# ---- frost32_fetch_unit ----
frost32_fetch_unit/layer_met1.png
The bar under the picture is 50 um long. Supply wires on this layer in gray.
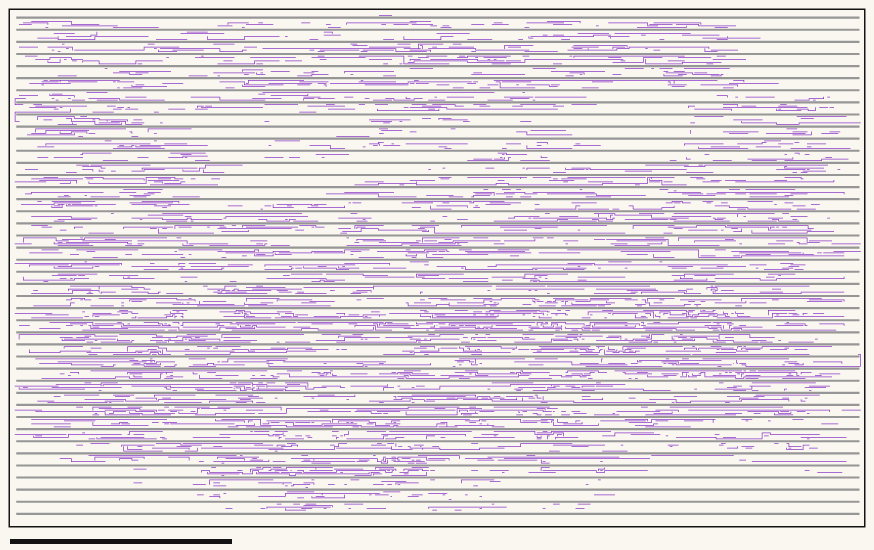

--- src/rtl/frost32_fetch_unit_pkg.sv ---
// Shared types and instruction predecode for the Frost32 fetch stage.
// Per-entry predecode storage exists only when FROST32_FETCH_PREDECODE_EN is defined.
package frost32_fetch_unit_pkg;

  typedef enum logic [1:0] {
    IDLE    = 2'd0,
    FETCH   = 2'd1,
    DISCARD = 2'd2
  } fetch_state_e;

  // Instruction field layout shared with the decoder.
  localparam int GROUP_MSB  = 31;
  localparam int GROUP_LSB  = 28;
  localparam int OPCODE_MSB = 3;
  localparam int OPCODE_LSB = 0;
  localparam int FILL_MSB   = 15;
  localparam int FILL_LSB   = 4;

  typedef enum logic [3:0] {
    GRP_ALU    = 4'd0,
    GRP_LDST   = 4'd1,
    GRP_BRANCH = 4'd2,
    GRP_SYSTEM = 4'd3
  } instr_group_e;

  localparam logic [3:0] ALU_OP_LIMIT    = 4'd12;
  localparam logic [3:0] BRANCH_OP_LIMIT = 4'd4;
  localparam logic [3:0] SYSTEM_OP_LIMIT = 4'd8;

  typedef struct packed {
    logic [31:0] pc;
    logic [31:0] instr;
`ifdef FROST32_FETCH_PREDECODE_EN
    logic        bad;
`endif
  } fetch_entry_t;

  // Flags words the decoder would reject, so the check is off the decode path.
  function automatic logic predecode_bad(input logic [31:0] instr);
    logic [3:0] group;
    logic [3:0] opcode;
    logic       fill_nz;
    group   = instr[GROUP_MSB:GROUP_LSB];
    opcode  = instr[OPCODE_MSB:OPCODE_LSB];
    fill_nz = |instr[FILL_MSB:FILL_LSB];
    case (group)
      GRP_ALU:    predecode_bad = (opcode >= ALU_OP_LIMIT) || fill_nz;
      GRP_LDST:   predecode_bad = 1'b0;
      GRP_BRANCH: predecode_bad = (opcode >= BRANCH_OP_LIMIT) || fill_nz;
      GRP_SYSTEM: predecode_bad = (opcode >= SYSTEM_OP_LIMIT) || fill_nz;
      default:    predecode_bad = 1'b1;
    endcase
  endfunction

endpackage

--- src/rtl/frost32_fetch_unit_fifo.sv ---
// Prefetch FIFO of fetch entries with push, pop and flush.
// Flush has priority over push and pop in the same cycle.
module frost32_fetch_fifo
  import frost32_fetch_unit_pkg::*;
#(
  parameter int DEPTH = 2,
  parameter int CW    = $clog2(DEPTH) + 1
) (
  input  logic         clk,
  input  logic         rst_n,
  input  logic         push,
  input  fetch_entry_t push_data,
  input  logic         pop,
  input  logic         flush,
  output fetch_entry_t head,
  output logic [CW-1:0] count,
  output logic         full,
  output logic         empty
);

  localparam int PW = $clog2(DEPTH);

  fetch_entry_t  mem [DEPTH];
  logic [PW-1:0] wr_ptr;
  logic [PW-1:0] rd_ptr;
  logic          do_push;
  logic          do_pop;

  assign empty   = (count == '0);
  assign full    = (count == CW'(DEPTH));
  assign do_push = push && (!full || pop);
  assign do_pop  = pop && !empty;
  assign head    = mem[rd_ptr];

  // NOTE: state registers use non-blocking assignments so every flop samples pre-edge values.
  always_ff @(posedge clk or negedge rst_n) begin
    if (!rst_n) begin
      wr_ptr <= '0;
      rd_ptr <= '0;
      count  <= '0;
    end else if (flush) begin
      wr_ptr <= '0;
      rd_ptr <= '0;
      count  <= '0;
    end else begin
      if (do_push) wr_ptr <= wr_ptr + PW'(1);
      if (do_pop)  rd_ptr <= rd_ptr + PW'(1);
      count <= count + CW'(do_push) - CW'(do_pop);
    end
  end

  // NOTE: storage is reset here only because the head drives out_* directly and must read 0 after reset.
  always_ff @(posedge clk or negedge rst_n) begin
    if (!rst_n) begin
      for (int i = 0; i < DEPTH; i++) mem[i] <= '0;
    end else if (do_push && !flush) begin
      mem[wr_ptr] <= push_data;
    end
  end

endmodule

--- src/rtl/frost32_fetch_unit.sv ---
// Frost32 instruction fetch: one-outstanding reads, prefetch FIFO, redirect flush.
// Optional predecode of illegal words: FROST32_FETCH_PREDECODE_EN.
module frost32_fetch_unit
  import frost32_fetch_unit_pkg::*;
#(
  parameter logic [31:0] RESET_PC   = 32'h0000_0000,
  parameter int          FIFO_DEPTH = 2
) (
  input  logic        clk,
  input  logic        rst_n,
  output logic        mem_req,
  output logic [31:0] mem_addr,
  input  logic        mem_ack,
  input  logic [31:0] mem_rdata,
  input  logic        in_redirect_valid,
  input  logic [31:0] in_redirect_pc,
  input  logic        in_ready,
  output logic        out_valid,
  output logic [31:0] out_instr,
  output logic [31:0] out_pc,
  output logic        out_bad_instr
);

  localparam int CW = $clog2(FIFO_DEPTH) + 1;

  fetch_state_e  state_q, state_d;
  logic [31:0]   fetch_pc_q;
  logic [31:0]   stale_addr_q;
  logic [31:0]   redirect_target;
  fetch_entry_t  push_entry;
  fetch_entry_t  head;
  logic [CW-1:0] fifo_count;
  logic [CW-1:0] count_after;
  logic          fifo_full;
  logic          fifo_empty;
  logic          push;
  logic          pop;
  logic          space_after;

  assign redirect_target = in_redirect_pc & ~32'd3;
  assign push        = (state_q == FETCH) && mem_ack && !in_redirect_valid;
  assign pop         = !fifo_empty && in_ready && !in_redirect_valid;
  assign count_after = fifo_count + CW'(push) - CW'(pop);
  assign space_after = count_after < CW'(FIFO_DEPTH);

  always_comb begin
    push_entry       = '0;
    push_entry.pc    = fetch_pc_q;
    push_entry.instr = mem_rdata;
`ifdef FROST32_FETCH_PREDECODE_EN
    push_entry.bad   = predecode_bad(mem_rdata);
`endif
  end

  frost32_fetch_fifo #(.DEPTH(FIFO_DEPTH), .CW(CW)) u_fifo (
    .clk       (clk),
    .rst_n     (rst_n),
    .push      (push),
    .push_data (push_entry),
    .pop       (pop),
    .flush     (in_redirect_valid),
    .head      (head),
    .count     (fifo_count),
    .full      (fifo_full),
    .empty     (fifo_empty)
  );

  // NOTE: state_d is defaulted first so no path through this block infers a latch.
  always_comb begin
    state_d = state_q;
    case (state_q)
      IDLE: begin
        if (in_redirect_valid || !fifo_full) state_d = FETCH;
      end
      FETCH: begin
        if (in_redirect_valid)  state_d = mem_ack ? FETCH : DISCARD;
        else if (mem_ack)       state_d = space_after ? FETCH : IDLE;
      end
      DISCARD: begin
        // The stale read must retire before the new target can be requested.
        if (mem_ack) state_d = (in_redirect_valid || space_after) ? FETCH : IDLE;
      end
      default: state_d = IDLE;
    endcase
  end

  always_ff @(posedge clk or negedge rst_n) begin
    if (!rst_n) begin
      state_q      <= IDLE;
      fetch_pc_q   <= RESET_PC;
      stale_addr_q <= RESET_PC;
    end else begin
      state_q <= state_d;
      if (in_redirect_valid)  fetch_pc_q <= redirect_target;
      else if (push)          fetch_pc_q <= fetch_pc_q + 32'd4;
      if (state_q == FETCH && in_redirect_valid && !mem_ack) stale_addr_q <= fetch_pc_q;
    end
  end

  assign mem_req   = (state_q != IDLE);
  assign mem_addr  = (state_q == DISCARD) ? stale_addr_q : fetch_pc_q;
  assign out_valid = !fifo_empty;
  assign out_instr = head.instr;
  assign out_pc    = head.pc;
`ifdef FROST32_FETCH_PREDECODE_EN
  assign out_bad_instr = head.bad;
`else
  assign out_bad_instr = 1'b0;
`endif

endmodule

--- config.mk ---
export PLATFORM = sky130hd
export DESIGN_NAME = frost32_fetch_unit
export DESIGN_NICKNAME = d
export VERILOG_FILES = /design/src/rtl/frost32_fetch_unit_pkg.sv /design/src/rtl/frost32_fetch_unit_fifo.sv /design/src/rtl/frost32_fetch_unit.sv
export SDC_FILE = /design/constraint.sdc
export NUM_CORES = 1
export LEC_CHECK = 0
export CAP_MARGIN = 20
export CORE_ASPECT_RATIO = 0.6
export CORE_UTILIZATION = 42
export DETAILED_ROUTE_END_ITERATION = 7
export PLACE_DENSITY = 0.7
export SYNTH_ARGS = -nofsm -noshare
export SYNTH_HDL_FRONTEND = slang
export SYNTH_SLANG_ARGS = --single-unit
--- constraint.sdc ---
create_clock -name clk -period 2.3 [get_ports clk]
set_clock_uncertainty 0.05 [all_clocks]
set_input_delay 0.575 -clock clk [delete_from_list [all_inputs] [get_ports clk]]
set_output_delay 0.575 -clock clk [all_outputs]
set_load 0.03 [all_outputs]
# ---- baud_switch_ctrl ----
**src/rtl/baud_switch_ctrl.sv**
```systemverilog
// Run-time baud-select switcher: holds TX, waits for a quiet link, applies the new select, then settles.
// Optional DRAIN timeout with ABORT/err is enabled by defining BAUD_CTRL_TIMEOUT_EN.
module baud_switch_ctrl #(
    parameter logic [1:0] RESET_SEL      = 2'b00,
    parameter int         QUIET_CYCLES   = 16,
    parameter int         SETTLE_CYCLES  = 5208,
    parameter int         TIMEOUT_CYCLES = 1000000
) (
    input  logic       clk,
    input  logic       rst,
    input  logic       req_valid,
    input  logic [1:0] req_sel,
    output logic       req_ready,
    input  logic       tx_busy,
    input  logic       rx_busy,
    output logic       hold,
    output logic [1:0] baud_sel,
    output logic       done,
    output logic       err
);

    localparam int QW = $clog2(QUIET_CYCLES + 1);
    localparam int SW = $clog2(SETTLE_CYCLES + 1);
`ifdef BAUD_CTRL_TIMEOUT_EN
    localparam int TW = $clog2(TIMEOUT_CYCLES + 1);
`endif

    if (QUIET_CYCLES < 1 || SETTLE_CYCLES < 1 || TIMEOUT_CYCLES < 1) begin : g_bad_params
        $error("baud_switch_ctrl: cycle-count parameters must be >= 1");
    end

    typedef enum logic [2:0] {
        IDLE,
        DRAIN,
        APPLY,
        SETTLE,
`ifdef BAUD_CTRL_TIMEOUT_EN
        ABORT,
`endif
        ACK
    } state_t;

    state_t          state;
    state_t          state_next;
    logic [1:0]      target;
    logic [QW-1:0]   quiet_cnt;
    logic [SW-1:0]   settle_cnt;
    logic            link_quiet;
    logic            accept;
`ifdef BAUD_CTRL_TIMEOUT_EN
    logic [TW-1:0]   drain_cnt;
`endif

    assign link_quiet = !tx_busy && !rx_busy;
    assign accept     = req_valid && (state == IDLE);

    always_ff @(posedge clk or posedge rst) begin
        if (rst) begin
            state <= IDLE;
        end else begin
            state <= state_next;
        end
    end

    always_comb begin
        state_next = state;
        case (state)
            IDLE: begin
                if (req_valid) begin
                    state_next = (req_sel == baud_sel) ? ACK : DRAIN;
                end
            end
            DRAIN: begin
                // Quiet completion wins over a timeout landing on the same cycle.
                if (link_quiet && quiet_cnt == QW'(QUIET_CYCLES - 1)) begin
                    state_next = APPLY;
                end
`ifdef BAUD_CTRL_TIMEOUT_EN
                else if (drain_cnt == TW'(TIMEOUT_CYCLES - 1)) begin
                    state_next = ABORT;
                end
`endif
            end
            APPLY:  state_next = SETTLE;
            SETTLE: begin
                if (settle_cnt == SW'(SETTLE_CYCLES - 1)) begin
                    state_next = ACK;
                end
            end
            ACK:    state_next = IDLE;
`ifdef BAUD_CTRL_TIMEOUT_EN
            ABORT:  state_next = IDLE;
`endif
            default: state_next = IDLE;
        endcase
    end

    always_ff @(posedge clk or posedge rst) begin
        if (rst) begin
            target   <= RESET_SEL;
            baud_sel <= RESET_SEL;
        end else begin
            if (accept) begin
                target <= req_sel;
            end
            if (state == APPLY) begin
                baud_sel <= target;
            end
        end
    end

    // Counters are zero outside their own state, so every entry starts from a clean count.
    always_ff @(posedge clk or posedge rst) begin
        if (rst) begin
            quiet_cnt  <= '0;
            settle_cnt <= '0;
        end else begin
            if (state != DRAIN || !link_quiet) begin
                quiet_cnt <= '0;
            end else if (quiet_cnt != QW'(QUIET_CYCLES)) begin
                quiet_cnt <= quiet_cnt + 1'b1;
            end
            if (state != SETTLE) begin
                settle_cnt <= '0;
            end else if (settle_cnt != SW'(SETTLE_CYCLES)) begin
                settle_cnt <= settle_cnt + 1'b1;
            end
        end
    end

`ifdef BAUD_CTRL_TIMEOUT_EN
    always_ff @(posedge clk or posedge rst) begin
        if (rst) begin
            drain_cnt <= '0;
        end else if (state != DRAIN) begin
            drain_cnt <= '0;
        end else if (drain_cnt != TW'(TIMEOUT_CYCLES)) begin
            drain_cnt <= drain_cnt + 1'b1;
        end
    end

    assign err = (state == ABORT);
`else
    assign err = 1'b0;
`endif

    assign req_ready = (state == IDLE);
    assign hold      = (state == DRAIN) || (state == APPLY) || (state == SETTLE);
    assign done      = (state == ACK);

endmodule

```
**config.mk**
```make
export PLATFORM = sky130hd
export DESIGN_NAME = baud_switch_ctrl
export DESIGN_NICKNAME = d
export VERILOG_FILES = /design/src/rtl/baud_switch_ctrl.sv
export SDC_FILE = /design/constraint.sdc
export NUM_CORES = 1
export LEC_CHECK = 0
export CAP_MARGIN = 20
export CORE_ASPECT_RATIO = 0.9
export CORE_MARGIN = 2
export CORE_UTILIZATION = 30
export DETAILED_ROUTE_END_ITERATION = 6
export PLACE_DENSITY_LB_ADDON = 0.1
export SETUP_SLACK_MARGIN = 0.1
export SLEW_MARGIN = 20
export SYNTH_ARGS = -nofsm -noshare
export SYNTH_HDL_FRONTEND = slang
export SYNTH_SLANG_ARGS = --single-unit
```
**constraint.sdc**
```tcl
create_clock -name clk -period 1.9 [get_ports clk]
set_input_delay 0.475 -clock clk [delete_from_list [all_inputs] [get_ports clk]]
set_output_delay 0.475 -clock clk [all_outputs]
set_load 0.005 [all_outputs]
```

## Gallery

Routing congestion.
Plate I
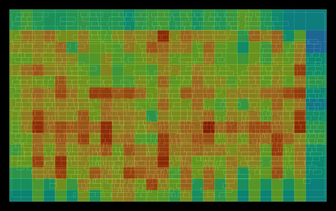
Plate II
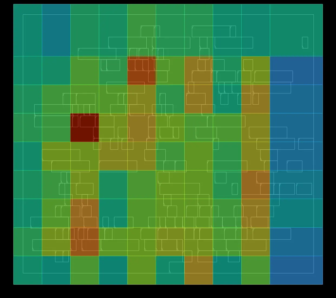
| from | picture |
|---|---|
| frost32_fetch_unit | Plate I |
| baud_switch_ctrl | Plate II |
- highest utilization: Plate I

baud_switch_ctrl/placement_by_type.png
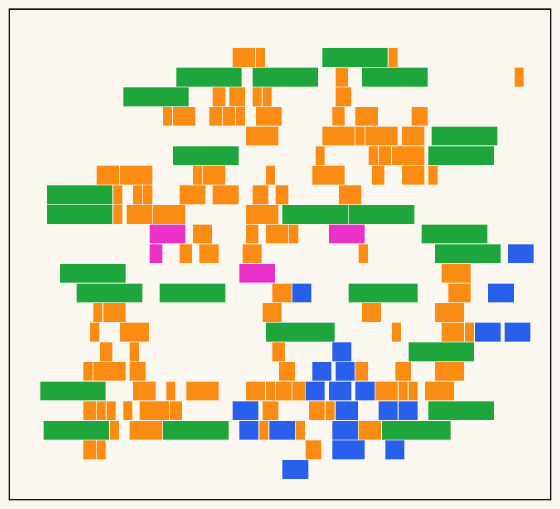
class	color	cells	share of their area
clock drivers and dummy loads	magenta	4	2.9%
sequential cells	green	25	40%
combinational and other logic	orange	108	46%
remaining buffers and delay cells	blue	21	12%

==> impl_metrics.yaml, baud_switch_ctrl <==
# generated from flow reports
yosys:
  yosys-top-cells-area: "dfrtp_1, nor2_1, ha_1"
  ys_cells: 135
  ys_types: 36
  ys_seq_share_pct: 46.1
  syn_avg_cell_area_sq_um: 10.0
cells_and_area:
  fillCellCount: 454
  area_delta_synth_final_pct: 22.4
  final_nets: 171
  lay_top_cells: "dfrtp_1, nor2_1, buf_4"
drt:
  dr_wl_met3_um: 68
  route.met2.wl_um: 1160
  top_layer_used: "met4"
  drt-wirelength-per-cell_um: 11.4
  firstDrtPassIters: 4
clock_tree:
  ctsResizeCount: 6
  cts_setup_buffers: 5
  cts_inserted_buffers: 3
floorplanning:
  chipWidth_um: 74.9
  fp_util_pct: 30.8
global_routing:
  met3_usage_pct: 3.88
  use_met1_pct: 14.6
  track_usage_pct: 11.8
  grt_pass1_wl_um: 4470
run_status:
  status: "finished clean"
timing:
  hold_ws_ns: 0.514
  period_used_pct: 97.1
  setup_viol: 0
worst_setup_path:
  worst-setup-path-type: "reg -> out"
  path_cells: "buf_4 > buf_4 > nor3_1 > dlygate4sd2_1"
  worstPathArrival_ns: 1.37
placement:
  dpl_cell_area_sq_um: 1550
baud_switch_ctrl: cell families after synthesis:
logic type	after synthesis	share of synthesized area (%)
adders and majority gates	5	4.61
AOI/OAI and AO/OA	13	5.54
other	1	0.276
muxes	6	4.89
xor gates and xnor gates	12	7.75
DFF	25	46.1
buffers and inverters	11	3.32
and+or+nand+nor	62	27.5
baud_switch_ctrl: registers in the layout, indices dropped and copies added (netlist names):
signal / count
state: 3
target: 2
baud_sel: 2
quiet_cnt: 5
settle_cnt: 13
baud_switch_ctrl: power by group:
part,switching (mW),internal (mW),total (mW)
clock network,0.168,0.147,0.314
logic,0.0156,0.0153,0.0309
registers,0.000965,0.534,0.535
total,0.184,0.696,0.880
baud_switch_ctrl: per-stage QoR:
step	total power, mW	cells
after floorplan	0.560	135
after global placement	0.578	208
after detailed placement	0.578	208
after CTS	0.900	217
after global routing	0.926	220
final	0.880	220
baud_switch_ctrl: critical path, delay by kind of cell (launching register included):
family | cells | cell delay, ns
buffers and inverters | 3 | 0.53
flip-flops | 1 | 0.42
AND/OR/NAND/NOR | 1 | 0.16
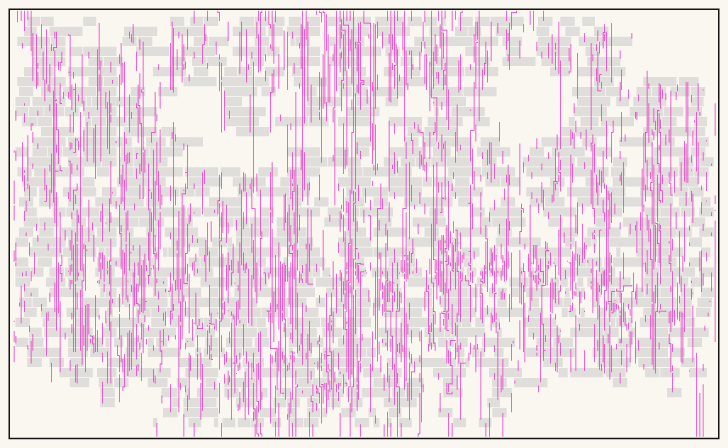
frost32_fetch_unit/layer_met2.png
Cells faint in the background.
main direction	vertical
nets with wire on the layer	895
wire length on this layer	10200 um
longest straight run	64.3 um

About frost32_fetch_unit/layer_met1.png:
longest straight run	52.0 um
wire length on this layer	11900 um
main direction	horizontal
Detailed Route WL: 24200 um
met1 global-route usage: 31.6%
vias: 6475

==> impl_metrics.yaml, frost32_fetch_unit <==
# generated from flow reports
run_status:
  status: "finished with violations"
  violations: "negative setup slack"
floorplanning:
  chipWidth_um: 192
  dieHeight_um: 116
  dieArea_sq_um: 22300
global_routing:
  antenna_found_initial: 0
  grt_pass1_vias: 6088
timing:
  finalMaxSlewViolations: 0
  setup_viol: 33
  layout_setup_ws_ns: -0.167
clock_tree:
  hold_buffers: 0
  cts_buffer_depth: 2
drt:
  initialDrtViolationCount: 339
power:
  ir_worst_vdd_mv: 0.906
  power.density_nw_per_um2: 1310
cells_and_area:
  utilization_pct: 60.9
  lay_top_cells: "dfrtp_1, mux2_2, buf_6"
yosys:
  yosys_warnings: 0
  logic_family: "multiplexers"
  ys_cells: 699
worst_setup_path:
  worstSetupEndpointType: "output port"
==> frost32_fetch_unit: where the power goes <==
group          switching (mW)  total [mW]  internal, mW
clock network            1.24        2.88          1.63
logic                    3.86        8.41          4.55
registers               0.822        5.58          4.76
==> frost32_fetch_unit: per-layer routing <==
layer	GRT usage, %	wire length (um)
met5	0	0
met1	31.6	11900
met2	29.4	10200
met3	6.45	1900
met4	5.13	182
==> frost32_fetch_unit: state kept, by name, summed over array words and instances, names as in the netlist <==
signal,count
fetch_pc_q,30
stale_addr_q,30
state_q,2
u_fifo.count,2
u_fifo.mem,124
u_fifo.rd_ptr,1
u_fifo.wr_ptr,1
==> frost32_fetch_unit: stage by stage <==
step	std cells	TNS [ns]
after floorplan	703	0
after global routing	1207	-6.57
after CTS	1182	-2.92
after global placement	1145	-43.46
final	1207	-3.41
after detailed placement	1145	-58.59
==> frost32_fetch_unit: cell type report <==
class                   count  area [sq um]
repair buffers            248          2820
fillers                  1687          8270
well taps                 279           349
inverters                   6          22.5
clock inverters             6          57.6
clock buffers              26           509
flip-flops and latches    190          4760
multi-input cells         452          4350

# ---- lab3_counter_ctrl_flat ----
lab3_counter_ctrl_flat/congestion.png
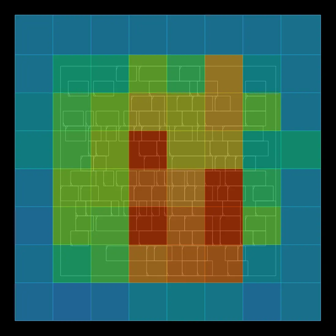

==> src/rtl/lab3_counter_ctrl_pkg.sv <==
// Shared types for the lab-3 step counter controller: FSM state encoding and
// prescaler sizing helper.
package lab3_counter_ctrl_pkg;

  localparam int ST_W = 2;

  typedef enum logic [ST_W-1:0] {
    ST_IDLE  = 2'd0,
    ST_RUN   = 2'd1,
    ST_PAUSE = 2'd2,
    ST_DONE  = 2'd3
  } state_e;

  // DIV=1 still needs a 1-bit prescaler register to keep widths legal.
  function automatic int pre_w(input int div);
    return (div > 1) ? $clog2(div) : 1;
  endfunction

endpackage

==> src/rtl/lab3_counter_ctrl_if.sv <==
// Command/status bundle between the board buttons/switches and the counter controller.
interface lab3_counter_ctrl_if #(
  parameter int WIDTH = 4
);
  import lab3_counter_ctrl_pkg::*;

  logic             start;
  logic             pause;
  logic             dir;
  logic             load;
  logic [WIDTH-1:0] load_val;
  logic [WIDTH-1:0] q;
  logic             busy;
  logic             done;
  logic [ST_W-1:0]  state;

  modport master (
    output start, pause, dir, load, load_val,
    input  q, busy, done, state
  );

  modport slave (
    input  start, pause, dir, load, load_val,
    output q, busy, done, state
  );

endinterface

==> src/rtl/lab3_step_counter.sv <==
// Count register for the lab-3 counter: load, single up/down step, and
// terminal-count detection with optional wrap to the opposite terminal.
module lab3_step_counter #(
  parameter int WIDTH  = 4,
  parameter int TOP    = 15,
  parameter int BOTTOM = 0
) (
  input  logic             clk,
  input  logic             rst,
  input  logic             step_i,
  input  logic             up_i,
  input  logic             load_i,
  input  logic [WIDTH-1:0] load_val_i,
  input  logic             wrap_i,
  output logic [WIDTH-1:0] q_o,
  output logic             at_term_o
);

  localparam logic [WIDTH-1:0] TOP_V = WIDTH'(TOP);
  localparam logic [WIDTH-1:0] BOT_V = WIDTH'(BOTTOM);

  logic [WIDTH-1:0] q_q, q_d;

  assign at_term_o = up_i ? (q_q == TOP_V) : (q_q == BOT_V);
  assign q_o       = q_q;

  always_comb begin
    q_d = q_q;
    if (load_i) begin
      q_d = load_val_i;
    end else if (step_i) begin
      if (at_term_o) begin
        // Non-wrapping terminal step holds; the controller moves to DONE.
        if (wrap_i) q_d = up_i ? BOT_V : TOP_V;
      end else begin
        q_d = up_i ? q_q + WIDTH'(1) : q_q - WIDTH'(1);
      end
    end
  end

  always_ff @(posedge clk) begin
    if (rst) q_q <= BOT_V;
    else     q_q <= q_d;
  end

endmodule

==> src/rtl/lab3_counter_ctrl.sv <==
// Lab-3 counter sequencer: IDLE/RUN/PAUSE/DONE FSM, step prescaler, direction
// latch and load clamp around the lab3_step_counter datapath.
module lab3_counter_ctrl
  import lab3_counter_ctrl_pkg::*;
#(
  parameter int WIDTH  = 4,
  parameter int DIV    = 1,
  parameter int TOP    = 15,
  parameter int BOTTOM = 0,
  parameter int WRAP   = 0
) (
  input logic               clk,
  input logic               rst,
  lab3_counter_ctrl_if.slave bus
);

  localparam int PW = pre_w(DIV);
  localparam logic [PW-1:0] PRE_LAST = PW'(DIV - 1);

  state_e           state_q, state_d;
  logic [PW-1:0]    pre_q, pre_d;
  logic             dir_q, dir_d;
  logic             busy_q, busy_d;
  logic             done_q, done_d;
  logic             step, at_term;
  logic [WIDTH-1:0] ld_val, q;
  int               lv;

  // Signed int compare keeps the clamp warning-free for BOTTOM=0 / TOP=max.
  always_comb begin
    lv = int'(bus.load_val);
    if (lv > TOP)         ld_val = WIDTH'(TOP);
    else if (lv < BOTTOM) ld_val = WIDTH'(BOTTOM);
    else                  ld_val = bus.load_val;
  end

  assign step = (state_q == ST_RUN) && !bus.load && !bus.pause && (pre_q == PRE_LAST);

  lab3_step_counter #(
    .WIDTH  (WIDTH),
    .TOP    (TOP),
    .BOTTOM (BOTTOM)
  ) u_cnt (
    .clk        (clk),
    .rst        (rst),
    .step_i     (step),
    .up_i       (dir_q),
    .load_i     (bus.load),
    .load_val_i (ld_val),
    .wrap_i     (WRAP != 0),
    .q_o        (q),
    .at_term_o  (at_term)
  );

  always_comb begin
    state_d = state_q;
    dir_d   = dir_q;
    pre_d   = pre_q;
    unique case (state_q)
      ST_IDLE: begin
        pre_d = '0;
        if (!bus.load && bus.start) begin
          state_d = ST_RUN;
          dir_d   = bus.dir;
        end
      end
      ST_RUN: begin
        if (bus.load) begin
          pre_d = '0;
        end else if (bus.pause) begin
          state_d = ST_PAUSE;
        end else begin
          pre_d = step ? '0 : pre_q + PW'(1);
          if (step && at_term && WRAP == 0) state_d = ST_DONE;
        end
      end
      ST_PAUSE: begin
        // Prescaler holds across a pause so resume keeps its phase.
        if (bus.load) begin
          pre_d = '0;
        end else if (!bus.pause && bus.start) begin
          state_d = ST_RUN;
          dir_d   = bus.dir;
        end
      end
      ST_DONE: begin
        pre_d = '0;
        if (bus.load || bus.start) state_d = ST_IDLE;
      end
      default: state_d = ST_IDLE;
    endcase
    busy_d = (state_d == ST_RUN);
    done_d = (WRAP != 0) ? (step && at_term) : (state_d == ST_DONE);
  end

  always_ff @(posedge clk) begin
    if (rst) begin
      state_q <= ST_IDLE;
      pre_q   <= '0;
      dir_q   <= 1'b1;
      busy_q  <= 1'b0;
      done_q  <= 1'b0;
    end else begin
      state_q <= state_d;
      pre_q   <= pre_d;
      dir_q   <= dir_d;
      busy_q  <= busy_d;
      done_q  <= done_d;
    end
  end

  assign bus.q     = q;
  assign bus.busy  = busy_q;
  assign bus.done  = done_q;
  assign bus.state = state_q;

endmodule

==> src/flat_wrapper.sv <==
// flat-port wrapper written by rule: the top's interface ports become plain ports
module lab3_counter_ctrl_flat import lab3_counter_ctrl_pkg::*;
#(
  parameter int WIDTH  = 4,
  parameter int DIV    = 1,
  parameter int TOP    = 15,
  parameter int BOTTOM = 0,
  parameter int WRAP   = 0
)
  (clk, rst, bus_start, bus_pause, bus_dir, bus_load, bus_load_val, bus_q, bus_busy, bus_done, bus_state);
  lab3_counter_ctrl_if #(.WIDTH(WIDTH)) bus_i ();
  input logic clk;
  input logic rst;
  input wire logic [$bits(bus_i.start)-1:0] bus_start;
  input wire logic [$bits(bus_i.pause)-1:0] bus_pause;
  input wire logic [$bits(bus_i.dir)-1:0] bus_dir;
  input wire logic [$bits(bus_i.load)-1:0] bus_load;
  input wire logic [$bits(bus_i.load_val)-1:0] bus_load_val;
  output wire logic [$bits(bus_i.q)-1:0] bus_q;
  output wire logic [$bits(bus_i.busy)-1:0] bus_busy;
  output wire logic [$bits(bus_i.done)-1:0] bus_done;
  output wire logic [$bits(bus_i.state)-1:0] bus_state;
  assign bus_i.start = bus_start;
  assign bus_i.pause = bus_pause;
  assign bus_i.dir = bus_dir;
  assign bus_i.load = bus_load;
  assign bus_i.load_val = bus_load_val;
  assign bus_q = bus_i.q;
  assign bus_busy = bus_i.busy;
  assign bus_done = bus_i.done;
  assign bus_state = bus_i.state;
  lab3_counter_ctrl #(.WIDTH(WIDTH), .DIV(DIV), .TOP(TOP), .BOTTOM(BOTTOM), .WRAP(WRAP)) u_core (.clk(clk), .rst(rst), .bus(bus_i));
endmodule
==> config.mk <==
export PLATFORM = sky130hd
export DESIGN_NAME = lab3_counter_ctrl_flat
export DESIGN_NICKNAME = d
export VERILOG_FILES = /design/src/rtl/lab3_counter_ctrl_pkg.sv /design/src/rtl/lab3_counter_ctrl_if.sv /design/src/rtl/lab3_step_counter.sv /design/src/rtl/lab3_counter_ctrl.sv /design/src/flat_wrapper.sv
export SDC_FILE = /design/constraint.sdc
export NUM_CORES = 1
export LEC_CHECK = 0
export CAP_MARGIN = 20
export CORE_MARGIN = 8
export CORE_UTILIZATION = 47
export DETAILED_ROUTE_END_ITERATION = 12
export PLACE_DENSITY = 0.83
export SYNTH_ARGS = -nofsm -noshare
export SYNTH_HDL_FRONTEND = slang
export SYNTH_HIERARCHICAL = 1
export SYNTH_SLANG_ARGS = --single-unit
==> constraint.sdc <==
create_clock -name clk -period 2.9 [get_ports clk]
set_input_delay 0.58 -clock clk [delete_from_list [all_inputs] [get_ports clk]]
set_output_delay 0.58 -clock clk [all_outputs]
set_load 0.01 [all_outputs]
# ---- board_frame_rx_ctrl_flat ----
`src/rtl/board_pkg.sv`:
```
// Shared board definitions for the frame receive path.
//   BOARD_BITS  : width of one board snapshot (81 cells x 2 bits)
//   SYNC_BYTE   : frame start marker on the UART link
//   cell_t      : 2-bit cell encoding
//   rx_state_t  : frame controller states
package board_pkg;
  localparam int         BOARD_BITS = 162;
  localparam logic [7:0] SYNC_BYTE  = 8'hA5;

  typedef enum logic [1:0] {
    CELL_EMPTY = 2'd0,
    CELL_BLACK = 2'd1,
    CELL_WHITE = 2'd2
  } cell_t;

  typedef enum logic [1:0] {
    ST_HUNT,
    ST_PAYLOAD,
    ST_CHECKSUM
  } rx_state_t;
endpackage

```
`src/rtl/board_frame_rx_ctrl_if.sv`:
```
// Byte-in / board-out bundle of the frame receive controller.
//   byte_in, byte_valid_in            : raw byte stream from the UART receiver
//   board_out, board_valid_out,
//   board_ready_in                    : ready/valid board delivery
//   frame_err_out, timeout_err_out,
//   overrun_out, err_count_out        : error pulses and saturating count
// slave  : the controller side; master : the surrounding environment.
interface board_frame_rx_ctrl_if
  import board_pkg::*;
#(
  parameter int BOARD_W = BOARD_BITS
);
  logic [7:0]         byte_in;
  logic               byte_valid_in;
  logic [BOARD_W-1:0] board_out;
  logic               board_valid_out;
  logic               board_ready_in;
  logic               frame_err_out;
  logic               timeout_err_out;
  logic               overrun_out;
  logic [7:0]         err_count_out;

  modport slave (
    input  byte_in, byte_valid_in, board_ready_in,
    output board_out, board_valid_out, frame_err_out,
           timeout_err_out, overrun_out, err_count_out
  );

  modport master (
    output byte_in, byte_valid_in, board_ready_in,
    input  board_out, board_valid_out, frame_err_out,
           timeout_err_out, overrun_out, err_count_out
  );
endinterface

```
`src/rtl/board_frame_rx_ctrl_frame_gap_timer.sv`:
```
// Link watchdog: counts idle cycles between strobes while enabled.
//   clk_in, rst_in : clock, synchronous active-low reset
//   en             : watchdog armed; counter held at zero when low
//   load           : strobe seen this cycle; restarts the gap
//   expired        : gap has reached LIMIT and no strobe rescues it
module frame_gap_timer #(
  parameter int unsigned LIMIT = 100
) (
  input  logic clk_in,
  input  logic rst_in,
  input  logic en,
  input  logic load,
  output logic expired
);
  localparam int W = $clog2(LIMIT + 1);

  logic [W-1:0] cnt;

  // A strobe in the expiry cycle wins, so load masks the flag.
  assign expired = en && !load && (cnt == W'(LIMIT));

  always_ff @(posedge clk_in) begin
    if (!rst_in)            cnt <= '0;
    else if (!en || load)   cnt <= '0;
    else if (!expired)      cnt <= cnt + 1'b1;
  end
endmodule

```
`src/rtl/board_frame_rx_ctrl.sv`:
```
// Frame controller behind the UART byte receiver. Hunts for SYNC_BYTE,
// assembles PAYLOAD_BYTES little-endian, checks an XOR checksum and zero
// pad bits, watches the inter-byte gap, and hands good boards out on a
// ready/valid slot.
//   clk_in, rst_in : clock, synchronous active-low reset
//   bus (slave)    : byte stream in, board + error pulses + err count out
module board_frame_rx_ctrl #(
  parameter logic [7:0]  SYNC_BYTE      = board_pkg::SYNC_BYTE,
  parameter int          PAYLOAD_BYTES  = 21,
  parameter int          BOARD_BITS     = board_pkg::BOARD_BITS,
  parameter int unsigned TIMEOUT_CYCLES = 2_000_000
) (
  input  logic                  clk_in,
  input  logic                  rst_in,
  board_frame_rx_ctrl_if.slave  bus
);
  import board_pkg::*;

  localparam int ASM_BITS = 8 * PAYLOAD_BYTES;
  localparam int IDX_W    = $clog2(PAYLOAD_BYTES);
  localparam logic [IDX_W-1:0] LAST_IDX = IDX_W'(PAYLOAD_BYTES - 1);

  rx_state_t state, state_nxt;

  logic [IDX_W-1:0]      idx;
  logic [ASM_BITS-1:0]   asm_q;
  logic [7:0]            xor_q;
  logic [BOARD_BITS-1:0] board_q;
  logic                  valid_q, ferr_q, terr_q, ovr_q;
  logic [7:0]            cnt_q;

  logic strobe, is_sync, expired, sum_ok, pad_ok, slot_free;
  logic good_evt, bad_evt, load_evt, ovr_evt, err_evt;

  assign strobe  = bus.byte_valid_in;
  assign is_sync = strobe && (bus.byte_in == SYNC_BYTE);

  frame_gap_timer #(.LIMIT(TIMEOUT_CYCLES)) u_gap (
    .clk_in  (clk_in),
    .rst_in  (rst_in),
    .en      (state != ST_HUNT),
    .load    (strobe),
    .expired (expired)
  );

  // Bits above the board must be zero in a well-formed frame.
  assign sum_ok    = (bus.byte_in == xor_q);
  assign pad_ok    = (asm_q[ASM_BITS-1:BOARD_BITS] == '0);
  assign slot_free = !valid_q || bus.board_ready_in;
  assign load_evt  = good_evt && slot_free;
  assign ovr_evt   = good_evt && !slot_free;
  assign err_evt   = bad_evt || expired || ovr_evt;

  always_ff @(posedge clk_in) begin
    if (!rst_in) state <= ST_HUNT;
    else         state <= state_nxt;
  end

  always_comb begin
    state_nxt = state;
    good_evt  = 1'b0;
    bad_evt   = 1'b0;
    case (state)
      ST_HUNT: begin
        if (is_sync) state_nxt = ST_PAYLOAD;
      end
      ST_PAYLOAD: begin
        if (strobe) begin
          if (idx == LAST_IDX) state_nxt = ST_CHECKSUM;
        end else if (expired) begin
          state_nxt = ST_HUNT;
        end
      end
      ST_CHECKSUM: begin
        if (strobe) begin
          state_nxt = ST_HUNT;
          good_evt  = sum_ok && pad_ok;
          bad_evt   = !(sum_ok && pad_ok);
        end else if (expired) begin
          state_nxt = ST_HUNT;
        end
      end
      default: state_nxt = ST_HUNT;
    endcase
  end

  always_ff @(posedge clk_in) begin
    if (!rst_in) begin
      idx     <= '0;
      asm_q   <= '0;
      xor_q   <= '0;
      board_q <= '0;
      valid_q <= 1'b0;
      ferr_q  <= 1'b0;
      terr_q  <= 1'b0;
      ovr_q   <= 1'b0;
      cnt_q   <= '0;
    end else begin
      if (state == ST_HUNT && is_sync) begin
        idx   <= '0;
        asm_q <= '0;
        xor_q <= '0;
      end else if (state == ST_PAYLOAD && strobe) begin
        asm_q[8*idx +: 8] <= bus.byte_in;
        xor_q             <= xor_q ^ bus.byte_in;
        idx               <= idx + 1'b1;
      end

      // A new load in the consume cycle keeps valid high.
      if (load_evt) begin
        board_q <= asm_q[BOARD_BITS-1:0];
        valid_q <= 1'b1;
      end else if (valid_q && bus.board_ready_in) begin
        valid_q <= 1'b0;
      end

      ferr_q <= bad_evt;
      terr_q <= expired;
      ovr_q  <= ovr_evt;
      if (err_evt && cnt_q != 8'hFF) cnt_q <= cnt_q + 1'b1;
    end
  end

  assign bus.board_out       = board_q;
  assign bus.board_valid_out = valid_q;
  assign bus.frame_err_out   = ferr_q;
  assign bus.timeout_err_out = terr_q;
  assign bus.overrun_out     = ovr_q;
  assign bus.err_count_out   = cnt_q;
endmodule

```
`src/flat_wrapper.sv`:
```
// flat-port wrapper written by rule: the top's interface ports become plain ports
module board_frame_rx_ctrl_flat import board_pkg::*;
#(
  parameter logic [7:0]  SYNC_BYTE      = board_pkg::SYNC_BYTE,
  parameter int          PAYLOAD_BYTES  = 21,
  parameter int          BOARD_BITS     = board_pkg::BOARD_BITS,
  parameter int unsigned TIMEOUT_CYCLES = 2_000_000
)
  (clk_in, rst_in, bus_byte_in, bus_byte_valid_in, bus_board_ready_in, bus_board_out, bus_board_valid_out, bus_frame_err_out, bus_timeout_err_out, bus_overrun_out, bus_err_count_out);
  board_frame_rx_ctrl_if #(.BOARD_W((162))) bus_i ();
  input  logic clk_in;
  input  logic rst_in;
  input wire logic [$bits(bus_i.byte_in)-1:0] bus_byte_in;
  input wire logic [$bits(bus_i.byte_valid_in)-1:0] bus_byte_valid_in;
  input wire logic [$bits(bus_i.board_ready_in)-1:0] bus_board_ready_in;
  output wire logic [$bits(bus_i.board_out)-1:0] bus_board_out;
  output wire logic [$bits(bus_i.board_valid_out)-1:0] bus_board_valid_out;
  output wire logic [$bits(bus_i.frame_err_out)-1:0] bus_frame_err_out;
  output wire logic [$bits(bus_i.timeout_err_out)-1:0] bus_timeout_err_out;
  output wire logic [$bits(bus_i.overrun_out)-1:0] bus_overrun_out;
  output wire logic [$bits(bus_i.err_count_out)-1:0] bus_err_count_out;
  assign bus_i.byte_in = bus_byte_in;
  assign bus_i.byte_valid_in = bus_byte_valid_in;
  assign bus_i.board_ready_in = bus_board_ready_in;
  assign bus_board_out = bus_i.board_out;
  assign bus_board_valid_out = bus_i.board_valid_out;
  assign bus_frame_err_out = bus_i.frame_err_out;
  assign bus_timeout_err_out = bus_i.timeout_err_out;
  assign bus_overrun_out = bus_i.overrun_out;
  assign bus_err_count_out = bus_i.err_count_out;
  board_frame_rx_ctrl #(.SYNC_BYTE(SYNC_BYTE), .PAYLOAD_BYTES(PAYLOAD_BYTES), .BOARD_BITS(BOARD_BITS), .TIMEOUT_CYCLES(TIMEOUT_CYCLES)) u_core (.clk_in(clk_in), .rst_in(rst_in), .bus(bus_i));
endmodule
```
`config.mk`:
```
export PLATFORM = sky130hd
export DESIGN_NAME = board_frame_rx_ctrl_flat
export DESIGN_NICKNAME = d
export VERILOG_FILES = /design/src/rtl/board_pkg.sv /design/src/rtl/board_frame_rx_ctrl_if.sv /design/src/rtl/board_frame_rx_ctrl_frame_gap_timer.sv /design/src/rtl/board_frame_rx_ctrl.sv /design/src/flat_wrapper.sv
export SDC_FILE = /design/constraint.sdc
export NUM_CORES = 1
export LEC_CHECK = 0
export CORE_AREA = 4 4 198 200
export CTS_CLUSTER_DIAMETER = 80
export CTS_CLUSTER_SIZE = 14
export DETAILED_ROUTE_END_ITERATION = 6
export DIE_AREA = 0 0 202 204
export PLACE_DENSITY_LB_ADDON = 0.15
export SLEW_MARGIN = 20
export SYNTH_ARGS = -nofsm -noshare
export SYNTH_HDL_FRONTEND = slang
export SYNTH_SLANG_ARGS = --single-unit
export TNS_END_PERCENT = 50
```
`constraint.sdc`:
```
create_clock -name clk_in -period 3.15 [get_ports clk_in]
set_input_delay 0.63 -clock clk_in [delete_from_list [all_inputs] [get_ports clk_in]]
set_output_delay 0.63 -clock clk_in [all_outputs]
set_load 0.01 [all_outputs]
```
lab3_counter_ctrl_flat/layer_met3.png
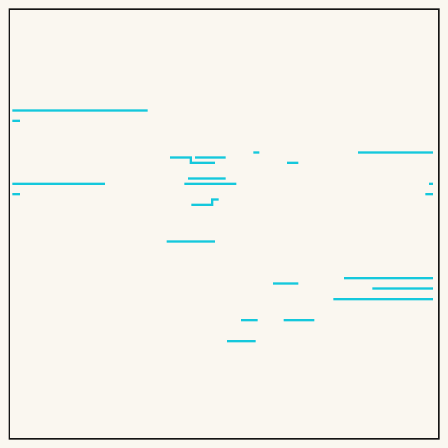
main direction	horizontal
share of all routed wire	6.3%
wire length on this layer	116 um
nets with wire on the layer	19
longest straight run	17.2 um

Notes on lab3_counter_ctrl_flat/congestion.png above:
gr busiest metal: met2
met1 global-route usage: 13.0%
routed length per instance: 14.9 um
met3 GRT Util: 3.20%

==> impl_metrics.yaml, lab3_counter_ctrl_flat <==
# generated from flow reports
run_status:
  status: "finished clean"
drt:
  via_per_inst: 6.10
  drc: 0
  met1_length_um: 783
yosys:
  yosys_warnings: 6
  most_common_cell: "dfxtp_1"
worst_setup_path:
  path_depth: 5
  worst_setup_path_start_kind: "input pin"
  required_ns: 3.09
clock_tree:
  cts_setup_buffers: 0
placement:
  dp_cells: 121
timing:
  final_hold_viol_count: 0
  finalSetupTns_ns: 0
  rsz0062_at_grt: "false"
power:
  p_clk_uw: 129
==> lab3_counter_ctrl_flat: cell type report <==
cell class	count	area [sq um]
Timing Repair Buffer	20	193
Sequential cell	10	200
Tap cell	16	20.0
Inverter	8	30.0
Clock buffer	4	36.3
Fill cell	120	513
Multi-Input combinational cell	67	497
==> lab3_counter_ctrl_flat: state kept, by name, indices dropped and copies added, names as in the netlist <==
register,cells
u_core/bus.state,2
u_core/dir_q,1
u_core/u_cnt/q_o,4
u_core/pre_q,1
u_core/bus.done,1
u_core/bus.busy,1
==> lab3_counter_ctrl_flat: cell families (layout without fill, tap and decap cells) <==
logic type	Yosys count	count (layout)	share of synthesized area, %
AOI/OAI and AO/OA	31	31	32.7
xor gates and xnor gates	3	3	3.58
adders and majority gates	3	3	6.13
buffers and inverters	11	32	7.15
DFF	10	10	27.3
muxes	1	1	1.36
other	1	5	0.511
and+or+nand+nor	24	24	21.3
==> lab3_counter_ctrl_flat: worst reg2reg max path, cell delays in order (launching register included) <==
cell      delay (ns)
dfxtp_1         0.41
or3_1           0.40
nor3_1          0.34
nand2b_1        0.16
nor2b_1         0.19
o21ai_0         0.14
a221oi_1        0.28
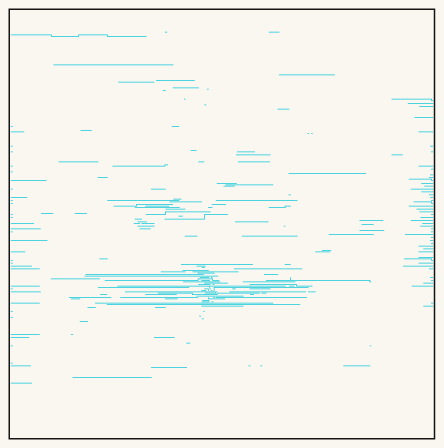
board_frame_rx_ctrl_flat/layer_met3.png
nets with wire on the layer	153
longest straight run	92.0 um

==> impl_metrics.yaml, board_frame_rx_ctrl_flat <==
# generated from flow reports
drt:
  initialDrtViolationCount: 995
  via_per_inst: 5.23
global_routing:
  grt_pass1_vias: 11900
worst_setup_path:
  crit_start: "u_core.idx[1]$_SDFFE_PP0P_"
  worstPathArrival_ns: 3.43
  path_cells: "inv_1 > ha_1 > nor3b_1 > ha_1 > or4_1 > or2_2 > nor4_1 > a21oi_1 > nor2_1"
cells_and_area:
  area_delta_synth_final_pct: 22.6
  layout_top_cell: "dfxtp_1"
  logic_area_sq_um: 6610
timing:
  period_used_pct: 92.3
  setup_viol: 0
  finalSetupTns_ns: 0
yosys:
  logic_family: "simple AND/OR/NAND/NOR gates"
  aoi_share_pct: 11.8
floorplanning:
  chipWidth_um: 202
  dieHeight_um: 204
  row_count: 71
run_status:
  status: "finished clean"
power:
  p_leak_nw: 5.78
  power.density_nw_per_um2: 467
clock_tree:
  clkTransAtPathRegs_ns: 0.07
  htree_levels: 1
board_frame_rx_ctrl_flat: metal layers:
metal | up-vias | track usage (%) | routed length, um
li1 | 6488 | - | -
met1 | 6057 | 29.1 | 20700
met2 | 316 | 34.2 | 20500
met3 | 73 | 3.46 | 2540
met4 | 0 | 5.47 | 1300
met5 | - | 0 | 0
board_frame_rx_ctrl_flat: cell families after synthesis:
logic type / Yosys count
fa+ha+maj: 6
compound gates: 333
mux: 36
buf+inv: 163
simple gates: 872
flops: 378
xor+xnor: 39
board_frame_rx_ctrl_flat: final cells by class:
cell class,count,area share [%]
flip-flops and latches,378,41.6
well taps,511,3.52
repair buffers,248,13.6
multi-input cells,1286,36.4
clock inverters,4,0.296
inverters,15,0.310
clock buffers,31,4.27
board_frame_rx_ctrl_flat: report_power, final:
part           internal, mW  total (mW)  switching, mW
sequential             4.78        4.78       0.000462
clock                  1.82        3.52           1.70
combinational        0.0526       0.189          0.136
total                  6.65        8.49           1.84

==> screenshots <==
The metal 2 layer.
Cells faint in the background.
(a)
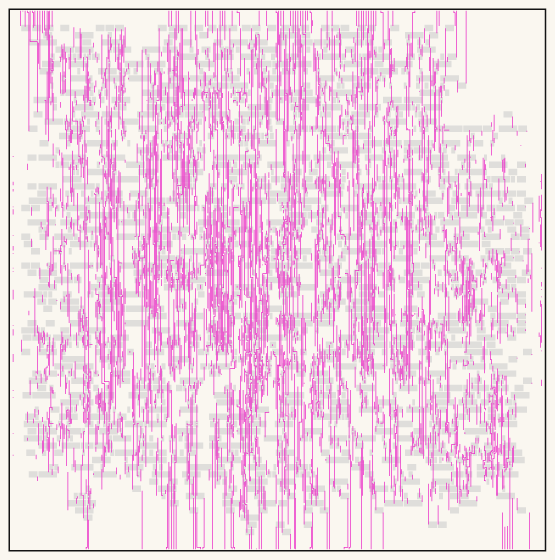
(b)
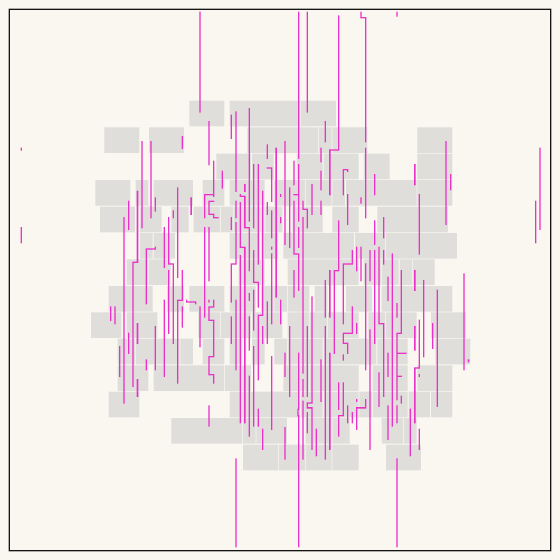
(b) -> lab3_counter_ctrl_flat
(a) -> board_frame_rx_ctrl_flat

Key to (b):
wire length on this layer	922 um
share of all routed wire	50%
longest straight run	19.0 um
main direction	vertical
nets with wire on the layer	108


# ---- jtag_gpio_bank ----
jtag_gpio_bank/placement_by_type.png
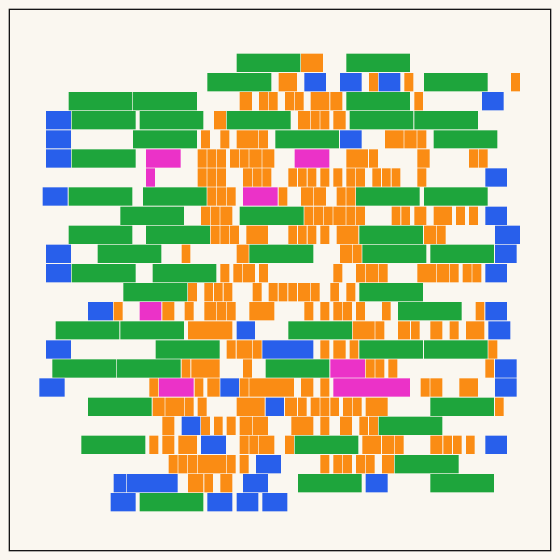

### src/rtl/jtag_gpio_bank.sv
// jtag_gpio_bank: JTAG-controlled GPIO bank with open-drain pads, input synchroniser and sticky edge flags.
// Optional feature: define JTAG_GPIO_EDGE_EN to build the edge flags, history stage and edge_pending.
module jtag_gpio_bank #(
   parameter int                  NR_GPIOS      = 8,
   parameter int                  SYNC_STAGES   = 2,
   parameter logic [NR_GPIOS-1:0] OUT_RESET_VAL = '0
) (
   input  logic                tck,
   input  logic                reset_,
   input  logic                tdi,
   output logic                gpios_tdo,
   input  logic                capture_dr,
   input  logic                shift_dr,
   input  logic                update_dr,
   input  logic                scan_n_ir,
   input  logic                extest_ir,
   input  logic [NR_GPIOS-1:0] gpio_inputs,
   output logic [NR_GPIOS-1:0] gpio_outputs,
   output logic [NR_GPIOS-1:0] gpio_outputs_ena,
   output logic                edge_pending
);
   localparam logic [1:0] SEL_DATA = 2'd0;
   localparam logic [1:0] SEL_OE   = 2'd1;
   localparam logic [1:0] SEL_OD   = 2'd2;

   logic [1:0]          sel_q, sel_d, sel_sr_q, sel_sr_d;
   logic [NR_GPIOS-1:0] dat_sr_q, dat_sr_d, out_q, out_d, oe_q, oe_d, od_q, od_d;
   logic [NR_GPIOS-1:0] sync_q [SYNC_STAGES];
   logic [NR_GPIOS-1:0] sync_d [SYNC_STAGES];
   logic [NR_GPIOS-1:0] sync_last, edge_val, cap_val, dat_shift;
   logic                scan_en, ext_en, ext_upd;

   // SCAN_N outranks EXTEST; update only counts when no other strobe is present
   always_comb begin
      scan_en   = scan_n_ir;
      ext_en    = extest_ir & ~scan_n_ir;
      ext_upd   = ext_en & update_dr & ~capture_dr & ~shift_dr;
      sync_last = sync_q[SYNC_STAGES-1];
   end

   // input synchroniser chain, stage 0 samples the pads
   always_comb begin
      sync_d[0] = gpio_inputs;
      for (int s = 1; s < SYNC_STAGES; s++) sync_d[s] = sync_q[s-1];
   end

`ifdef JTAG_GPIO_EDGE_EN
   logic [NR_GPIOS-1:0] hist_q, edge_q, edge_d;

   // sticky edge flags: write-1-to-clear, a new edge in the same cycle wins over the clear
   always_comb edge_d = (edge_q & ~((ext_upd && sel_q == 2'd3) ? dat_sr_q : '0)) | (sync_last ^ hist_q);

   // edge flags and history stage
   always_ff @(posedge tck or negedge reset_)
      if (!reset_) begin
         hist_q <= '0;
         edge_q <= '0;
      end else begin
         hist_q <= sync_last;
         edge_q <= edge_d;
      end

   assign edge_val = edge_q;
`else
   assign edge_val = '0;
`endif

   assign edge_pending = |edge_val;

   // next-state for the select chain, data chain and the three control registers
   always_comb begin
      sel_sr_d  = (scan_en && capture_dr) ? sel_q : (scan_en && shift_dr) ? {tdi, sel_sr_q[1]} : sel_sr_q;
      sel_d     = (scan_en && update_dr && !capture_dr && !shift_dr) ? sel_sr_q : sel_q;
      cap_val   = sel_q == SEL_DATA ? sync_last : sel_q == SEL_OE ? oe_q : sel_q == SEL_OD ? od_q : edge_val;
      dat_shift = dat_sr_q >> 1;
      dat_shift[NR_GPIOS-1] = tdi;
      dat_sr_d  = (ext_en && capture_dr) ? cap_val : (ext_en && shift_dr) ? dat_shift : dat_sr_q;
      out_d     = (ext_upd && sel_q == SEL_DATA) ? dat_sr_q : out_q;
      oe_d      = (ext_upd && sel_q == SEL_OE) ? dat_sr_q : oe_q;
      od_d      = (ext_upd && sel_q == SEL_OD) ? dat_sr_q : od_q;
   end

   // all bank state; reset aborts any scan in progress
   always_ff @(posedge tck or negedge reset_)
      if (!reset_) begin
         sel_q    <= '0;
         sel_sr_q <= '0;
         dat_sr_q <= '0;
         out_q    <= OUT_RESET_VAL;
         oe_q     <= '0;
         od_q     <= '0;
         sync_q   <= '{default: '0};
      end else begin
         sel_q    <= sel_d;
         sel_sr_q <= sel_sr_d;
         dat_sr_q <= dat_sr_d;
         out_q    <= out_d;
         oe_q     <= oe_d;
         od_q     <= od_d;
         sync_q   <= sync_d;
      end

   // pad drive: open-drain pins only ever pull low, by enabling a forced-0 output
   always_comb begin
      gpio_outputs     = out_q & ~od_q;
      gpio_outputs_ena = oe_q & ~(od_q & out_q);
      gpios_tdo        = scan_n_ir ? sel_sr_q[0] : dat_sr_q[0];
   end
endmodule

### config.mk
export PLATFORM = sky130hd
export DESIGN_NAME = jtag_gpio_bank
export DESIGN_NICKNAME = d
export VERILOG_FILES = /design/src/rtl/jtag_gpio_bank.sv
export SDC_FILE = /design/constraint.sdc
export NUM_CORES = 1
export LEC_CHECK = 0
export ABC_AREA = 1
export CAP_MARGIN = 15
export CORE_MARGIN = 4
export CORE_UTILIZATION = 50
export DETAILED_ROUTE_END_ITERATION = 8
export HOLD_SLACK_MARGIN = 0.1
export MAX_ROUTING_LAYER = met4
export PLACE_DENSITY = 0.8
export SLEW_MARGIN = 20
export SYNTH_ARGS = -nofsm -noshare
export SYNTH_HDL_FRONTEND = slang
export SYNTH_SLANG_ARGS = --single-unit
### constraint.sdc
create_clock -name tck -period 1.6 [get_ports tck]
set_input_delay 0.24 -clock tck [delete_from_list [all_inputs] [get_ports tck]]
set_output_delay 0.24 -clock tck [all_outputs]
set_load 0.02 [all_outputs]
# ---- pipe_stall_ctrl ----
### config.mk
export PLATFORM = sky130hd
export DESIGN_NAME = pipe_stall_ctrl
export DESIGN_NICKNAME = d
export VERILOG_FILES = /design/src/rtl/pipe_stall_ctrl.sv
export SDC_FILE = /design/constraint.sdc
export NUM_CORES = 1
export LEC_CHECK = 0
export ABC_AREA = 0
export CAP_MARGIN = 20
export CORE_MARGIN = 8
export CORE_UTILIZATION = 35
export CTS_CLUSTER_DIAMETER = 30
export DETAILED_ROUTE_END_ITERATION = 10
export HOLD_SLACK_MARGIN = 0.15
export PLACE_DENSITY = 0.61
export SYNTH_ARGS = -nofsm -noshare
export SYNTH_HDL_FRONTEND = slang
export SYNTH_SLANG_ARGS = --single-unit
### constraint.sdc
create_clock -name clk -period 1.9 [get_ports clk]
set_input_delay 0.38 -clock clk [delete_from_list [all_inputs] [get_ports clk]]
set_output_delay 0.38 -clock clk [all_outputs]
set_load 0.005 [all_outputs]
### src/rtl/pipe_stall_ctrl.sv
// pipe_stall_ctrl: hazard sequencer driving stage enables, flush/bubble strobes,
// HLT drain/halt and a saturating stall-cycle counter. Rev 1.0
`default_nettype none

module pipe_stall_ctrl #(
  parameter int DRAIN_CYCLES = 3,
  parameter int CNT_W        = 16
) (
  input  logic             clk,
  input  logic             rst_n,
  input  logic             load_use,
  input  logic             hlt_id,
  input  logic             br_taken,
  input  logic             mem_busy,
  output logic             pc_write,
  output logic             if_id_write,
  output logic             pipe_write,
  output logic             if_id_flush,
  output logic             id_ex_bubble,
  output logic             halted,
  output logic [CNT_W-1:0] stall_cnt
);

  typedef enum logic [1:0] {
    RUN    = 2'd0,
    DRAIN  = 2'd1,
    HALTED = 2'd2
  } state_t;

  localparam logic [3:0] c_DRAIN_LOAD = 4'(DRAIN_CYCLES - 1);

  state_t           r_state;
  state_t           w_state_nxt;
  logic [3:0]       r_dcnt;
  logic [3:0]       w_dcnt_nxt;
  logic [CNT_W-1:0] r_stall_cnt;
  logic             w_stall;

  // Outputs are gated by rst_n so every enable reads 0 while reset is held.
  always_comb begin
    pc_write     = 1'b0;
    if_id_write  = 1'b0;
    pipe_write   = 1'b0;
    if_id_flush  = 1'b0;
    id_ex_bubble = 1'b0;
    halted       = 1'b0;
    w_state_nxt  = r_state;
    w_dcnt_nxt   = r_dcnt;
    if (rst_n) begin
      case (r_state)
        RUN: begin
          if (!mem_busy) begin
            if (br_taken) begin
              pc_write     = 1'b1;
              if_id_write  = 1'b1;
              pipe_write   = 1'b1;
              if_id_flush  = 1'b1;
              id_ex_bubble = 1'b1;
            end else if (hlt_id) begin
              pipe_write   = 1'b1;
              id_ex_bubble = 1'b1;
              w_state_nxt  = DRAIN;
              w_dcnt_nxt   = c_DRAIN_LOAD;
            end else if (load_use) begin
              pipe_write   = 1'b1;
              id_ex_bubble = 1'b1;
            end else begin
              pc_write     = 1'b1;
              if_id_write  = 1'b1;
              pipe_write   = 1'b1;
            end
          end
        end
        DRAIN: begin
          if (!mem_busy) begin
            if (br_taken) begin
              // The HLT being drained was on the wrong path: resume.
              pc_write     = 1'b1;
              if_id_write  = 1'b1;
              pipe_write   = 1'b1;
              if_id_flush  = 1'b1;
              id_ex_bubble = 1'b1;
              w_state_nxt  = RUN;
              w_dcnt_nxt   = 4'd0;
            end else begin
              pipe_write   = 1'b1;
              id_ex_bubble = 1'b1;
              if (r_dcnt == 4'd0) begin
                w_state_nxt = HALTED;
              end else begin
                w_dcnt_nxt = r_dcnt - 4'd1;
              end
            end
          end
        end
        HALTED: begin
          halted = 1'b1;
        end
        default: begin
          w_state_nxt = RUN;
          w_dcnt_nxt  = 4'd0;
        end
      endcase
    end
  end

  assign w_stall = !pc_write && (r_state != HALTED);

  always_ff @(posedge clk or negedge rst_n) begin
    if (!rst_n) begin
      r_state     <= RUN;
      r_dcnt      <= 4'd0;
      r_stall_cnt <= '0;
    end else begin
      r_state <= w_state_nxt;
      r_dcnt  <= w_dcnt_nxt;
      if (w_stall && (r_stall_cnt != '1)) begin
        r_stall_cnt <= r_stall_cnt + 1'b1;
      end
    end
  end

  assign stall_cnt = r_stall_cnt;

endmodule

`default_nettype wire


==> screenshots <==
M1 wires.
The bar under the picture is 20 um long. Supply wires on this layer in gray.
shot_01.png
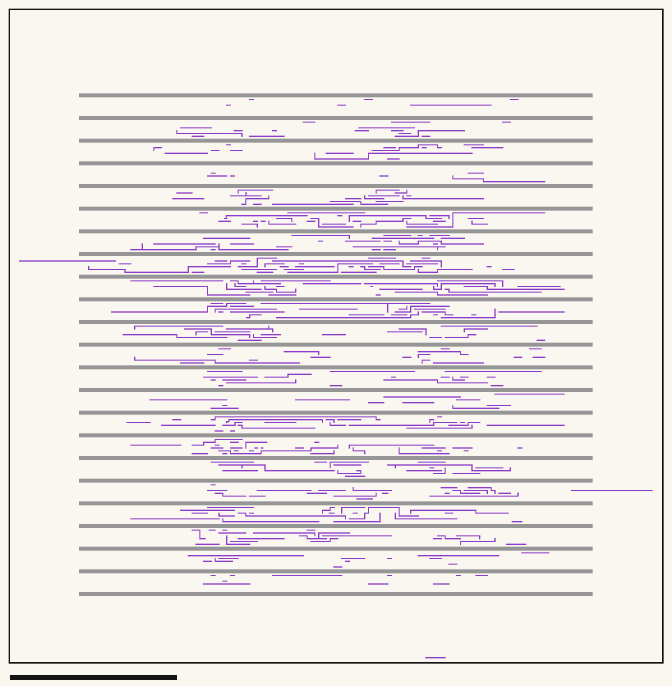
shot_02.png
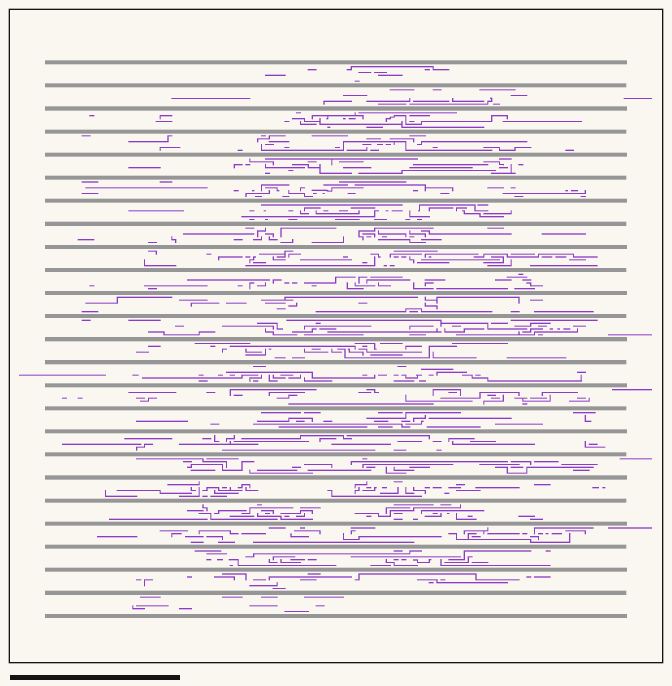
jtag_gpio_bank is shot_02.png.
pipe_stall_ctrl is shot_01.png.

Key to shot_01.png:
longest straight run	20.2 um
main direction	horizontal
wire length on this layer	1570 um

pipe_stall_ctrl/layer_met3.png
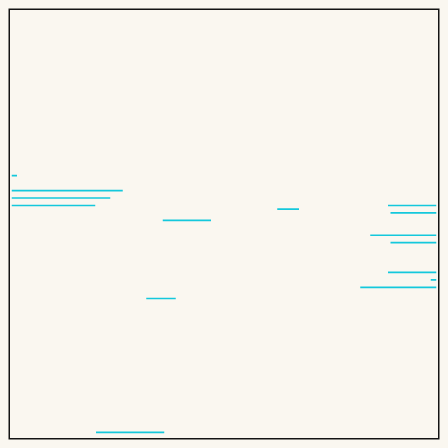
wire length on this layer	142 um
longest straight run	20.0 um
Detailed Route WL: 3410 um
vias: 1181
met3 GRT Util: 2.39%

==> impl_metrics.yaml, pipe_stall_ctrl <==
# generated from flow reports
timing:
  rsz0062_at_grt: "true"
  finalMaxSlewViolations: 0
yosys:
  aoi_share_pct: 16.8
  synthCells: 127
  syn_avg_cell_area_sq_um: 10.7
  yosys-top-cells-area: "dfrtp_1, xnor2_1, xor2_1"
  ys_types: 45
  ys_sh_simple_pct: 23.5
cells_and_area:
  final_nets: 186
  largest_reg_flops: 16
  largest_class: "logic gates"
clock_tree:
  cts_setup_buffers: 4
  cts_tree: "yes"
  ctsResizeCount: 16
worst_setup_path:
  crit_buf_inv: 2
  worstSetupEndpointType: "register"
  crit_fanout: 6
run_status:
  status: "finished clean"
power:
  p_leak_nw: 0.796
  power.density_nw_per_um2: 1190
floorplanning:
  fp_util_pct: 36.7
  taps: 48
  row_count: 22
global_routing:
  grt_busiest_layer: "met2"
  grt_pass1_vias: 1256
  antenna_found_initial: 0
drt:
  initialDrtViolationCount: 64
placement:
  place_congestion: 0.858
==> pipe_stall_ctrl: routing by layer <==
layer  share of wire (%)  routed length (um)
met1                  46                1570
met2                  49                1670
met3                 4.1                 141
met4                 1.1                  38
met5                   0                   0
==> pipe_stall_ctrl: metrics by stage <==
step	util (%)	hold slack, ns	power, mW	worst slack, ns	cells
3_3_place_gp	48.5	0.509	1.83	-0.357	216
2_1_floorplan	-	0.0844	1.33	0.160	127
3_5_place_dp	48.5	0.514	1.88	-0.399	216
4_1_cts	51.1	0.194	2.27	0.00946	224
5_1_grt	51.5	0.212	2.45	-0.00898	224
6_report	51.5	0.197	2.26	0.0269	224
==> pipe_stall_ctrl: worst paths after layout <==
kind                       depth (start not counted)  slack (ns)                        to
max in group asynchronous                          3        1.32    r_state[1]$_DFFE_PN0P_
hold / removal                                     2        0.20  stall_cnt[5]$_DFFE_PN0P_
hold reg to reg                                    1        0.53  stall_cnt[5]$_DFFE_PN0P_
setup reg to reg                                   5        0.03  stall_cnt[8]$_DFFE_PN0P_
min in group clk                                   1        0.53  stall_cnt[5]$_DFFE_PN0P_
setup / recovery                                   5        0.03  stall_cnt[8]$_DFFE_PN0P_
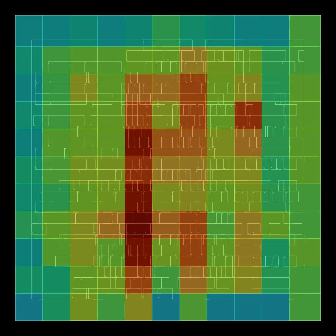
jtag_gpio_bank/congestion.png
routed length per instance: 12.3 um
GRT Total Usage: 16.5%
met1 global-route usage: 22.1%
met3 GRT Util: 3.16%
Util after Layout: 63.9%

## Picture notes: jtag_gpio_bank/placement_by_type.png
class	color	cells	share of their area
clock drivers and dummy loads	magenta	8	4.0%
combinational and other logic	orange	217	36%
remaining buffers and delay cells	blue	39	13%
sequential cells	green	52	47%
row cnt: 24
core area: 4470 sq um

==> impl_metrics.yaml, jtag_gpio_bank <==
# generated from flow reports
run_status:
  status: "finished clean"
global_routing:
  overflow: 0
  grt_pass1_vias: 1593
  antenna_found_initial: 0
  grt_pass1_wl_um: 7480
clock_tree:
  ctsResizeCount: 17
cells_and_area:
  n_antenna_cell: 0
  lay_top_cells: "nand2_1, dfrtp_1, inv_1"
worst_setup_path:
  r2r_slack_ns: 0.19
  r2r_end: "od_q[3]$_DFFE_PN0P_"
  required_ns: 1.36
  crit_buf_inv: 1
  worstSetupEndpointType: "output port"
power:
  power.density_nw_per_um2: 1230
  p_clk_uw: 901
  ir_worst_vdd_mv: 0.719
  netSwitchingFraction_pct: 33.3
drt:
  initialDrtViolationCount: 121
  vias: 1775
  firstDrtPassIters: 4
timing:
  max_freq_ghz: 0.659
  hold_ws_ns: 0.353
placement:
  hpwlAfterDp_um: 3130
floorplanning:
  chipWidth_um: 76.9
worst_hold_path:
  hold_path_class: "reg -> reg"
  whs_path_depth: 0
yosys:
  ys_types: 22
  ys_cells: 276
  logic_family: "simple AND/OR/NAND/NOR gates"
jtag_gpio_bank: Yosys cell counts, drive strengths merged:
master   n  share of area [%]
o21ai   29                7.4
a21oi    8                1.7
nand3   13                4.0
buf      7                2.7
nor2    31                5.6
dfrtp   52                 55
conb     1               0.16
nand2   82                 14
a21boi   8                2.5
o211ai   2               0.63
inv     43                6.8
jtag_gpio_bank: area by class of cell:
class	instances	area [sq um]
Sequential cell	52	1300
Tap cell	52	65.1
Clock inverter	2	38.8
Fill cell	366	1610
Clock buffer	6	72.6
Timing Repair Buffer	39	375
Inverter	43	161
Multi-Input combinational cell	174	846
jtag_gpio_bank: state kept, by name, indices dropped and copies added (netlist names):
| signal | cells |
|---|---|
| sync_d | 8 |
| sel_sr_q | 2 |
| out_q | 8 |
| oe_q | 8 |
| sync_last | 8 |
| dat_sr_q | 8 |
| sel_q | 2 |
| od_q | 8 |
jtag_gpio_bank: per-layer routing:
| metal | share of wire (%) | wire length, um | global-route usage, % |
|---|---|---|---|
| met1 | 47 | 2130 | 22.1 |
| met2 | 47 | 2130 | 25.0 |
| met3 | 4.1 | 185 | 3.16 |
| met4 | 1.8 | 80 | 6.52 |
| met5 | 0 | 0 | - |


==> layout pictures side by side <==
The metal 2 layer.
Cells faint in the background.
panel A
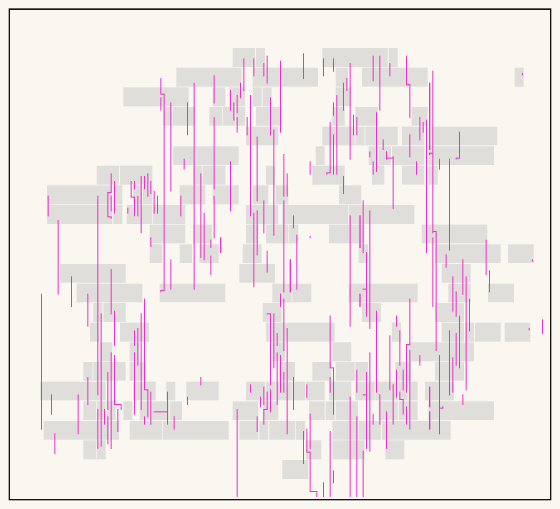
panel B
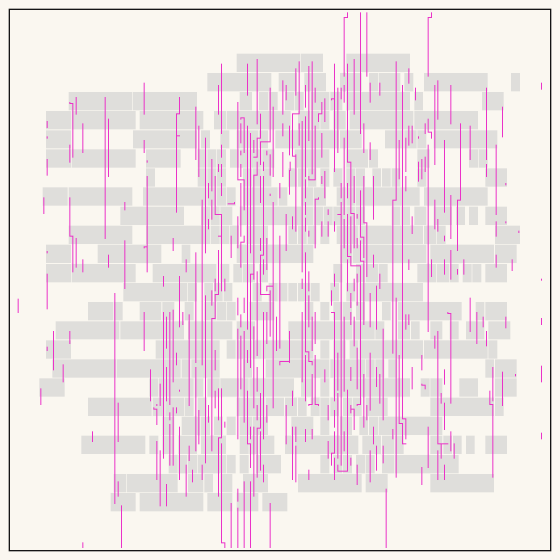
panel C
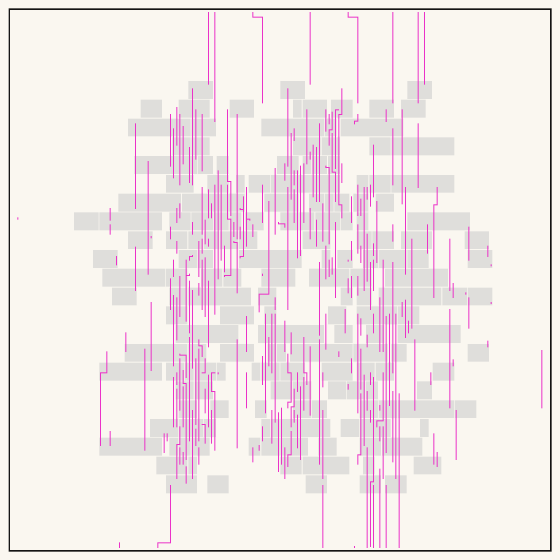
panel A -> baud_switch_ctrl
panel C -> pipe_stall_ctrl
panel B -> jtag_gpio_bank


==> gallery <==
M1 wires.
image #1
The bar under the picture is 20 um long. Supply wires on this layer in gray.
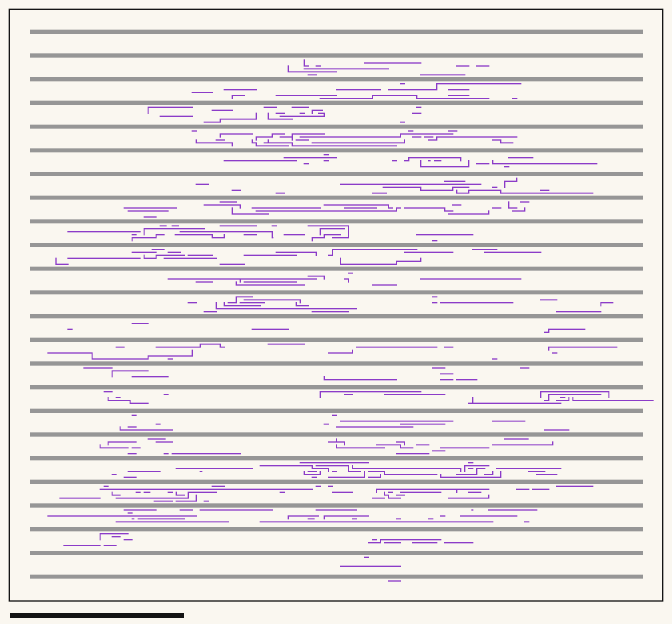
image #2
The bar under the picture is 20 um long. Supply wires on this layer in gray.
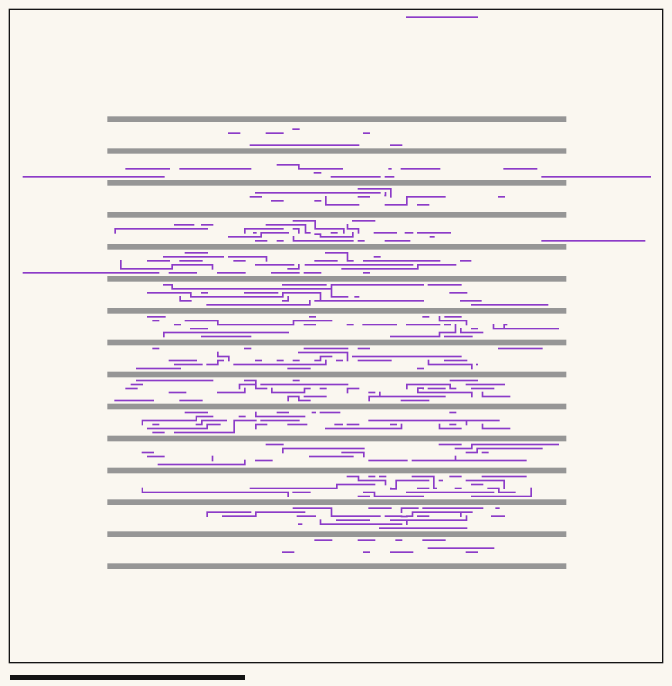
image #3
The bar under the picture is 50 um long. Supply wires on this layer in gray.
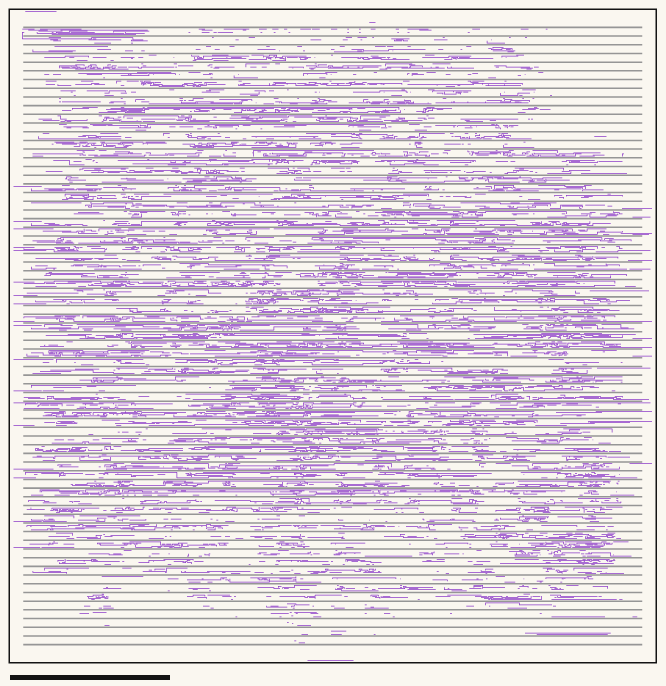
board_frame_rx_ctrl_flat is image #3.
baud_switch_ctrl is image #1.
lab3_counter_ctrl_flat is image #2.

Key to image #2:
longest straight run	13.6 um
main direction	horizontal
wire length on this layer	783 um
share of all routed wire	42%

Power is estimated from default activity; no workload was simulated.
